=== design 1 ===
### Cells coloured by class, design 1

Scale: 4 px per µm. Fill, decap, tap and diode cells in grey.
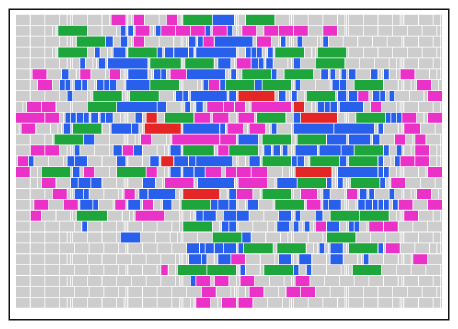

`src/rtl/multiword_add_ctrl.sv`:
```
// multiword_add_ctrl: performs an (N*WORDS)-bit addition by stepping one
// external N-bit adder slice across the operands, LSB slice first.
// The carry between slices is held in a register. Operands come in and the
// result goes out over valid/ready handshakes.
module multiword_add_ctrl #(
  parameter int N     = 4,
  parameter int WORDS = 4
) (
  input  logic               clk,
  input  logic               rst,
  input  logic               start_valid,
  output logic               start_ready,
  input  logic [N*WORDS-1:0] a,
  input  logic [N*WORDS-1:0] b,
  input  logic               cin,
  output logic               res_valid,
  input  logic               res_ready,
  output logic [N*WORDS-1:0] sum,
  output logic               cout,
  output logic               busy,
  output logic [N-1:0]       add_a,
  output logic [N-1:0]       add_b,
  output logic               add_cin,
  input  logic [N-1:0]       add_sum,
  input  logic               add_cout
);

  localparam int W  = N * WORDS;
  localparam int IW = (WORDS > 1) ? $clog2(WORDS) : 1;

  typedef enum logic [1:0] {
    IDLE = 2'd0,
    RUN  = 2'd1,
    DONE = 2'd2
  } state_t;

  state_t         state_q, state_d;
  logic [IW-1:0]  idx_q, idx_d;
  logic           carry_q, carry_d;
  logic [W-1:0]   a_q, a_d;
  logic [W-1:0]   b_q, b_d;
  logic [W-1:0]   sum_q, sum_d;
  logic           cout_q, cout_d;
  logic [N-1:0]   slice_a, slice_b;

  // Pick the operand slices addressed by the current slice index
  always_comb begin
    slice_a = '0;
    slice_b = '0;
    for (int i = 0; i < WORDS; i++) begin
      if (idx_q == IW'(i)) begin
        slice_a = a_q[i*N +: N];
        slice_b = b_q[i*N +: N];
      end
    end
  end

  // Handshake flags depend on state only, so no combinational path
  // exists between the requester and the consumer.
  assign start_ready = (state_q == IDLE);
  assign res_valid   = (state_q == DONE);
  assign busy        = (state_q != IDLE);

  // The shared adder inputs stay at zero outside RUN so it does not toggle
  assign add_a   = (state_q == RUN) ? slice_a : '0;
  assign add_b   = (state_q == RUN) ? slice_b : '0;
  assign add_cin = (state_q == RUN) ? carry_q : 1'b0;

  assign sum  = sum_q;
  assign cout = cout_q;

  // Next-state and datapath update for the IDLE/RUN/DONE sequencer
  always_comb begin
    state_d = state_q;
    idx_d   = idx_q;
    carry_d = carry_q;
    a_d     = a_q;
    b_d     = b_q;
    sum_d   = sum_q;
    cout_d  = cout_q;
    case (state_q)
      IDLE: begin
        if (start_valid) begin
          a_d     = a;
          b_d     = b;
          carry_d = cin;
          idx_d   = '0;
          sum_d   = '0;
          cout_d  = 1'b0;
          state_d = RUN;
        end
      end
      RUN: begin
        carry_d = add_cout;
        for (int i = 0; i < WORDS; i++) begin
          if (idx_q == IW'(i)) begin
            sum_d[i*N +: N] = add_sum;
          end
        end
        if (idx_q == IW'(WORDS - 1)) begin
          cout_d  = add_cout;
          state_d = DONE;
        end else begin
          idx_d = idx_q + IW'(1);
        end
      end
      DONE: begin
        if (res_ready) begin
          state_d = IDLE;
          idx_d   = '0;
        end
      end
      default: begin
        state_d = IDLE;
      end
    endcase
  end

  // State register; reset aborts any operation in flight
  always_ff @(posedge clk) begin
    if (rst) begin
      state_q <= IDLE;
      idx_q   <= '0;
      carry_q <= 1'b0;
      a_q     <= '0;
      b_q     <= '0;
      sum_q   <= '0;
      cout_q  <= 1'b0;
    end else begin
      state_q <= state_d;
      idx_q   <= idx_d;
      carry_q <= carry_d;
      a_q     <= a_d;
      b_q     <= b_d;
      sum_q   <= sum_d;
      cout_q  <= cout_d;
    end
  end

endmodule
```
`config.mk`:
```
export PLATFORM = sky130hd
export DESIGN_NAME = multiword_add_ctrl
export DESIGN_NICKNAME = d
export VERILOG_FILES = /design/src/rtl/multiword_add_ctrl.sv
export SDC_FILE = /design/constraint.sdc
export NUM_CORES = 1
export LEC_CHECK = 0
export CORE_ASPECT_RATIO = 0.7
export CORE_UTILIZATION = 30
export CTS_CLUSTER_SIZE = 14
export DETAILED_ROUTE_END_ITERATION = 16
export SLEW_MARGIN = 30
export SYNTH_ARGS = -nofsm -noshare
export SYNTH_HDL_FRONTEND = slang
export SYNTH_SLANG_ARGS = --single-unit
export TNS_END_PERCENT = 100
```
`constraint.sdc`:
```
create_clock -name clk -period 1.9 [get_ports clk]
set_input_delay 0.285 -clock clk [delete_from_list [all_inputs] [get_ports clk]]
set_output_delay 0.285 -clock clk [all_outputs]
set_load 0.03 [all_outputs]
```
=== design 2 ===
==> config.mk <==
export PLATFORM = sky130hd
export DESIGN_NAME = piso_tx_arbiter
export DESIGN_NICKNAME = d
export VERILOG_FILES = /design/src/rtl/piso_tx_arbiter.sv
export SDC_FILE = /design/constraint.sdc
export NUM_CORES = 1
export LEC_CHECK = 0
export CAP_MARGIN = 15
export CORE_MARGIN = 5
export CORE_UTILIZATION = 43
export CTS_CLUSTER_DIAMETER = 120
export CTS_CLUSTER_SIZE = 10
export DETAILED_ROUTE_END_ITERATION = 8
export GPL_TIMING_DRIVEN = 1
export HOLD_SLACK_MARGIN = 0.08
export PLACE_DENSITY = 0.76
export SLEW_MARGIN = 5
export SYNTH_ARGS = -nofsm -noshare
export SYNTH_HDL_FRONTEND = slang
export SYNTH_SLANG_ARGS = --single-unit
==> constraint.sdc <==
create_clock -name clk -period 1.42 [get_ports clk]
set_input_delay 0.284 -clock clk [delete_from_list [all_inputs] [get_ports clk]]
set_output_delay 0.284 -clock clk [all_outputs]
set_load 0.02 [all_outputs]
==> src/rtl/piso_tx_arbiter.sv <==
// Round-robin arbitrated parallel-in/serial-out transmitter: two requesters, framed MSB-first output.
// Optional macro PISO_TX_PARITY_EN appends an even-parity bit to every frame.
module piso_tx_arbiter #(
  parameter int WIDTH = 4
) (
  input  logic             clk,
  input  logic             rst_n,
  input  logic             req_a,
  input  logic [WIDTH-1:0] data_a,
  output logic             ack_a,
  input  logic             req_b,
  input  logic [WIDTH-1:0] data_b,
  output logic             ack_b,
  output logic             ser_out,
  output logic             ser_valid,
  output logic             ser_src,
  output logic             frame_done,
  output logic             busy
);

  localparam int CW = $clog2(WIDTH + 1);
`ifdef PISO_TX_PARITY_EN
  localparam int LAST = WIDTH;
`else
  localparam int LAST = WIDTH - 1;
`endif
  localparam logic [CW-1:0] LAST_CNT = CW'(LAST);

  typedef enum logic {IDLE, SHIFT} state_e;

  state_e           state_q, state_d;
  logic [WIDTH-1:0] shreg_q, shreg_d;
  logic [CW-1:0]    cnt_q, cnt_d;
  logic             last_grant_q, last_grant_d;
  logic             ser_src_q, ser_src_d;
  logic             ack_a_q, ack_a_d;
  logic             ack_b_q, ack_b_d;
  logic             grant_a, grant_b;
`ifdef PISO_TX_PARITY_EN
  logic             parity_q, parity_d;
`endif

  // last_grant of 1 means B was served last, so A wins a tie.
  assign grant_a = req_a && (!req_b || last_grant_q);
  assign grant_b = req_b && (!req_a || !last_grant_q);

  always_comb begin
    state_d      = state_q;
    shreg_d      = shreg_q;
    cnt_d        = cnt_q;
    last_grant_d = last_grant_q;
    ser_src_d    = ser_src_q;
    ack_a_d      = 1'b0;
    ack_b_d      = 1'b0;
`ifdef PISO_TX_PARITY_EN
    parity_d     = parity_q;
`endif
    case (state_q)
      IDLE: begin
        if (grant_a) begin
          shreg_d      = data_a;
          ser_src_d    = 1'b0;
          last_grant_d = 1'b0;
          cnt_d        = '0;
          ack_a_d      = 1'b1;
          state_d      = SHIFT;
`ifdef PISO_TX_PARITY_EN
          parity_d     = ^data_a;
`endif
        end else if (grant_b) begin
          shreg_d      = data_b;
          ser_src_d    = 1'b1;
          last_grant_d = 1'b1;
          cnt_d        = '0;
          ack_b_d      = 1'b1;
          state_d      = SHIFT;
`ifdef PISO_TX_PARITY_EN
          parity_d     = ^data_b;
`endif
        end
      end
      SHIFT: begin
        shreg_d = {shreg_q[WIDTH-2:0], 1'b0};
        cnt_d   = cnt_q + CW'(1);
        if (cnt_q == LAST_CNT) begin
          state_d = IDLE;
        end
      end
      default: state_d = IDLE;
    endcase
  end

  always_ff @(posedge clk or negedge rst_n) begin
    if (!rst_n) begin
      state_q      <= IDLE;
      shreg_q      <= '0;
      cnt_q        <= '0;
      last_grant_q <= 1'b1;
      ser_src_q    <= 1'b0;
      ack_a_q      <= 1'b0;
      ack_b_q      <= 1'b0;
`ifdef PISO_TX_PARITY_EN
      parity_q     <= 1'b0;
`endif
    end else begin
      state_q      <= state_d;
      shreg_q      <= shreg_d;
      cnt_q        <= cnt_d;
      last_grant_q <= last_grant_d;
      ser_src_q    <= ser_src_d;
      ack_a_q      <= ack_a_d;
      ack_b_q      <= ack_b_d;
`ifdef PISO_TX_PARITY_EN
      parity_q     <= parity_d;
`endif
    end
  end

  assign ser_valid  = (state_q == SHIFT);
  assign busy       = (state_q == SHIFT);
  assign frame_done = (state_q == SHIFT) && (cnt_q == LAST_CNT);
  assign ack_a      = ack_a_q;
  assign ack_b      = ack_b_q;
  assign ser_src    = ser_src_q;

  // The parity bit follows the data bits, once the word has shifted fully out.
`ifdef PISO_TX_PARITY_EN
  assign ser_out = (state_q == SHIFT) &&
                   ((cnt_q == LAST_CNT) ? parity_q : shreg_q[WIDTH-1]);
`else
  assign ser_out = (state_q == SHIFT) && shreg_q[WIDTH-1];
`endif

endmodule
=== design 3 ===
### config.mk
export PLATFORM = sky130hd
export DESIGN_NAME = inv_mix_columns_seq
export DESIGN_NICKNAME = d
export VERILOG_FILES = /design/src/rtl/inv_mix_columns_seq.sv
export SDC_FILE = /design/constraint.sdc
export NUM_CORES = 1
export LEC_CHECK = 0
export CAP_MARGIN = 10
export CELL_PAD_IN_SITES_DETAIL_PLACEMENT = 0
export CELL_PAD_IN_SITES_GLOBAL_PLACEMENT = 1
export CORE_MARGIN = 1.5
export CORE_UTILIZATION = 40
export DETAILED_ROUTE_END_ITERATION = 16
export PLACE_DENSITY_LB_ADDON = 0.12
export SLEW_MARGIN = 20
export SYNTH_ARGS = -nofsm -noshare
export SYNTH_HDL_FRONTEND = slang
export SYNTH_SLANG_ARGS = --single-unit
### constraint.sdc
create_clock -name clk -period 8.65 [get_ports clk]
set_input_delay 1.2975 -clock clk [delete_from_list [all_inputs] [get_ports clk]]
set_output_delay 1.2975 -clock clk [all_outputs]
set_load 0.02 [all_outputs]
### src/rtl/inv_mix_columns_seq.sv
// Iterative AES InvMixColumns engine: accepts one 128-bit state, transforms
// COLS_PER_CYCLE columns per clock in place, then holds the result for handoff.
module inv_mix_columns_seq #(
    parameter int unsigned COLS_PER_CYCLE = 1
) (
    input  logic         clk,
    input  logic         rst_n,
    input  logic         in_valid,
    output logic         in_ready,
    input  logic [127:0] in_state,
    output logic         out_valid,
    input  logic         out_ready,
    output logic [127:0] out_state,
    output logic         busy
);

    localparam int unsigned NCOL  = 4;
    localparam int unsigned COLW  = 32;
    localparam int unsigned IDXW  = 2;

    if (COLS_PER_CYCLE != 1 && COLS_PER_CYCLE != 2 && COLS_PER_CYCLE != 4) begin : g_bad_cpc
        $error("inv_mix_columns_seq: COLS_PER_CYCLE must be 1, 2 or 4");
    end

    typedef enum logic [1:0] {
        IDLE = 2'd0,
        CALC = 2'd1,
        DONE = 2'd2
    } fsm_e;

    // GF(2^8) doubling modulo x^8+x^4+x^3+x+1
    function automatic logic [7:0] xtime(input logic [7:0] a);
        return {a[6:0], 1'b0} ^ (a[7] ? 8'h1b : 8'h00);
    endfunction

    // Multiply by a constant with bit3 set (09/0B/0D/0E): 8*a plus selected 4*a, 2*a, a
    function automatic logic [7:0] gmul(input logic [7:0] a, input logic [3:0] k);
        logic [7:0] x2;
        logic [7:0] x4;
        logic [7:0] x8;
        x2 = xtime(a);
        x4 = xtime(x2);
        x8 = xtime(x4);
        return x8 ^ (k[2] ? x4 : 8'h00) ^ (k[1] ? x2 : 8'h00) ^ (k[0] ? a : 8'h00);
    endfunction

    // One column, row 0 in the top byte
    function automatic logic [COLW-1:0] inv_mix_col(input logic [COLW-1:0] c);
        logic [7:0] s0;
        logic [7:0] s1;
        logic [7:0] s2;
        logic [7:0] s3;
        s0 = c[31:24];
        s1 = c[23:16];
        s2 = c[15:8];
        s3 = c[7:0];
        return {gmul(s0, 4'he) ^ gmul(s1, 4'hb) ^ gmul(s2, 4'hd) ^ gmul(s3, 4'h9),
                gmul(s0, 4'h9) ^ gmul(s1, 4'he) ^ gmul(s2, 4'hb) ^ gmul(s3, 4'hd),
                gmul(s0, 4'hd) ^ gmul(s1, 4'h9) ^ gmul(s2, 4'he) ^ gmul(s3, 4'hb),
                gmul(s0, 4'hb) ^ gmul(s1, 4'hd) ^ gmul(s2, 4'h9) ^ gmul(s3, 4'he)};
    endfunction

    fsm_e                            fsm_q, fsm_d;
    logic [IDXW-1:0]                 col_q, col_d;
    logic [NCOL-1:0][COLW-1:0]       st_q, st_d;
    logic                            in_ready_q, in_ready_d;
    logic                            out_valid_q, out_valid_d;
    logic                            busy_q, busy_d;
    logic [IDXW-1:0]                 cidx;
    logic                            last_c;

    // Column c sits at packed index NCOL-1-c so column 0 occupies the top 32 bits
    always_comb begin
        fsm_d  = fsm_q;
        col_d  = col_q;
        st_d   = st_q;
        cidx   = '0;
        last_c = ((3'(col_q) + 3'(COLS_PER_CYCLE)) == 3'(NCOL));

        unique case (fsm_q)
            IDLE: begin
                if (in_valid && in_ready_q) begin
                    st_d  = in_state;
                    col_d = '0;
                    fsm_d = CALC;
                end
            end
            CALC: begin
                for (int unsigned k = 0; k < COLS_PER_CYCLE; k++) begin
                    cidx = col_q + IDXW'(k);
                    st_d[IDXW'(NCOL - 1) - cidx] = inv_mix_col(st_q[IDXW'(NCOL - 1) - cidx]);
                end
                col_d = col_q + IDXW'(COLS_PER_CYCLE);
                if (last_c) begin
                    fsm_d = DONE;
                end
            end
            DONE: begin
                if (out_ready) begin
                    fsm_d = IDLE;
                end
            end
            default: fsm_d = IDLE;
        endcase

        in_ready_d  = (fsm_d == IDLE);
        out_valid_d = (fsm_d == DONE);
        busy_d      = (fsm_d != IDLE);
    end

    always_ff @(posedge clk or negedge rst_n) begin
        if (!rst_n) begin
            fsm_q       <= IDLE;
            col_q       <= '0;
            st_q        <= '0;
            in_ready_q  <= 1'b0;
            out_valid_q <= 1'b0;
            busy_q      <= 1'b0;
        end else begin
            fsm_q       <= fsm_d;
            col_q       <= col_d;
            st_q        <= st_d;
            in_ready_q  <= in_ready_d;
            out_valid_q <= out_valid_d;
            busy_q      <= busy_d;
        end
    end

    assign in_ready  = in_ready_q;
    assign out_valid = out_valid_q;
    assign busy      = busy_q;
    assign out_state = st_q;

endmodule

### Sequential cells grouped by signal name, design 1

Scale: 4 px per µm. Other sequential cells in the stronger grey, the rest of the logic in the fainter grey.
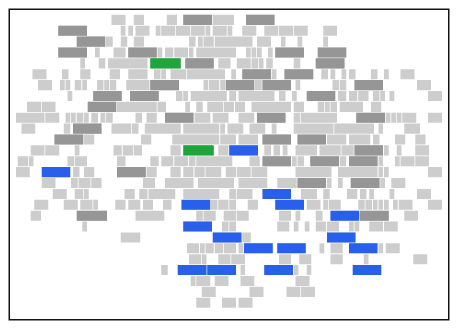
[idx_q] green | flops: 2
[sum] blue | flops: 16
not coloured: 36

## Picture notes: 'Cells coloured by class' of design 1
[flops] green | cells: 54 | share of their area: 29%
[clock drivers and dummy loads] red | cells: 8 | share of their area: 3.9%
[other buffers and delay cells] magenta | cells: 104 | share of their area: 28%
[combinational and other logic] blue | cells: 211 | share of their area: 39%

==> flow_metrics.rpt, design 1 <==
FLOW METRICS REPORT
----------------------------------------------------
[Finish]
  Most used logic cell in the final layout ........................ sky130_fd_sc_hd__nand2_1
  Non-clock buffer share of cell area ........................ 0.2737
  Share of final layout cell area taken by clock buffers and inverters ........................ 0.03819
  Count of clock-net buffers in the final layout ........................ 5
  Sequential share of cell area ........................ 0.2782

[Clocking]
  Clock latency on the worst-skew pair ........................ 0.29 ns
  Hold bufs inserted after CTS ........................ 0

[Final timing]
  Number of setup violations in the final report ........................ 8
  Final worst slack ........................ -0.2357 ns
  Final Slew Violations ........................ 0
  Part of the cycle the worst path needs ........................ 1.124
  Highest clock rate ........................ 468.2 MHz

[Yosys]
  Commonest cells post-synth ........................ 68 x sky130_fd_sc_hd__nand2_1, 54 x sky130_fd_sc_hd__dfxtp_1, 39 x sky130_fd_sc_hd__a21oi_1
  Chip area from the yosys synthesis statistics ........................ 2427 µm²
  Post-synthesis instance total ........................ 291
  Number of distinct library cells after synthesis ........................ 28

[Global route]
  GR Layer Usage met3 ........................ 0.04677
  GRT Resource Usage Total ........................ 0.1780

[Critical path]
  Crit path launch ........................ idx_q[0]$_SDFFE_PP0P_
  Slowest cell on the critical path ........................ sky130_fd_sc_hd__dfxtp_2
  Capture point of the worst path ........................ add_b[3]
  Worst reg-to-reg path cell count ........................ 7

[Routing]
  Total length of routed met3 wires ........................ 467 µm

[Placed design]
  RD Place Congestion ........................ 0.7525
  Number of placed cells counting well taps ........................ 460

[Outcome]
  Result of the run ........................ complete, but fails checks
  Violations in the final reports ........................ setup timing

[Die]
  Horizontal die dimension ........................ 109.5 µm
  Core region area ........................ 7838 µm²
  Floorplan-stage core utilization ........................ 0.3097
  Number of top-level design ports ........................ 71

----------------------------------------------------
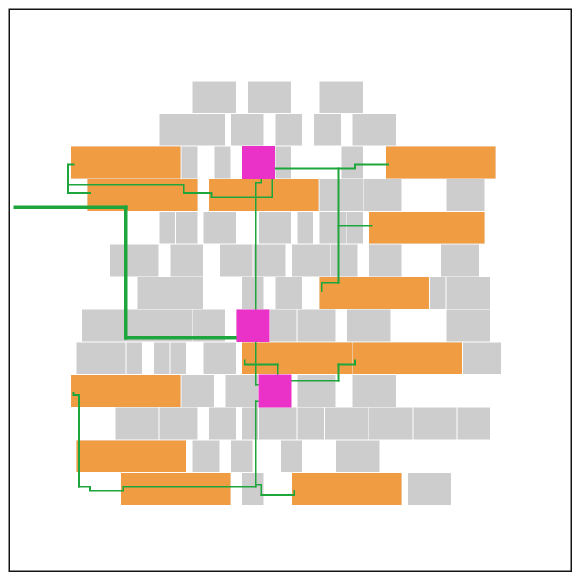
*Routed clock nets over the placement, design 2*
Scale: 12 px per µm.
[clock drivers] magenta | count: 3
[clock wires] green | length: 150 µm
[flip-flops] orange | count: 12
routed clock nets: 4

==> flow_metrics.rpt, design 2 <==
FLOW METRICS REPORT
----------------------------------------------------
[Outcome]
  Result of the run ........................ complete, but fails checks
  Violations in the final reports ........................ setup timing

[Routing]
  Number of DRC violations after detailed routing ........................ 0

[Finish]
  Non-Filler Instances ........................ 97
  Fin util ........................ 0.6748
  Largest registers ranked by flip-flop count ........................ shreg_q (4), cnt_q (3)
  Sequential share of cell area ........................ 0.3478

[Final timing]
  Number of setup violations in the final report ........................ 1
  Final worst slack ........................ -0.1124 ns
  Sum of negative setup slack ........................ -0.1124 ns

[Yosys]
  Cells in synth_stat.txt ........................ 52
  Yosys xor share ........................ 0
  Post-Synth AOI/OAI Area ........................ 0.1965
  Most used DFF post-synth ........................ sky130_fd_sc_hd__dfrtp_1
  Synthesized area per cell ........................ 11.14 µm²

[Placed design]
  Dpl ws ........................ -0.3019 ns
  RD Place Congestion ........................ 0.6665

[Critical path]
  Capturing element type of the critical path ........................ output port

[Die]
  Floorplan die area ........................ 2181 µm²

[Global route]
  Initial antenna violation count ........................ 0

----------------------------------------------------
### Sequential cells grouped by signal name, design 3

Scale: 3 px per µm. Other sequential cells in the stronger grey, the rest of the logic in the fainter grey.
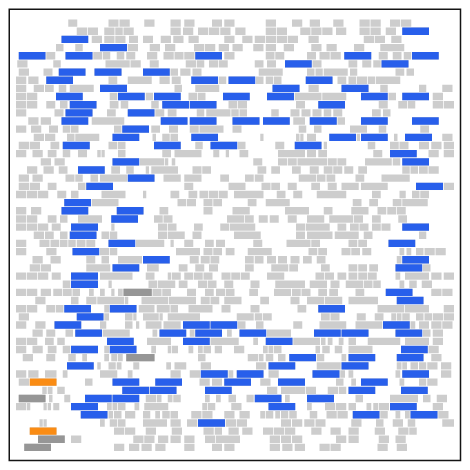
[out_state] blue | flops: 128 | where: all over the die
[fsm_q] orange | flops: 2

==> flow_metrics.rpt, design 3 <==
FLOW METRICS REPORT
----------------------------------------------------
[Outcome]
  Result of the run ........................ complete, no violations

[Yosys]
  Synth Area in Adders ........................ 0.005799
  Synth Warn # ........................ 0
  Cells in synth_stat.txt ........................ 727
  Area share of the leading cell type in the synthesized netlist ........................ 0.3914
  Post-synthesis instance total ........................ 727
  Commonest cells post-synth ........................ 135 x sky130_fd_sc_hd__dfrtp_1, 121 x sky130_fd_sc_hd__xnor2_1, 76 x sky130_fd_sc_hd__a21o_1, 76 x sky130_fd_sc_hd__a22o_1, 48 x sky130_fd_sc_hd__a22oi_1

[Finish]
  Logic area ........................ 5029 µm²
  Most frequent cells in the layout ........................ 261 x sky130_fd_sc_hd__clkdlybuf4s50_1, 133 x sky130_fd_sc_hd__dfrtp_1, 121 x sky130_fd_sc_hd__xnor2_1
  Most used logic cell in the final layout ........................ sky130_fd_sc_hd__clkdlybuf4s50_1
  Number of inserted filler cells in the final layout ........................ 1,789
  Count of clock-net buffers in the final layout ........................ 18
  Share of final layout cell area taken by clock buffers and inverters ........................ 0.05291

[Clocking]
  Number of buffers inserted to repair setup after CTS ........................ 0
  Cell at the root of the clock tree ........................ sky130_fd_sc_hd__clkbuf_16
  # H-tree levels ........................ 4
  Clk pin slew, worst setup/hold paths ........................ 0.06 ns
  Cts bufs inserted ........................ 17
  Clk buf depth ........................ 2

[Final timing]
  Post-layout minimum cycle time ........................ 4.120 ns
  Transition time of the tightest slew-check pin ........................ 0.9987 ns
  Highest clock rate ........................ 242.7 MHz
  Layout Skew ........................ 0.01081 ns

[Critical path]
  Largest delay contributor family on the critical path ........................ XOR/XNOR gates
  Most frequent cell on the critical path ........................ sky130_fd_sc_hd__xnor2_1
  Slowest cell on the critical path ........................ sky130_fd_sc_hd__mux4_2
  Capturing element type of the critical path ........................ flip-flop
  Required time of the critical path ........................ 8.93 ns
  CP arrival ........................ 4.40 ns

[Global route]
  Global-route congestion overflow total ........................ 0
  Met2 layer usage reported by global route ........................ 0.4647
  Layer with the highest usage after global routing ........................ met2
  Initial antenna violation count ........................ 0

[Die]
  Core region area ........................ 21,090 µm²
  Number of rows in the core area ........................ 53

[Routing]
  Routed Wire Length ........................ 31,130 µm
  M1 wire length ........................ 13,170 µm

[Placed design]
  Port bufs ........................ 262
  Dpl ws ........................ 4.538 ns
  Number of placed cells counting well taps ........................ 1,218
  Placed cell area ........................ 11,460 µm²

[Min path]
  Hold path cells ........................ 2
  Startpoint of the most critical hold path ........................ out_state[101]$_DFFE_PN0P_

----------------------------------------------------

==> layout pictures side by side <==
Congestion heat map.
Plate I
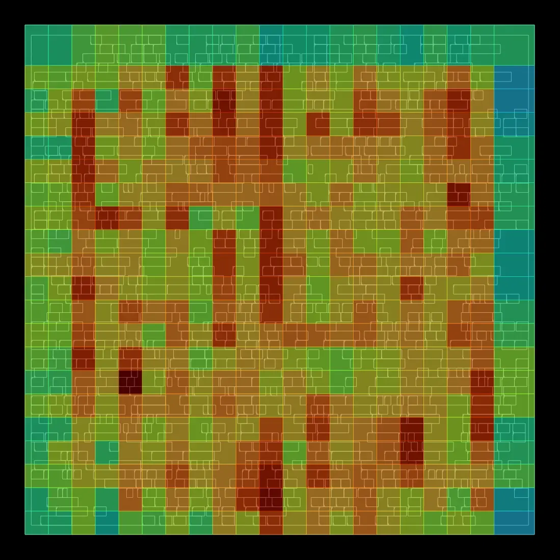
Plate II
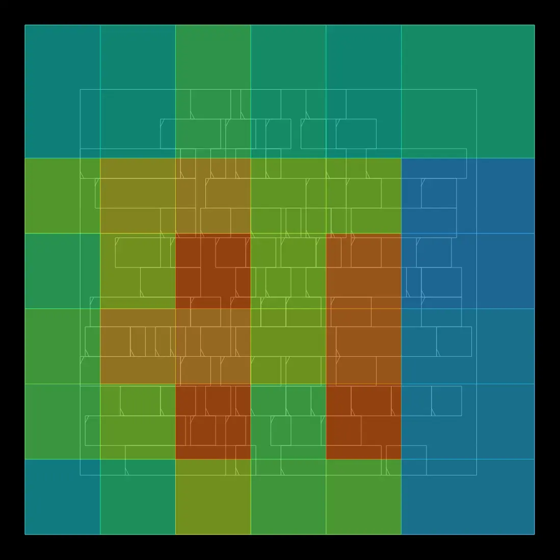
Plate III
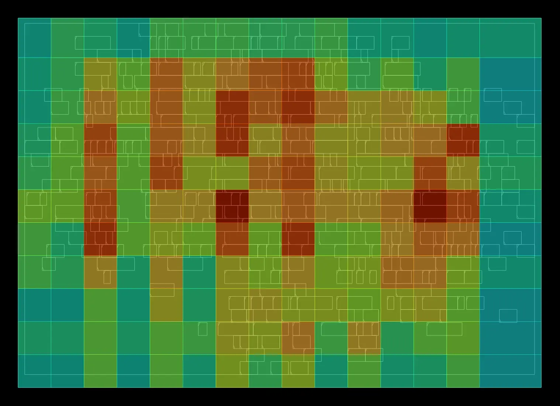
- Plate II = design 2
- Plate I = design 3
- Plate III = design 1


=== design 4 ===
### Sequential cells grouped by signal name, design 4

Scale: 4 px per µm. Other sequential cells in the stronger grey, the rest of the logic in the fainter grey.
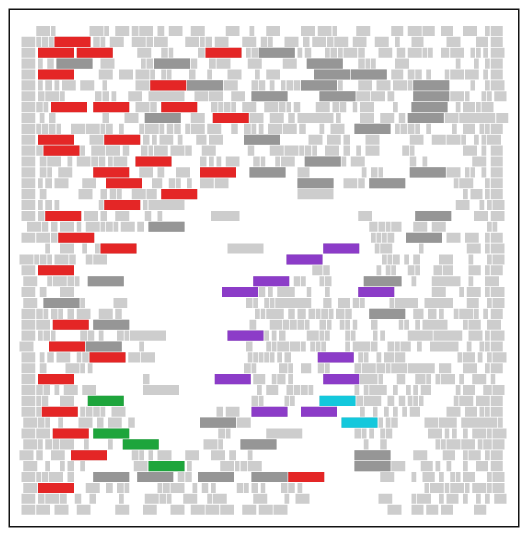

[src/rtl/avalon_master_arbiter.sv]
// Two-requester Avalon-MM arbiter with round-robin tie-break and a watchdog
// that aborts transfers the downstream slave never finishes.
module avalon_master_arbiter #(
  parameter int ADDR_WIDTH     = 32,
  parameter int DATA_WIDTH     = 32,
  parameter int TIMEOUT_CYCLES = 1024
) (
  input  logic                    iClk,
  input  logic                    iReset,
  input  logic                    r0Read,
  input  logic                    r0Write,
  input  logic [ADDR_WIDTH-1:0]   r0Addr,
  input  logic [DATA_WIDTH/8-1:0] r0BE,
  input  logic [DATA_WIDTH-1:0]   r0WriteData,
  output logic                    r0WaitReq,
  output logic                    r0ReadValid,
  output logic [DATA_WIDTH-1:0]   r0ReadData,
  input  logic                    r1Read,
  input  logic                    r1Write,
  input  logic [ADDR_WIDTH-1:0]   r1Addr,
  input  logic [DATA_WIDTH/8-1:0] r1BE,
  input  logic [DATA_WIDTH-1:0]   r1WriteData,
  output logic                    r1WaitReq,
  output logic                    r1ReadValid,
  output logic [DATA_WIDTH-1:0]   r1ReadData,
  output logic                    avalonRead,
  output logic                    avalonWrite,
  output logic                    avalonBeginTransfer,
  output logic [ADDR_WIDTH-1:0]   avalonAddr,
  output logic [DATA_WIDTH/8-1:0] avalonBE,
  output logic [DATA_WIDTH-1:0]   avalonWriteData,
  input  logic                    avalonWaitReq,
  input  logic                    avalonReadValid,
  input  logic [DATA_WIDTH-1:0]   avalonReadData,
  output logic [1:0]              oGrant,
  output logic                    oTimeout
);

  // A zero limit would give a zero-width counter, so keep one bit when disabled.
  localparam int CW = (TIMEOUT_CYCLES > 0) ? $clog2(TIMEOUT_CYCLES + 1) : 1;
  localparam logic [CW-1:0] TLIM = CW'(TIMEOUT_CYCLES);
  localparam logic WD_EN = (TIMEOUT_CYCLES > 0);

  typedef enum logic [1:0] {IDLE = 2'd0, CMD = 2'd1, RDATA = 2'd2} state_t;

  state_t          state;
  logic            last_grant;
  logic            owner;
  logic [CW-1:0]   wdog;
  logic            req0;
  logic            req1;
  logic            win1;
  logic            progress;
  logic            abort;
  logic [DATA_WIDTH-1:0] ret_data;

  // Arbitration decision and watchdog abort qualification.
  always_comb begin
    req0 = r0Read | r0Write;
    req1 = r1Read | r1Write;
    win1 = req1 & (~req0 | ~last_grant);
    if (state == CMD) begin
      progress = ~avalonWaitReq;
    end else if (state == RDATA) begin
      progress = avalonReadValid;
    end else begin
      progress = 1'b0;
    end
    abort = WD_EN && (state != IDLE) && (wdog == TLIM) && !progress;
  end

  // Requester-side handshake; completion data takes precedence over the abort pattern.
  always_comb begin
    r0WaitReq   = 1'b1;
    r1WaitReq   = 1'b1;
    r0ReadValid = 1'b0;
    r1ReadValid = 1'b0;
    r0ReadData  = '0;
    r1ReadData  = '0;
    ret_data    = avalonReadValid ? avalonReadData : {DATA_WIDTH{1'b1}};
    if (state == CMD && (!avalonWaitReq || abort)) begin
      if (owner) begin
        r1WaitReq = 1'b0;
      end else begin
        r0WaitReq = 1'b0;
      end
    end else if (state == RDATA && (avalonReadValid || abort)) begin
      if (owner) begin
        r1ReadValid = 1'b1;
        r1ReadData  = ret_data;
      end else begin
        r0ReadValid = 1'b1;
        r0ReadData  = ret_data;
      end
    end else begin
      r0WaitReq = 1'b1;
    end
    oTimeout = abort;
  end

  // Transfer FSM with registered downstream command and grant.
  always_ff @(posedge iClk or posedge iReset) begin
    if (iReset) begin
      state               <= IDLE;
      last_grant          <= 1'b1;
      owner               <= 1'b0;
      wdog                <= '0;
      oGrant              <= 2'b00;
      avalonRead          <= 1'b0;
      avalonWrite         <= 1'b0;
      avalonBeginTransfer <= 1'b0;
      avalonAddr          <= '0;
      avalonBE            <= '0;
      avalonWriteData     <= '0;
    end else begin
      avalonBeginTransfer <= 1'b0;
      case (state)
        IDLE: begin
          if (req0 || req1) begin
            state               <= CMD;
            owner               <= win1;
            last_grant          <= win1;
            oGrant              <= win1 ? 2'b10 : 2'b01;
            wdog                <= '0;
            avalonBeginTransfer <= 1'b1;
            avalonAddr          <= win1 ? r1Addr : r0Addr;
            avalonBE            <= win1 ? r1BE : r0BE;
            avalonWriteData     <= win1 ? r1WriteData : r0WriteData;
            // Write wins when a requester raises both strobes.
            avalonWrite         <= win1 ? r1Write : r0Write;
            avalonRead          <= win1 ? (r1Read & ~r1Write) : (r0Read & ~r0Write);
          end
        end
        CMD: begin
          if (wdog != TLIM) wdog <= wdog + CW'(1);
          if (!avalonWaitReq) begin
            avalonRead  <= 1'b0;
            avalonWrite <= 1'b0;
            if (avalonRead) begin
              state <= RDATA;
            end else begin
              state  <= IDLE;
              oGrant <= 2'b00;
            end
          end else if (abort) begin
            avalonRead  <= 1'b0;
            avalonWrite <= 1'b0;
            state       <= IDLE;
            oGrant      <= 2'b00;
          end
        end
        RDATA: begin
          if (wdog != TLIM) wdog <= wdog + CW'(1);
          if (avalonReadValid || abort) begin
            state  <= IDLE;
            oGrant <= 2'b00;
          end
        end
        default: begin
          state  <= IDLE;
          oGrant <= 2'b00;
        end
      endcase
    end
  end

endmodule

[config.mk]
export PLATFORM = sky130hd
export DESIGN_NAME = avalon_master_arbiter
export DESIGN_NICKNAME = d
export VERILOG_FILES = /design/src/rtl/avalon_master_arbiter.sv
export SDC_FILE = /design/constraint.sdc
export NUM_CORES = 1
export LEC_CHECK = 0
export ABC_AREA = 1
export CORE_AREA = 2 2 125 127
export DETAILED_ROUTE_END_ITERATION = 10
export DIE_AREA = 0 0 127 129
export PLACE_DENSITY = 0.73
export SLEW_MARGIN = 20
export SYNTH_ARGS = -nofsm -noshare
export SYNTH_HDL_FRONTEND = slang
export SYNTH_SLANG_ARGS = --single-unit
[constraint.sdc]
create_clock -name iClk -period 4.98 [get_ports iClk]
set_clock_uncertainty 0.05 [all_clocks]
set_input_delay 1.494 -clock iClk [delete_from_list [all_inputs] [get_ports iClk]]
set_output_delay 1.494 -clock iClk [all_outputs]
set_load 0.01 [all_outputs]
=== design 5 ===
===== config.mk =====
export PLATFORM = sky130hd
export DESIGN_NAME = lockin_controller
export DESIGN_NICKNAME = d
export VERILOG_FILES = /design/src/rtl/lockin_controller.sv
export SDC_FILE = /design/constraint.sdc
export NUM_CORES = 1
export LEC_CHECK = 0
export CAP_MARGIN = 30
export CORE_AREA = 2 2 132 134
export DETAILED_ROUTE_END_ITERATION = 10
export DIE_AREA = 0 0 134 136
export GPL_ROUTABILITY_DRIVEN = 0
export PLACE_DENSITY_LB_ADDON = 0.08
export SYNTH_ARGS = -nofsm -noshare
export SYNTH_HDL_FRONTEND = slang
export SYNTH_SLANG_ARGS = --single-unit

===== constraint.sdc =====
create_clock -name clk -period 2.3 [get_ports clk]
set_clock_uncertainty 0.05 [all_clocks]
set_input_delay 0.23 -clock clk [delete_from_list [all_inputs] [get_ports clk]]
set_output_delay 0.23 -clock clk [all_outputs]
set_load 0.03 [all_outputs]

===== src/rtl/lockin_controller.sv =====
// lockin_controller: sequences one buffer of samples through DDFS -> mixer -> CIC.
// Latency: 5 cycles per sample when DDFS and mixer answer in their first wait cycle.
// Backpressure: blocks in WAIT_DDFS / WAIT_MIX until the matching valid arrives.
//
// Ports:
//   clk, reset             rising-edge clock, synchronous active-low reset
//   tuning_word_in         reference frequency word, latched on start
//   ddfs_tuning_word       latched word, zero-extended, to the DDFS
//   buffer_ready           start request, sampled only while idle
//   buffer_addr/data       sample buffer read port (1-cycle synchronous read)
//   ddfs_sample_en         one-cycle DDFS sample request
//   ddfs_valid_out/sine/cosine   DDFS response
//   mixer_start_en         one-cycle mixer start, with mixer_*_in held stable
//   mixer_*_out/valid_out  mixer I/Q response
//   cic_*_in/cic_valid_in  I/Q result plus sample index, one-cycle strobe
//
// Optional build macro LOCKIN_TIMEOUT_EN adds TIMEOUT_CYCLES: a wait state that
// sees no valid for TIMEOUT_CYCLES cycles abandons the buffer and returns to idle.

module lockin_controller #(
  parameter int BUFFER_DEPTH       = 512,
  parameter int DATA_WIDTH         = 24,
  parameter int FREQUENCY_SIZE_IN  = 13,
  parameter int FREQUENCY_SIZE_OUT = 16,
  parameter int SIN_WIDTH          = 18,
`ifdef LOCKIN_TIMEOUT_EN
  parameter int TIMEOUT_CYCLES     = 1024,
`endif
  localparam int AW = $clog2(BUFFER_DEPTH),
  localparam int PW = DATA_WIDTH + SIN_WIDTH
) (
  input  logic                          clk,
  input  logic                          reset,
  input  logic [FREQUENCY_SIZE_IN-1:0]  tuning_word_in,
  output logic [FREQUENCY_SIZE_OUT-1:0] ddfs_tuning_word,
  input  logic                          buffer_ready,
  output logic [AW-1:0]                 buffer_addr,
  input  logic [DATA_WIDTH-1:0]         buffer_data,
  output logic                          mixer_start_en,
  output logic signed [DATA_WIDTH-1:0]  mixer_data_in,
  output logic signed [SIN_WIDTH-1:0]   mixer_sine_in,
  output logic signed [SIN_WIDTH-1:0]   mixer_cosine_in,
  input  logic signed [PW-1:0]          mixer_phase_out,
  input  logic signed [PW-1:0]          mixer_quadrature_out,
  input  logic                          mixer_valid_out,
  output logic signed [PW-1:0]          cic_phase_in,
  output logic signed [PW-1:0]          cic_quadrature_in,
  output logic [AW-1:0]                 cic_addr_in,
  output logic                          cic_valid_in,
  output logic                          ddfs_sample_en,
  input  logic                          ddfs_valid_out,
  input  logic signed [SIN_WIDTH-1:0]   ddfs_sine_out,
  input  logic signed [SIN_WIDTH-1:0]   ddfs_cosine_out
);

  localparam logic [2:0] S_IDLE      = 3'd0;
  localparam logic [2:0] S_REQ       = 3'd1;
  localparam logic [2:0] S_WAIT_DDFS = 3'd2;
  localparam logic [2:0] S_MIX       = 3'd3;
  localparam logic [2:0] S_WAIT_MIX  = 3'd4;
  localparam logic [2:0] S_OUT       = 3'd5;

  logic [2:0]    state;
  logic [AW-1:0] addr;

`ifdef LOCKIN_TIMEOUT_EN
  localparam int TW = (TIMEOUT_CYCLES > 1) ? $clog2(TIMEOUT_CYCLES) : 1;
  logic [TW-1:0] wait_cnt;
  // High on the last permitted wait cycle; no valid then means abort.
  logic          wait_expired;
  assign wait_expired = (wait_cnt == TW'(TIMEOUT_CYCLES - 1));
`endif

  // Strobes decode straight from state so each lasts exactly one cycle and
  // all are low while reset holds the FSM in IDLE.
  assign ddfs_sample_en = (state == S_REQ);
  assign mixer_start_en = (state == S_MIX);
  assign cic_valid_in   = (state == S_OUT);

  // addr only moves in IDLE and OUT, so the read address is stable from the
  // request through the DDFS capture and buffer_data is valid by then.
  assign buffer_addr = addr;

  always_ff @(posedge clk) begin
    if (!reset) begin
      state             <= S_IDLE;
      addr              <= '0;
      ddfs_tuning_word  <= '0;
      mixer_data_in     <= '0;
      mixer_sine_in     <= '0;
      mixer_cosine_in   <= '0;
      cic_phase_in      <= '0;
      cic_quadrature_in <= '0;
      cic_addr_in       <= '0;
`ifdef LOCKIN_TIMEOUT_EN
      wait_cnt          <= '0;
`endif
    end else begin
      case (state)
        S_IDLE: begin
          if (buffer_ready) begin
            ddfs_tuning_word <= FREQUENCY_SIZE_OUT'(tuning_word_in);
            addr             <= '0;
            state            <= S_REQ;
          end
        end

        S_REQ: begin
`ifdef LOCKIN_TIMEOUT_EN
          wait_cnt <= '0;
`endif
          state <= S_WAIT_DDFS;
        end

        S_WAIT_DDFS: begin
          if (ddfs_valid_out) begin
            mixer_data_in   <= buffer_data;
            mixer_sine_in   <= ddfs_sine_out;
            mixer_cosine_in <= ddfs_cosine_out;
            state           <= S_MIX;
          end
`ifdef LOCKIN_TIMEOUT_EN
          else if (wait_expired) begin
            addr  <= '0;
            state <= S_IDLE;
          end else begin
            wait_cnt <= wait_cnt + 1'b1;
          end
`endif
        end

        S_MIX: begin
`ifdef LOCKIN_TIMEOUT_EN
          wait_cnt <= '0;
`endif
          state <= S_WAIT_MIX;
        end

        S_WAIT_MIX: begin
          if (mixer_valid_out) begin
            cic_phase_in      <= mixer_phase_out;
            cic_quadrature_in <= mixer_quadrature_out;
            cic_addr_in       <= addr;
            state             <= S_OUT;
          end
`ifdef LOCKIN_TIMEOUT_EN
          else if (wait_expired) begin
            addr  <= '0;
            state <= S_IDLE;
          end else begin
            wait_cnt <= wait_cnt + 1'b1;
          end
`endif
        end

        S_OUT: begin
          if (addr == AW'(BUFFER_DEPTH - 1)) begin
            addr  <= '0;
            state <= S_IDLE;
          end else begin
            addr  <= addr + 1'b1;
            state <= S_REQ;
          end
        end

        default: begin
          state <= S_IDLE;
        end
      endcase
    end
  end

endmodule


=== design 6 ===
--- config.mk ---
export PLATFORM = sky130hd
export DESIGN_NAME = stopwatch_display
export DESIGN_NICKNAME = d
export VERILOG_FILES = /design/src/rtl/stopwatch_display.sv
export SDC_FILE = /design/constraint.sdc
export NUM_CORES = 1
export LEC_CHECK = 0
export CAP_MARGIN = 20
export CORE_MARGIN = 4
export CORE_UTILIZATION = 44
export DETAILED_ROUTE_END_ITERATION = 12
export PLACE_DENSITY = 0.62
export RECOVER_POWER = 50
export SKIP_LAST_GASP = 1
export SYNTH_ARGS = -nofsm -noshare
export SYNTH_HDL_FRONTEND = slang
export SYNTH_SLANG_ARGS = --single-unit
--- constraint.sdc ---
create_clock -name clk -period 3.4 [get_ports clk]
set_input_delay 0.34 -clock clk [delete_from_list [all_inputs] [get_ports clk]]
set_output_delay 0.34 -clock clk [all_outputs]
set_load 0.01 [all_outputs]
--- src/rtl/stopwatch_display.sv ---
// Stopwatch display driver: converts binary minutes/seconds to BCD with a
// repeated-subtraction engine and scans them onto a 4-digit common-anode
// 7-segment display as MM.SS, blinking the selected field in adjust mode.
module stopwatch_display #(
    parameter int SCAN_DIV  = 100000,
    parameter int BLINK_DIV = 25000000
) (
    input  logic       clk,
    input  logic       rst,
    input  logic [7:0] minutes,
    input  logic [7:0] seconds,
    input  logic       valid,
    output logic       busy,
    input  logic       adj,
    input  logic       sel,
    output logic [6:0] seg,
    output logic       dp,
    output logic [3:0] an
);

    localparam int SCAN_W  = (SCAN_DIV  > 1) ? $clog2(SCAN_DIV)  : 1;
    localparam int BLINK_W = (BLINK_DIV > 1) ? $clog2(BLINK_DIV) : 1;

    typedef enum logic [1:0] {
        IDLE,
        CONV_MIN,
        CONV_SEC
    } state_t;

    state_t state_q, state_d;

    logic [7:0] rem_q, rem_d;
    logic [7:0] secHold_q, secHold_d;
    logic [3:0] tens_q, tens_d;
    logic [3:0] pendMinT_q, pendMinT_d;
    logic [3:0] pendMinO_q, pendMinO_d;
    logic       pendMinInv_q, pendMinInv_d;

    logic [3:0] minT_q, minT_d;
    logic [3:0] minO_q, minO_d;
    logic [3:0] secT_q, secT_d;
    logic [3:0] secO_q, secO_d;
    logic       minInv_q, minInv_d;
    logic       secInv_q, secInv_d;

    logic [SCAN_W-1:0]  scanCnt_q;
    logic [1:0]         idx_q;
    logic [BLINK_W-1:0] blinkCnt_q;
    logic               phase_q;

    logic [6:0] seg_q, seg_d;
    logic       dp_q, dp_d;
    logic [3:0] an_q, an_d;

    logic [3:0] curDigit;
    logic       curInv;
    logic       curIsSec;

    // Active-low 7-segment pattern {g,f,e,d,c,b,a} for a BCD digit.
    function automatic logic [6:0] decode(input logic [3:0] d);
        case (d)
            4'd0:    decode = 7'b1000000;
            4'd1:    decode = 7'b1111001;
            4'd2:    decode = 7'b0100100;
            4'd3:    decode = 7'b0110000;
            4'd4:    decode = 7'b0011001;
            4'd5:    decode = 7'b0010010;
            4'd6:    decode = 7'b0000010;
            4'd7:    decode = 7'b1111000;
            4'd8:    decode = 7'b0000000;
            4'd9:    decode = 7'b0010000;
            default: decode = 7'h7F;
        endcase
    endfunction

    // Converter next state: snapshot, subtract-by-ten per field, atomic commit.
    always_comb begin
        state_d      = state_q;
        rem_d        = rem_q;
        secHold_d    = secHold_q;
        tens_d       = tens_q;
        pendMinT_d   = pendMinT_q;
        pendMinO_d   = pendMinO_q;
        pendMinInv_d = pendMinInv_q;
        minT_d       = minT_q;
        minO_d       = minO_q;
        secT_d       = secT_q;
        secO_d       = secO_q;
        minInv_d     = minInv_q;
        secInv_d     = secInv_q;
        case (state_q)
            IDLE: begin
                if (valid) begin
                    rem_d     = minutes;
                    secHold_d = seconds;
                    tens_d    = 4'd0;
                    state_d   = CONV_MIN;
                end
            end
            CONV_MIN: begin
                if (rem_q >= 8'd60) begin
                    pendMinInv_d = 1'b1;
                    pendMinT_d   = 4'd0;
                    pendMinO_d   = 4'd0;
                    rem_d        = secHold_q;
                    tens_d       = 4'd0;
                    state_d      = CONV_SEC;
                end else if (rem_q >= 8'd10) begin
                    rem_d  = rem_q - 8'd10;
                    tens_d = tens_q + 4'd1;
                end else begin
                    pendMinInv_d = 1'b0;
                    pendMinT_d   = tens_q;
                    pendMinO_d   = rem_q[3:0];
                    rem_d        = secHold_q;
                    tens_d       = 4'd0;
                    state_d      = CONV_SEC;
                end
            end
            CONV_SEC: begin
                if (rem_q >= 8'd60) begin
                    minT_d   = pendMinT_q;
                    minO_d   = pendMinO_q;
                    minInv_d = pendMinInv_q;
                    secT_d   = 4'd0;
                    secO_d   = 4'd0;
                    secInv_d = 1'b1;
                    state_d  = IDLE;
                end else if (rem_q >= 8'd10) begin
                    rem_d  = rem_q - 8'd10;
                    tens_d = tens_q + 4'd1;
                end else begin
                    minT_d   = pendMinT_q;
                    minO_d   = pendMinO_q;
                    minInv_d = pendMinInv_q;
                    secT_d   = tens_q;
                    secO_d   = rem_q[3:0];
                    secInv_d = 1'b0;
                    state_d  = IDLE;
                end
            end
            default: state_d = IDLE;
        endcase
    end

    // Converter and committed-digit registers.
    always_ff @(posedge clk) begin
        if (rst) begin
            state_q      <= IDLE;
            rem_q        <= 8'd0;
            secHold_q    <= 8'd0;
            tens_q       <= 4'd0;
            pendMinT_q   <= 4'd0;
            pendMinO_q   <= 4'd0;
            pendMinInv_q <= 1'b0;
            minT_q       <= 4'd0;
            minO_q       <= 4'd0;
            secT_q       <= 4'd0;
            secO_q       <= 4'd0;
            minInv_q     <= 1'b0;
            secInv_q     <= 1'b0;
        end else begin
            state_q      <= state_d;
            rem_q        <= rem_d;
            secHold_q    <= secHold_d;
            tens_q       <= tens_d;
            pendMinT_q   <= pendMinT_d;
            pendMinO_q   <= pendMinO_d;
            pendMinInv_q <= pendMinInv_d;
            minT_q       <= minT_d;
            minO_q       <= minO_d;
            secT_q       <= secT_d;
            secO_q       <= secO_d;
            minInv_q     <= minInv_d;
            secInv_q     <= secInv_d;
        end
    end

    // Digit scan timer: each digit stays lit for SCAN_DIV cycles.
    always_ff @(posedge clk) begin
        if (rst) begin
            scanCnt_q <= '0;
            idx_q     <= 2'd0;
        end else if (scanCnt_q == SCAN_W'(SCAN_DIV - 1)) begin
            scanCnt_q <= '0;
            idx_q     <= idx_q + 2'd1;
        end else begin
            scanCnt_q <= scanCnt_q + 1'b1;
        end
    end

    // Blink timer, parked at visible phase whenever adjust mode is off.
    always_ff @(posedge clk) begin
        if (rst || !adj) begin
            blinkCnt_q <= '0;
            phase_q    <= 1'b0;
        end else if (blinkCnt_q == BLINK_W'(BLINK_DIV - 1)) begin
            blinkCnt_q <= '0;
            phase_q    <= ~phase_q;
        end else begin
            blinkCnt_q <= blinkCnt_q + 1'b1;
        end
    end

    // Select the lit digit, decode it and apply dash/blank overrides.
    always_comb begin
        an_d     = 4'b1110;
        curDigit = secO_q;
        curInv   = secInv_q;
        curIsSec = 1'b1;
        case (idx_q)
            2'd0: begin an_d = 4'b1110; curDigit = secO_q; curInv = secInv_q; curIsSec = 1'b1; end
            2'd1: begin an_d = 4'b1101; curDigit = secT_q; curInv = secInv_q; curIsSec = 1'b1; end
            2'd2: begin an_d = 4'b1011; curDigit = minO_q; curInv = minInv_q; curIsSec = 1'b0; end
            default: begin an_d = 4'b0111; curDigit = minT_q; curInv = minInv_q; curIsSec = 1'b0; end
        endcase
        seg_d = curInv ? 7'b0111111 : decode(curDigit);
        if (adj && phase_q && (curIsSec == sel)) begin
            seg_d = 7'h7F;
        end
        dp_d = (idx_q == 2'd2) ? 1'b0 : 1'b1;
    end

    // Registered display outputs, all dark during reset.
    always_ff @(posedge clk) begin
        if (rst) begin
            seg_q <= 7'h7F;
            dp_q  <= 1'b1;
            an_q  <= 4'b1111;
        end else begin
            seg_q <= seg_d;
            dp_q  <= dp_d;
            an_q  <= an_d;
        end
    end

    assign busy = (state_q != IDLE);
    assign seg  = seg_q;
    assign dp   = dp_q;
    assign an   = an_q;

endmodule

=== design 7 ===
[config.mk]
export PLATFORM = sky130hd
export DESIGN_NAME = speed_meter_nch
export DESIGN_NICKNAME = d
export VERILOG_FILES = /design/src/rtl/speed_meter_nch.sv
export SDC_FILE = /design/constraint.sdc
export NUM_CORES = 1
export LEC_CHECK = 0
export ABC_AREA = 1
export CAP_MARGIN = 20
export CELL_PAD_IN_SITES_DETAIL_PLACEMENT = 2
export CELL_PAD_IN_SITES_GLOBAL_PLACEMENT = 2
export CORE_AREA = 2 2 154 156
export CTS_CLUSTER_SIZE = 25
export DETAILED_ROUTE_END_ITERATION = 10
export DIE_AREA = 0 0 156 158
export GPL_TIMING_DRIVEN = 0
export MAX_ROUTING_LAYER = met4
export PLACE_DENSITY = 0.83
export SYNTH_ARGS = -nofsm -noshare
export SYNTH_HDL_FRONTEND = slang
export SYNTH_SLANG_ARGS = --single-unit
[constraint.sdc]
create_clock -name clk_in -period 1.7 [get_ports clk_in]
set_input_delay 0.425 -clock clk_in [delete_from_list [all_inputs] [get_ports clk_in]]
set_output_delay 0.425 -clock clk_in [all_outputs]
set_load 0.02 [all_outputs]
[src/rtl/speed_meter_nch.sv]
// speed_meter_nch: multi-channel pulse-rate meter with gated counting and serial BCD conversion.
// Defining SPEED_DEBOUNCE_EN inserts a 4-sample glitch filter ahead of each edge detector.
module speed_meter_nch #(
    parameter int N_CH        = 2,
    parameter int CNT_W       = 12,
    parameter int GATE_CYCLES = 100000000,
    parameter int SHIFT       = 1
) (
    input  logic                  clk_in,
    input  logic                  rst_n,
    input  logic [N_CH-1:0]       speed_pulse,
    output logic [N_CH*CNT_W-1:0] speed_bin,
    output logic [N_CH*12-1:0]    speed_bcd,
    output logic [N_CH-1:0]       ovf,
    output logic                  data_valid
);
    localparam int GATE_W = $clog2(GATE_CYCLES);
    localparam int IDX_W  = (N_CH > 1) ? $clog2(N_CH) : 1;
    localparam logic [CNT_W-1:0]  CNT_MAX   = '1;
    localparam logic [GATE_W-1:0] GATE_LAST = GATE_W'(GATE_CYCLES - 1);

    localparam logic [1:0] ST_IDLE  = 2'd0;
    localparam logic [1:0] ST_LOAD  = 2'd1;
    localparam logic [1:0] ST_SHIFT = 2'd2;
    localparam logic [1:0] ST_DONE  = 2'd3;

    logic [N_CH-1:0] sync1;
    logic [N_CH-1:0] sync2;
    logic [N_CH-1:0] level;
    logic [N_CH-1:0] level_d;
    logic [N_CH-1:0] pulse_edge;

    always_ff @(posedge clk_in) begin
        if (!rst_n) begin
            sync1 <= '0;
            sync2 <= '0;
        end else begin
            sync1 <= speed_pulse;
            sync2 <= sync1;
        end
    end

`ifdef SPEED_DEBOUNCE_EN
    logic [N_CH-1:0][1:0] stable_cnt;
    logic [N_CH-1:0]      filt;

    // The filtered level follows only after four consecutive samples disagree with it.
    always_ff @(posedge clk_in) begin
        if (!rst_n) begin
            filt       <= '0;
            stable_cnt <= '0;
        end else begin
            for (int i = 0; i < N_CH; i++) begin
                if (sync2[i] == filt[i]) begin
                    stable_cnt[i] <= 2'd0;
                end else if (stable_cnt[i] == 2'd3) begin
                    filt[i]       <= sync2[i];
                    stable_cnt[i] <= 2'd0;
                end else begin
                    stable_cnt[i] <= stable_cnt[i] + 2'd1;
                end
            end
        end
    end

    assign level = filt;
`else
    assign level = sync2;
`endif

    always_ff @(posedge clk_in) begin
        if (!rst_n) begin
            level_d <= '0;
        end else begin
            level_d <= level;
        end
    end

    assign pulse_edge = level & ~level_d;

    logic [GATE_W-1:0] gate_cnt;
    logic              window_end;

    assign window_end = (gate_cnt == GATE_LAST);

    always_ff @(posedge clk_in) begin
        if (!rst_n) begin
            gate_cnt <= '0;
        end else if (window_end) begin
            gate_cnt <= '0;
        end else begin
            gate_cnt <= gate_cnt + GATE_W'(1);
        end
    end

    logic [N_CH-1:0][CNT_W-1:0] cnt;
    logic [N_CH-1:0]            sticky;
    logic [N_CH-1:0]            sat_hit;

    // An edge arriving while the counter is already full is the overflow event.
    always_comb begin
        sat_hit = '0;
        for (int i = 0; i < N_CH; i++) begin
            sat_hit[i] = pulse_edge[i] && (cnt[i] == CNT_MAX);
        end
    end

    always_ff @(posedge clk_in) begin
        if (!rst_n) begin
            cnt       <= '0;
            sticky    <= '0;
            speed_bin <= '0;
            ovf       <= '0;
        end else begin
            for (int i = 0; i < N_CH; i++) begin
                if (window_end) begin
                    speed_bin[i*CNT_W +: CNT_W] <= (pulse_edge[i] && !sat_hit[i]) ?
                                                   cnt[i] + CNT_W'(1) : cnt[i];
                    ovf[i]    <= sticky[i] | sat_hit[i];
                    cnt[i]    <= '0;
                    sticky[i] <= 1'b0;
                end else if (pulse_edge[i]) begin
                    if (sat_hit[i]) begin
                        sticky[i] <= 1'b1;
                    end else begin
                        cnt[i] <= cnt[i] + CNT_W'(1);
                    end
                end
            end
        end
    end

    logic [1:0]       state;
    logic [IDX_W-1:0] idx;
    logic [3:0]       iter;
    logic [9:0]       bin_sr;
    logic [11:0]      bcd_sr;
    logic [CNT_W-1:0] sel_bin;
    logic [CNT_W-1:0] shifted;
    logic [9:0]       operand;
    logic [11:0]      bcd_adj;
    logic [11:0]      bcd_next;
    logic [9:0]       bin_next;

    // Operand selection with display clipping, plus one double-dabble step.
    always_comb begin
        sel_bin = '0;
        for (int i = 0; i < N_CH; i++) begin
            if (int'(idx) == i) begin
                sel_bin = speed_bin[i*CNT_W +: CNT_W];
            end
        end
        shifted = sel_bin >> SHIFT;
        operand = (shifted > CNT_W'(999)) ? 10'd999 : shifted[9:0];
        bcd_adj = bcd_sr;
        for (int d = 0; d < 3; d++) begin
            if (bcd_sr[d*4 +: 4] >= 4'd5) begin
                bcd_adj[d*4 +: 4] = bcd_sr[d*4 +: 4] + 4'd3;
            end
        end
        bcd_next = {bcd_adj[10:0], bin_sr[9]};
        bin_next = {bin_sr[8:0], 1'b0};
    end

    always_ff @(posedge clk_in) begin
        if (!rst_n) begin
            state      <= ST_IDLE;
            idx        <= '0;
            iter       <= '0;
            bin_sr     <= '0;
            bcd_sr     <= '0;
            speed_bcd  <= '0;
            data_valid <= 1'b0;
        end else begin
            data_valid <= 1'b0;
            case (state)
                ST_IDLE: begin
                    if (window_end) begin
                        idx   <= '0;
                        state <= ST_LOAD;
                    end
                end
                ST_LOAD: begin
                    bin_sr <= operand;
                    bcd_sr <= '0;
                    iter   <= '0;
                    state  <= ST_SHIFT;
                end
                ST_SHIFT: begin
                    bin_sr <= bin_next;
                    bcd_sr <= bcd_next;
                    iter   <= iter + 4'd1;
                    if (iter == 4'd9) begin
                        for (int i = 0; i < N_CH; i++) begin
                            if (int'(idx) == i) begin
                                speed_bcd[i*12 +: 12] <= bcd_next;
                            end
                        end
                        if (int'(idx) == N_CH - 1) begin
                            data_valid <= 1'b1;
                            state      <= ST_DONE;
                        end else begin
                            idx   <= idx + IDX_W'(1);
                            state <= ST_LOAD;
                        end
                    end
                end
                ST_DONE: begin
                    state <= ST_IDLE;
                end
                default: begin
                    state <= ST_IDLE;
                end
            endcase
        end
    end

endmodule

### Sequential cells grouped by signal name, design 6

Scale: 4 px per µm. Other sequential cells in the stronger grey, the rest of the logic in the fainter grey.
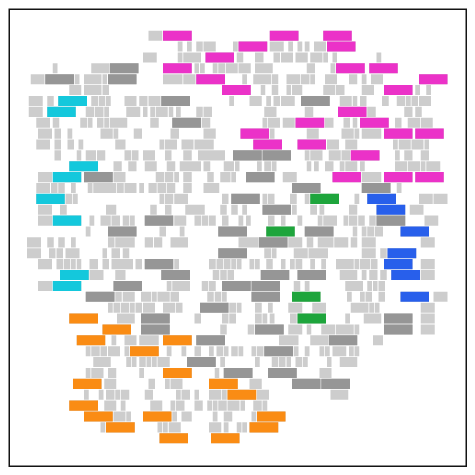
[secO_q] green | flops: 4
[seg] blue | flops: 7 | where: right middle
[blinkCnt_q] magenta | flops: 25
[scanCnt_q] orange | flops: 17
[secHold_q] cyan | flops: 8

==> flow_metrics.rpt, design 6 <==
FLOW METRICS REPORT
----------------------------------------------------
[Yosys]
  Area share of the leading cell type in the synthesized netlist ........................ 0.4263
  Synth flops ........................ 105
  Cell area leaders ........................ sky130_fd_sc_hd__dfxtp_1 43%, sky130_fd_sc_hd__nand2_1 6.0%, sky130_fd_sc_hd__nor2_1 5.1%
  Number of distinct library cells after synthesis ........................ 58
  Most used DFF post-synth ........................ sky130_fd_sc_hd__dfxtp_1

[Routing]
  Routed vias/inst ........................ 5.392
  DR vias ........................ 3,979
  M1 wire length ........................ 4978 µm
  Number of DRC violations after detailed routing ........................ 0

[Critical path]
  Worst reg-to-reg path cell count ........................ 5
  Required time of the critical path ........................ 3.64 ns
  CP arrival ........................ 2.99 ns
  Crit path launch ........................ rem_q[6]$_SDFFE_PP0P_
  Sequence of cells on the critical path ........................ nor2_1 > and2_0 > a21boi_2 > a211oi_1 > o41ai_2
  Number of buffer and inverter stages on the critical path ........................ 0
  Reg-to-reg setup timing slack ........................ 0.65 ns

[Clocking]
  Clock latency on the worst-skew pair ........................ 0.37 ns
  Count of cells resized by post-cts repair ........................ 0

[Global route]
  Met2 layer usage reported by global route ........................ 0.2619
  GRT Resource Usage Total ........................ 0.1648

[Min path]
  Hold endpoint ........................ pendMinO_q[2]$_SDFFE_PP0P_

[Die]
  Num tapcells ........................ 140

[Power and ir drop]
  Combinational share of power ........................ 0.341
  Power attributed to the clock group ........................ 658 µW
  Switching share of total power ........................ 0.3792

[Finish]
  Fin util ........................ 0.4966
  Most frequent cells in the layout ........................ 105 x sky130_fd_sc_hd__dfxtp_1, 79 x sky130_fd_sc_hd__nand2_1, 67 x sky130_fd_sc_hd__nor2_1
  Number of signal-net inverters in the final layout ........................ 20
  Logic area ........................ 2571 µm²
  Comb_multi_in ........................ 426
  Non-clock buffer share of cell area ........................ 0.06156

[Outcome]
  Result of the run ........................ complete, no violations

[Final timing]
  Final worst slack ........................ 0.6544 ns
  Transition time of the tightest slew-check pin ........................ 1.272 ns

[Placed design]
  Port bufs ........................ 33
  Placed cell area ........................ 5270 µm²

----------------------------------------------------
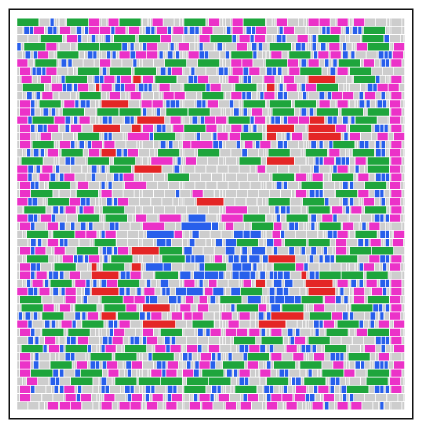
*Cells coloured by class, design 5*
Scale: 3 px per µm. Fill, decap, tap and diode cells in grey.
[combinational and other logic] blue | cells: 569 | share of their area: 25%
[clock drivers and dummy loads] red | cells: 32 | share of their area: 5.9%
[flops] green | cells: 178 | share of their area: 34%
[other buffers and delay cells] magenta | cells: 364 | share of their area: 35%

==> flow_metrics.rpt, design 5 <==
FLOW METRICS REPORT
----------------------------------------------------
[Final timing]
  RSZ-0062 raised after global routing ........................ no
  Sum of negative setup slack ........................ 0 ns

[Die]
  Horizontal die dimension ........................ 134 µm
  Number of rows in the core area ........................ 48

[Yosys]
  Post-synth seq share ........................ 0.5564
  Share of flip-flops with an asynchronous set or reset after synthesis ........................ 0
  Most used DFF post-synth ........................ sky130_fd_sc_hd__dfxtp_1
  Number of distinct library cells after synthesis ........................ 35
  Share of synthesized area spent on multiplexers ........................ 0.007814
  Dominant non-sequential cell family after synthesis ........................ simple AND/OR/NAND/NOR gates
  Yosys xor share ........................ 0.001367
  Chip area from the yosys synthesis statistics ........................ 6405 µm²
  Post-synthesis simple-gate area fraction ........................ 0.2395

[Global route]
  First-pass GRT wire length ........................ 30,810 µm
  Layer with the highest usage after global routing ........................ met2
  Pin count of the biggest net entering global routing ........................ 82
  Global-route congestion overflow total ........................ 0
  GRT Resource Usage Total ........................ 0.2130

[Placed design]
  Placed cell area ........................ 10,150 µm²

[Clocking]
  Clk pin slew, worst setup/hold paths ........................ 0.07 ns
  Cts bufs inserted ........................ 17
  Hold bufs inserted after CTS ........................ 0

[Critical path]
  Capture point of the worst path ........................ ddfs_sample_en
  Number of buffer and inverter stages on the critical path ........................ 1
  Start of the worst register-to-register path ........................ buffer_addr[0]$_SDFFE_PN0P_
  Crit path launch ........................ state[0]$_SDFFE_PN0P_
  Capturing element type of the critical path ........................ output port
  Reg-to-reg setup timing slack ........................ 0.39 ns
  Sequence of cells on the critical path ........................ nor3b_1 > clkdlybuf4s50_1

[Finish]
  Sequential share of cell area ........................ 0.3311
  Non-Filler Instances ........................ 1,368
  Most used logic cell in the final layout ........................ sky130_fd_sc_hd__clkdlybuf4s50_1
  Final standard cell area without fillers ........................ 10,770 µm²
  Reg area ........................ 3567 µm²
  Antenna Diode Count ........................ 0
  Share of final layout cell area taken by clock buffers and inverters ........................ 0.05761
  Fraction of final layout cells with drive strength greater than 1 ........................ 0.05862
  Number of signal-net inverters in the final layout ........................ 3
  Comb_multi_in ........................ 566

[Min path]
  Hold endpoint ........................ cic_phase_in[10]$_SDFFE_PN0P_
  Hold path cells ........................ 3

[Routing]
  Average wire per cell in the routed design ........................ 14.72 µm
  Number of DRC violations after detailed routing ........................ 0
  M1 wire length ........................ 8181 µm

[Power and ir drop]
  Worst vdd rail ir drop ........................ 0.0005220 V
  Power attributed to the clock group ........................ 3.03 mW
  Combinational logic power ........................ 1.16 mW

[Outcome]
  Result of the run ........................ complete, no violations

----------------------------------------------------
### Supply network, design 7

Scale: 2 px per µm. Pins as bars on the die edge.
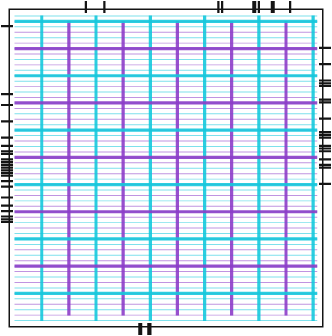
[VDD] purple
[VSS] cyan
met1 rails: 57
met4 straps: 11
signal pins: 55

==> flow_metrics.rpt, design 7 <==
FLOW METRICS REPORT
----------------------------------------------------
[Die]
  Floorplan-stage core utilization ........................ 0.2864
  Num tapcells ........................ 290

[Final timing]
  Final worst slack ........................ -0.05851 ns
  Number of setup violations in the final report ........................ 17
  Layout Skew ........................ 0.009301 ns
  RSZ-0062 raised after global routing ........................ yes
  Highest clock rate ........................ 568.7 MHz

[Yosys]
  Number of distinct library cells after synthesis ........................ 37
  Synthesized area per cell ........................ 6.793 µm²
  Cell area leaders ........................ sky130_fd_sc_hd__dfxtp_1 42%, sky130_fd_sc_hd__nand2_1 17%, sky130_fd_sc_hd__nor2_1 6.5%
  Synth Warn # ........................ 0
  Yosys top cell by area ........................ sky130_fd_sc_hd__dfxtp_1
  Post-Synth AOI/OAI Area ........................ 0.1110
  Syn_nets ........................ 990

[Finish]
  Max reg flops ........................ 27
  Logic gate fraction of the total cell area ........................ 0.4168
  Non-clock buffer instance count of the final layout ........................ 113
  Logic area ........................ 3706 µm²
  Antenna Diode Count ........................ 0
  Most flops, register ........................ gate_cnt
  Reg area ........................ 2830 µm²
  Share of final layout cell area taken by clock buffers and inverters ........................ 0.06093
  Non-Filler Instances ........................ 1,377
  Number of sequential storage elements ........................ 139

[Placed design]
  RD Place Congestion ........................ 0.8358
  Port bufs ........................ 54
  Placed cell area ........................ 7506 µm²
  Dpl ws ........................ -0.9932 ns

[Min path]
  Hold path cells ........................ 2

[Routing]
  Average wire per cell in the routed design ........................ 18.57 µm
  Routed Wire Length ........................ 25,570 µm
  Starting DRC count in detailed routing ........................ 245
  DR vias ........................ 6,818

[Critical path]
  Worst reg-to-reg path cell count ........................ 10
  FF-to-FF End ........................ bin_sr[0]$_SDFFE_PN0P_
  Number of buffer and inverter stages on the critical path ........................ 2
  Worst Setup Start Kind ........................ flip-flop
  CP arrival ........................ 2.10 ns

[Outcome]
  Violations in the final reports ........................ setup timing
  Result of the run ........................ complete, but fails checks

[Power and ir drop]
  Worst vdd rail ir drop ........................ 0.0007230 V
  Total Power ........................ 7.394 mW
  Combinational share of power ........................ 0.074
  Switch Pwr ........................ 1.900 mW

[Clocking]
  Clock latency on the worst-skew pair ........................ 0.43 ns
  Clock tree from TritonCTS ........................ done
  Clk buf depth ........................ 2
  Number of buffers inserted to repair setup after CTS ........................ 15

[Global route]
  Met1 usage ........................ 0.2428

----------------------------------------------------
### Routed clock nets over the placement, design 4

Scale: 4 px per µm.
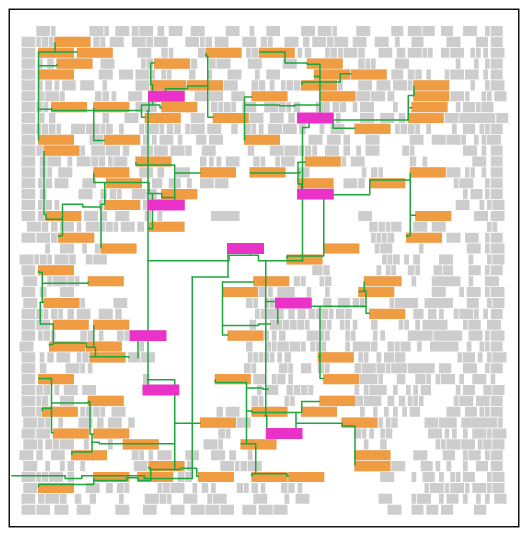
[clock wires] green | length: 1,220 µm
[flip-flops] orange | count: 88
[clock drivers] magenta | count: 9
routed clock nets: 10
flops lie: all over the die

## Picture notes: 'Sequential cells grouped by signal name' of design 4
[wdog] purple | flops: 11
[state] cyan | flops: 2
[avalonAddr] red | flops: 32
[avalonBE] green | flops: 4 | where: bottom left
not coloured: 39

==> flow_metrics.rpt, design 4 <==
FLOW METRICS REPORT
----------------------------------------------------
[Outcome]
  Result of the run ........................ complete, no violations

[Global route]
  Pin count of the biggest net entering global routing ........................ 71
  Initial antenna violation count ........................ 0
  GR Layer Usage met3 ........................ 0.06029
  Met1 usage ........................ 0.2346
  Met2 layer usage reported by global route ........................ 0.3843
  GRT Resource Usage Total ........................ 0.2109

[Min path]
  Hold endpoint ........................ last_grant$_DFFE_PP1P_
  Startpoint of the most critical hold path ........................ last_grant$_DFFE_PP1P_

[Clocking]
  Cell at the root of the clock tree ........................ sky130_fd_sc_hd__clkbuf_16
  # H-tree levels ........................ 3

[Critical path]
  Crit Path Class ........................ in -> out
  Largest delay contributor family on the critical path ........................ buffers and inverters
  Number of buffer and inverter stages on the critical path ........................ 5
  Most frequent cell on the critical path ........................ sky130_fd_sc_hd__nor2_2
  Reg-to-reg setup timing slack ........................ 2.50 ns
  Required time of the critical path ........................ 3.44 ns
  CP arrival ........................ 3.34 ns

[Final timing]
  Transition time of the tightest slew-check pin ........................ 0.8098 ns
  Final worst slack ........................ 0.09701 ns
  Number of setup violations in the final report ........................ 0
  Final Slew Violations ........................ 0
  Post-layout minimum cycle time ........................ 4.883 ns

[Routing]
  Number of DRC violations after detailed routing ........................ 0
  Number of nets with antenna violations after routing ........................ 0
  Total length of routed met3 wires ........................ 1461 µm
  Routed wl met2 ........................ 9355 µm
  Starting DRC count in detailed routing ........................ 226
  Top Layer Used ........................ met4

[Power and ir drop]
  Total leakage power ........................ 3.963 nW
  Total Power ........................ 4.074 mW
  Combinational logic power ........................ 2.19 mW

[Yosys]
  Synthesized area per cell ........................ 7.263 µm²
  Number of distinct library cells after synthesis ........................ 30
  Dominant non-sequential cell family after synthesis ........................ simple AND/OR/NAND/NOR gates
  Share of flip-flops with an asynchronous set or reset after synthesis ........................ 1.000
  Most frequent cell after synthesis ........................ sky130_fd_sc_hd__nor2_1
  Post-synthesis simple-gate area fraction ........................ 0.2738
  Syn Std Cell Area ........................ 4793 µm²

[Die]
  Floorplan-stage core utilization ........................ 0.3201
  Num tapcells ........................ 188
  Core region area ........................ 14,980 µm²
  Floorplan die area ........................ 16,380 µm²
  Horizontal die dimension ........................ 127 µm
  Number of rows in the core area ........................ 45

[Finish]
  Non-clock buffer share of cell area ........................ 0.3961
  Number of signal-net inverters in the final layout ........................ 33
  Area added between synthesis and finish ........................ 76.74%
  Reg area ........................ 2203 µm²
  Sequential share of cell area ........................ 0.2601
  Most used logic cell in the final layout ........................ sky130_fd_sc_hd__clkdlybuf4s50_1
  Share of final layout cell area taken by clock buffers and inverters ........................ 0.03279
  Largest registers ranked by flip-flop count ........................ avalonAddr (32), avalonWriteData (32), wdog (11)

[Placed design]
  RD Place Congestion ........................ 0.8271
  Dpl ws ........................ -0.1769 ns
  Port bufs ........................ 317
  Placed cell area ........................ 8179 µm²

----------------------------------------------------


## Gallery

Cells coloured by class.
panel A
Scale: 3 px per µm. Fill, decap, tap and diode cells in grey.
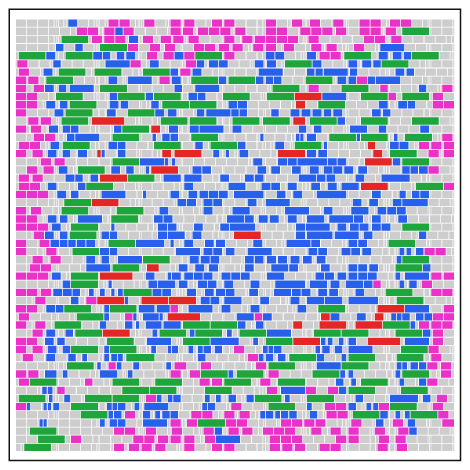
panel B
Scale: 4 px per µm. Fill, decap, tap and diode cells in grey.
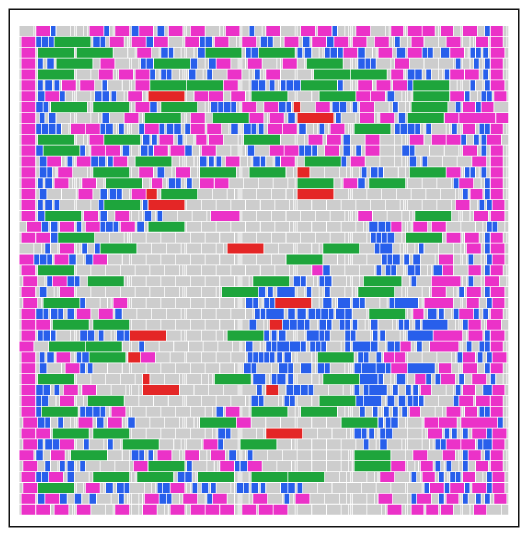
panel C
Scale: 4 px per µm. Fill, decap, tap and diode cells in grey.
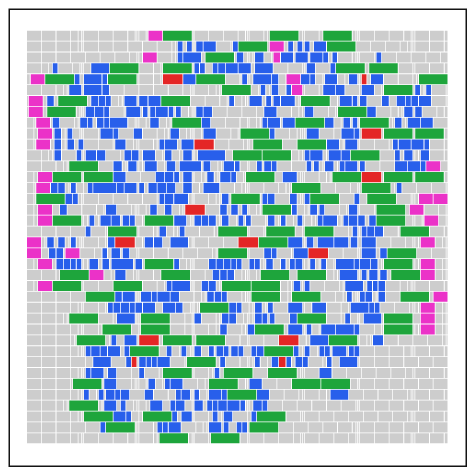
panel D
Scale: 10 px per µm. Fill, decap, tap and diode cells in grey.
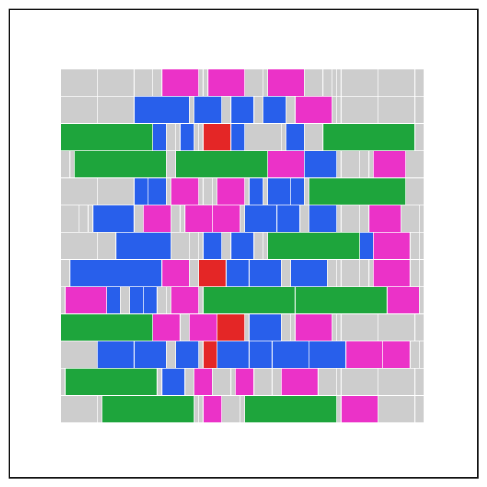
panel E
Scale: 3 px per µm. Fill, decap, tap and diode cells in grey.
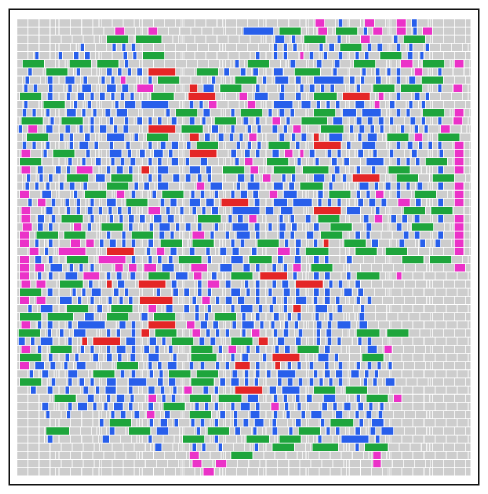
- panel C = design 6
- panel A = design 3
- panel E = design 7
- panel B = design 4
- panel D = design 2
- highest utilization: panel D

Key to panel D:
[other buffers and delay cells] magenta | cells: 28 | share of their area: 28%
[clock drivers and dummy loads] red | cells: 4 | share of their area: 3.1%
[flops] green | cells: 12 | share of their area: 36%
[combinational and other logic] blue | cells: 38 | share of their area: 33%


==> notes/layouts.md <==
Pictures saved along the way, in no particular order.

Routed clock nets over the placement.
Scale: 4 px per µm.
(a)
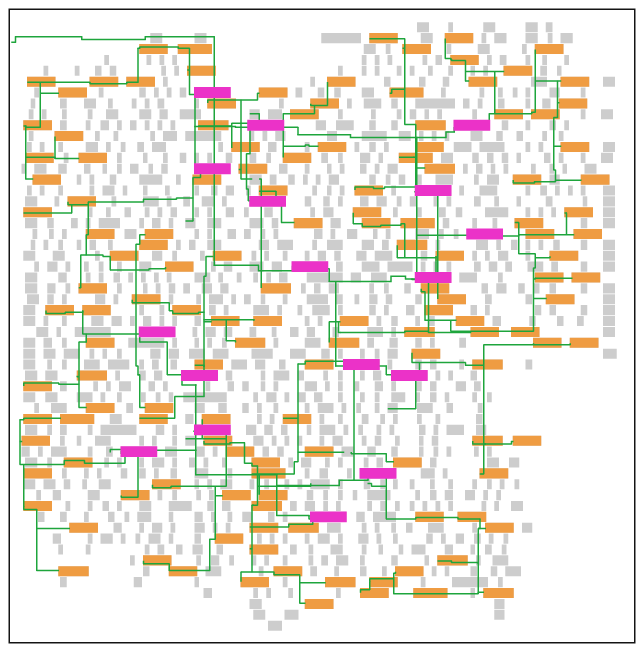
(b)
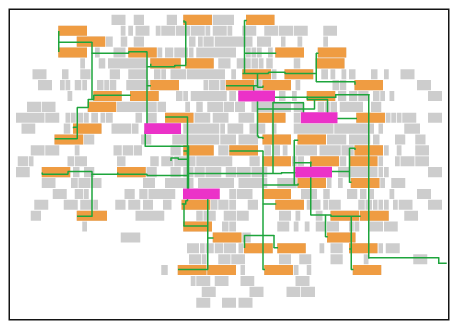
(c)
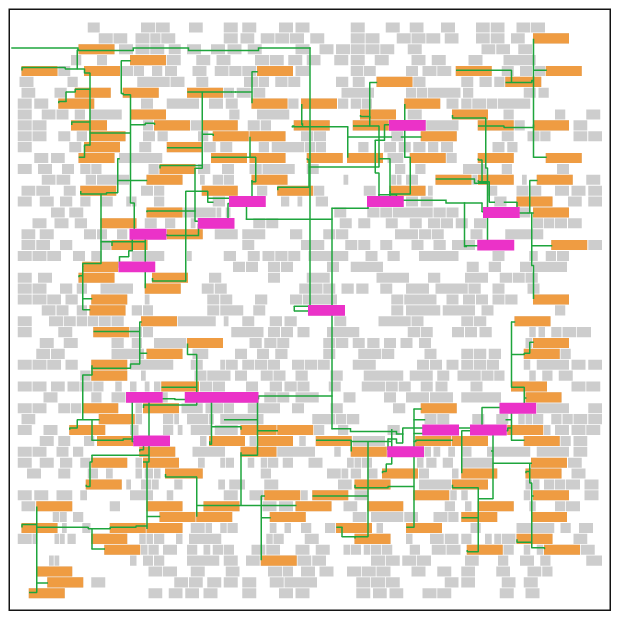
(d)
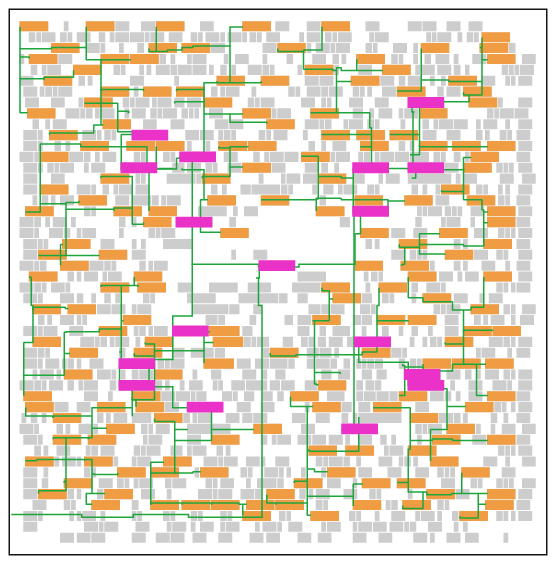
(e)
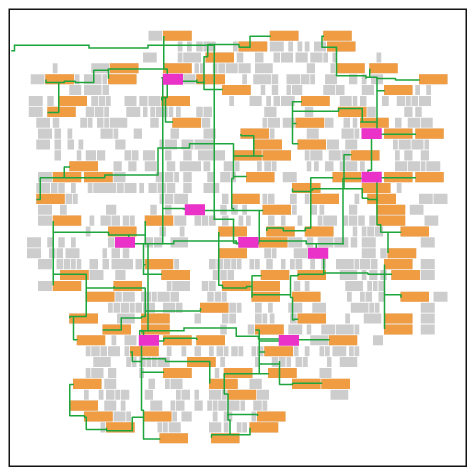
- most sequential cells: (d)
- fewest sequential cells: (b)
Design 3 is (c).
Design 7 is (a).
Design 5 is (d).
Design 1 is (b).
Design 6 is (e).

Key to (b):
[clock drivers] magenta | count: 5
[flip-flops] orange | count: 54
[clock wires] green | length: 694 µm
flops lie: all over the die

Power is estimated from default activity; no workload was simulated.
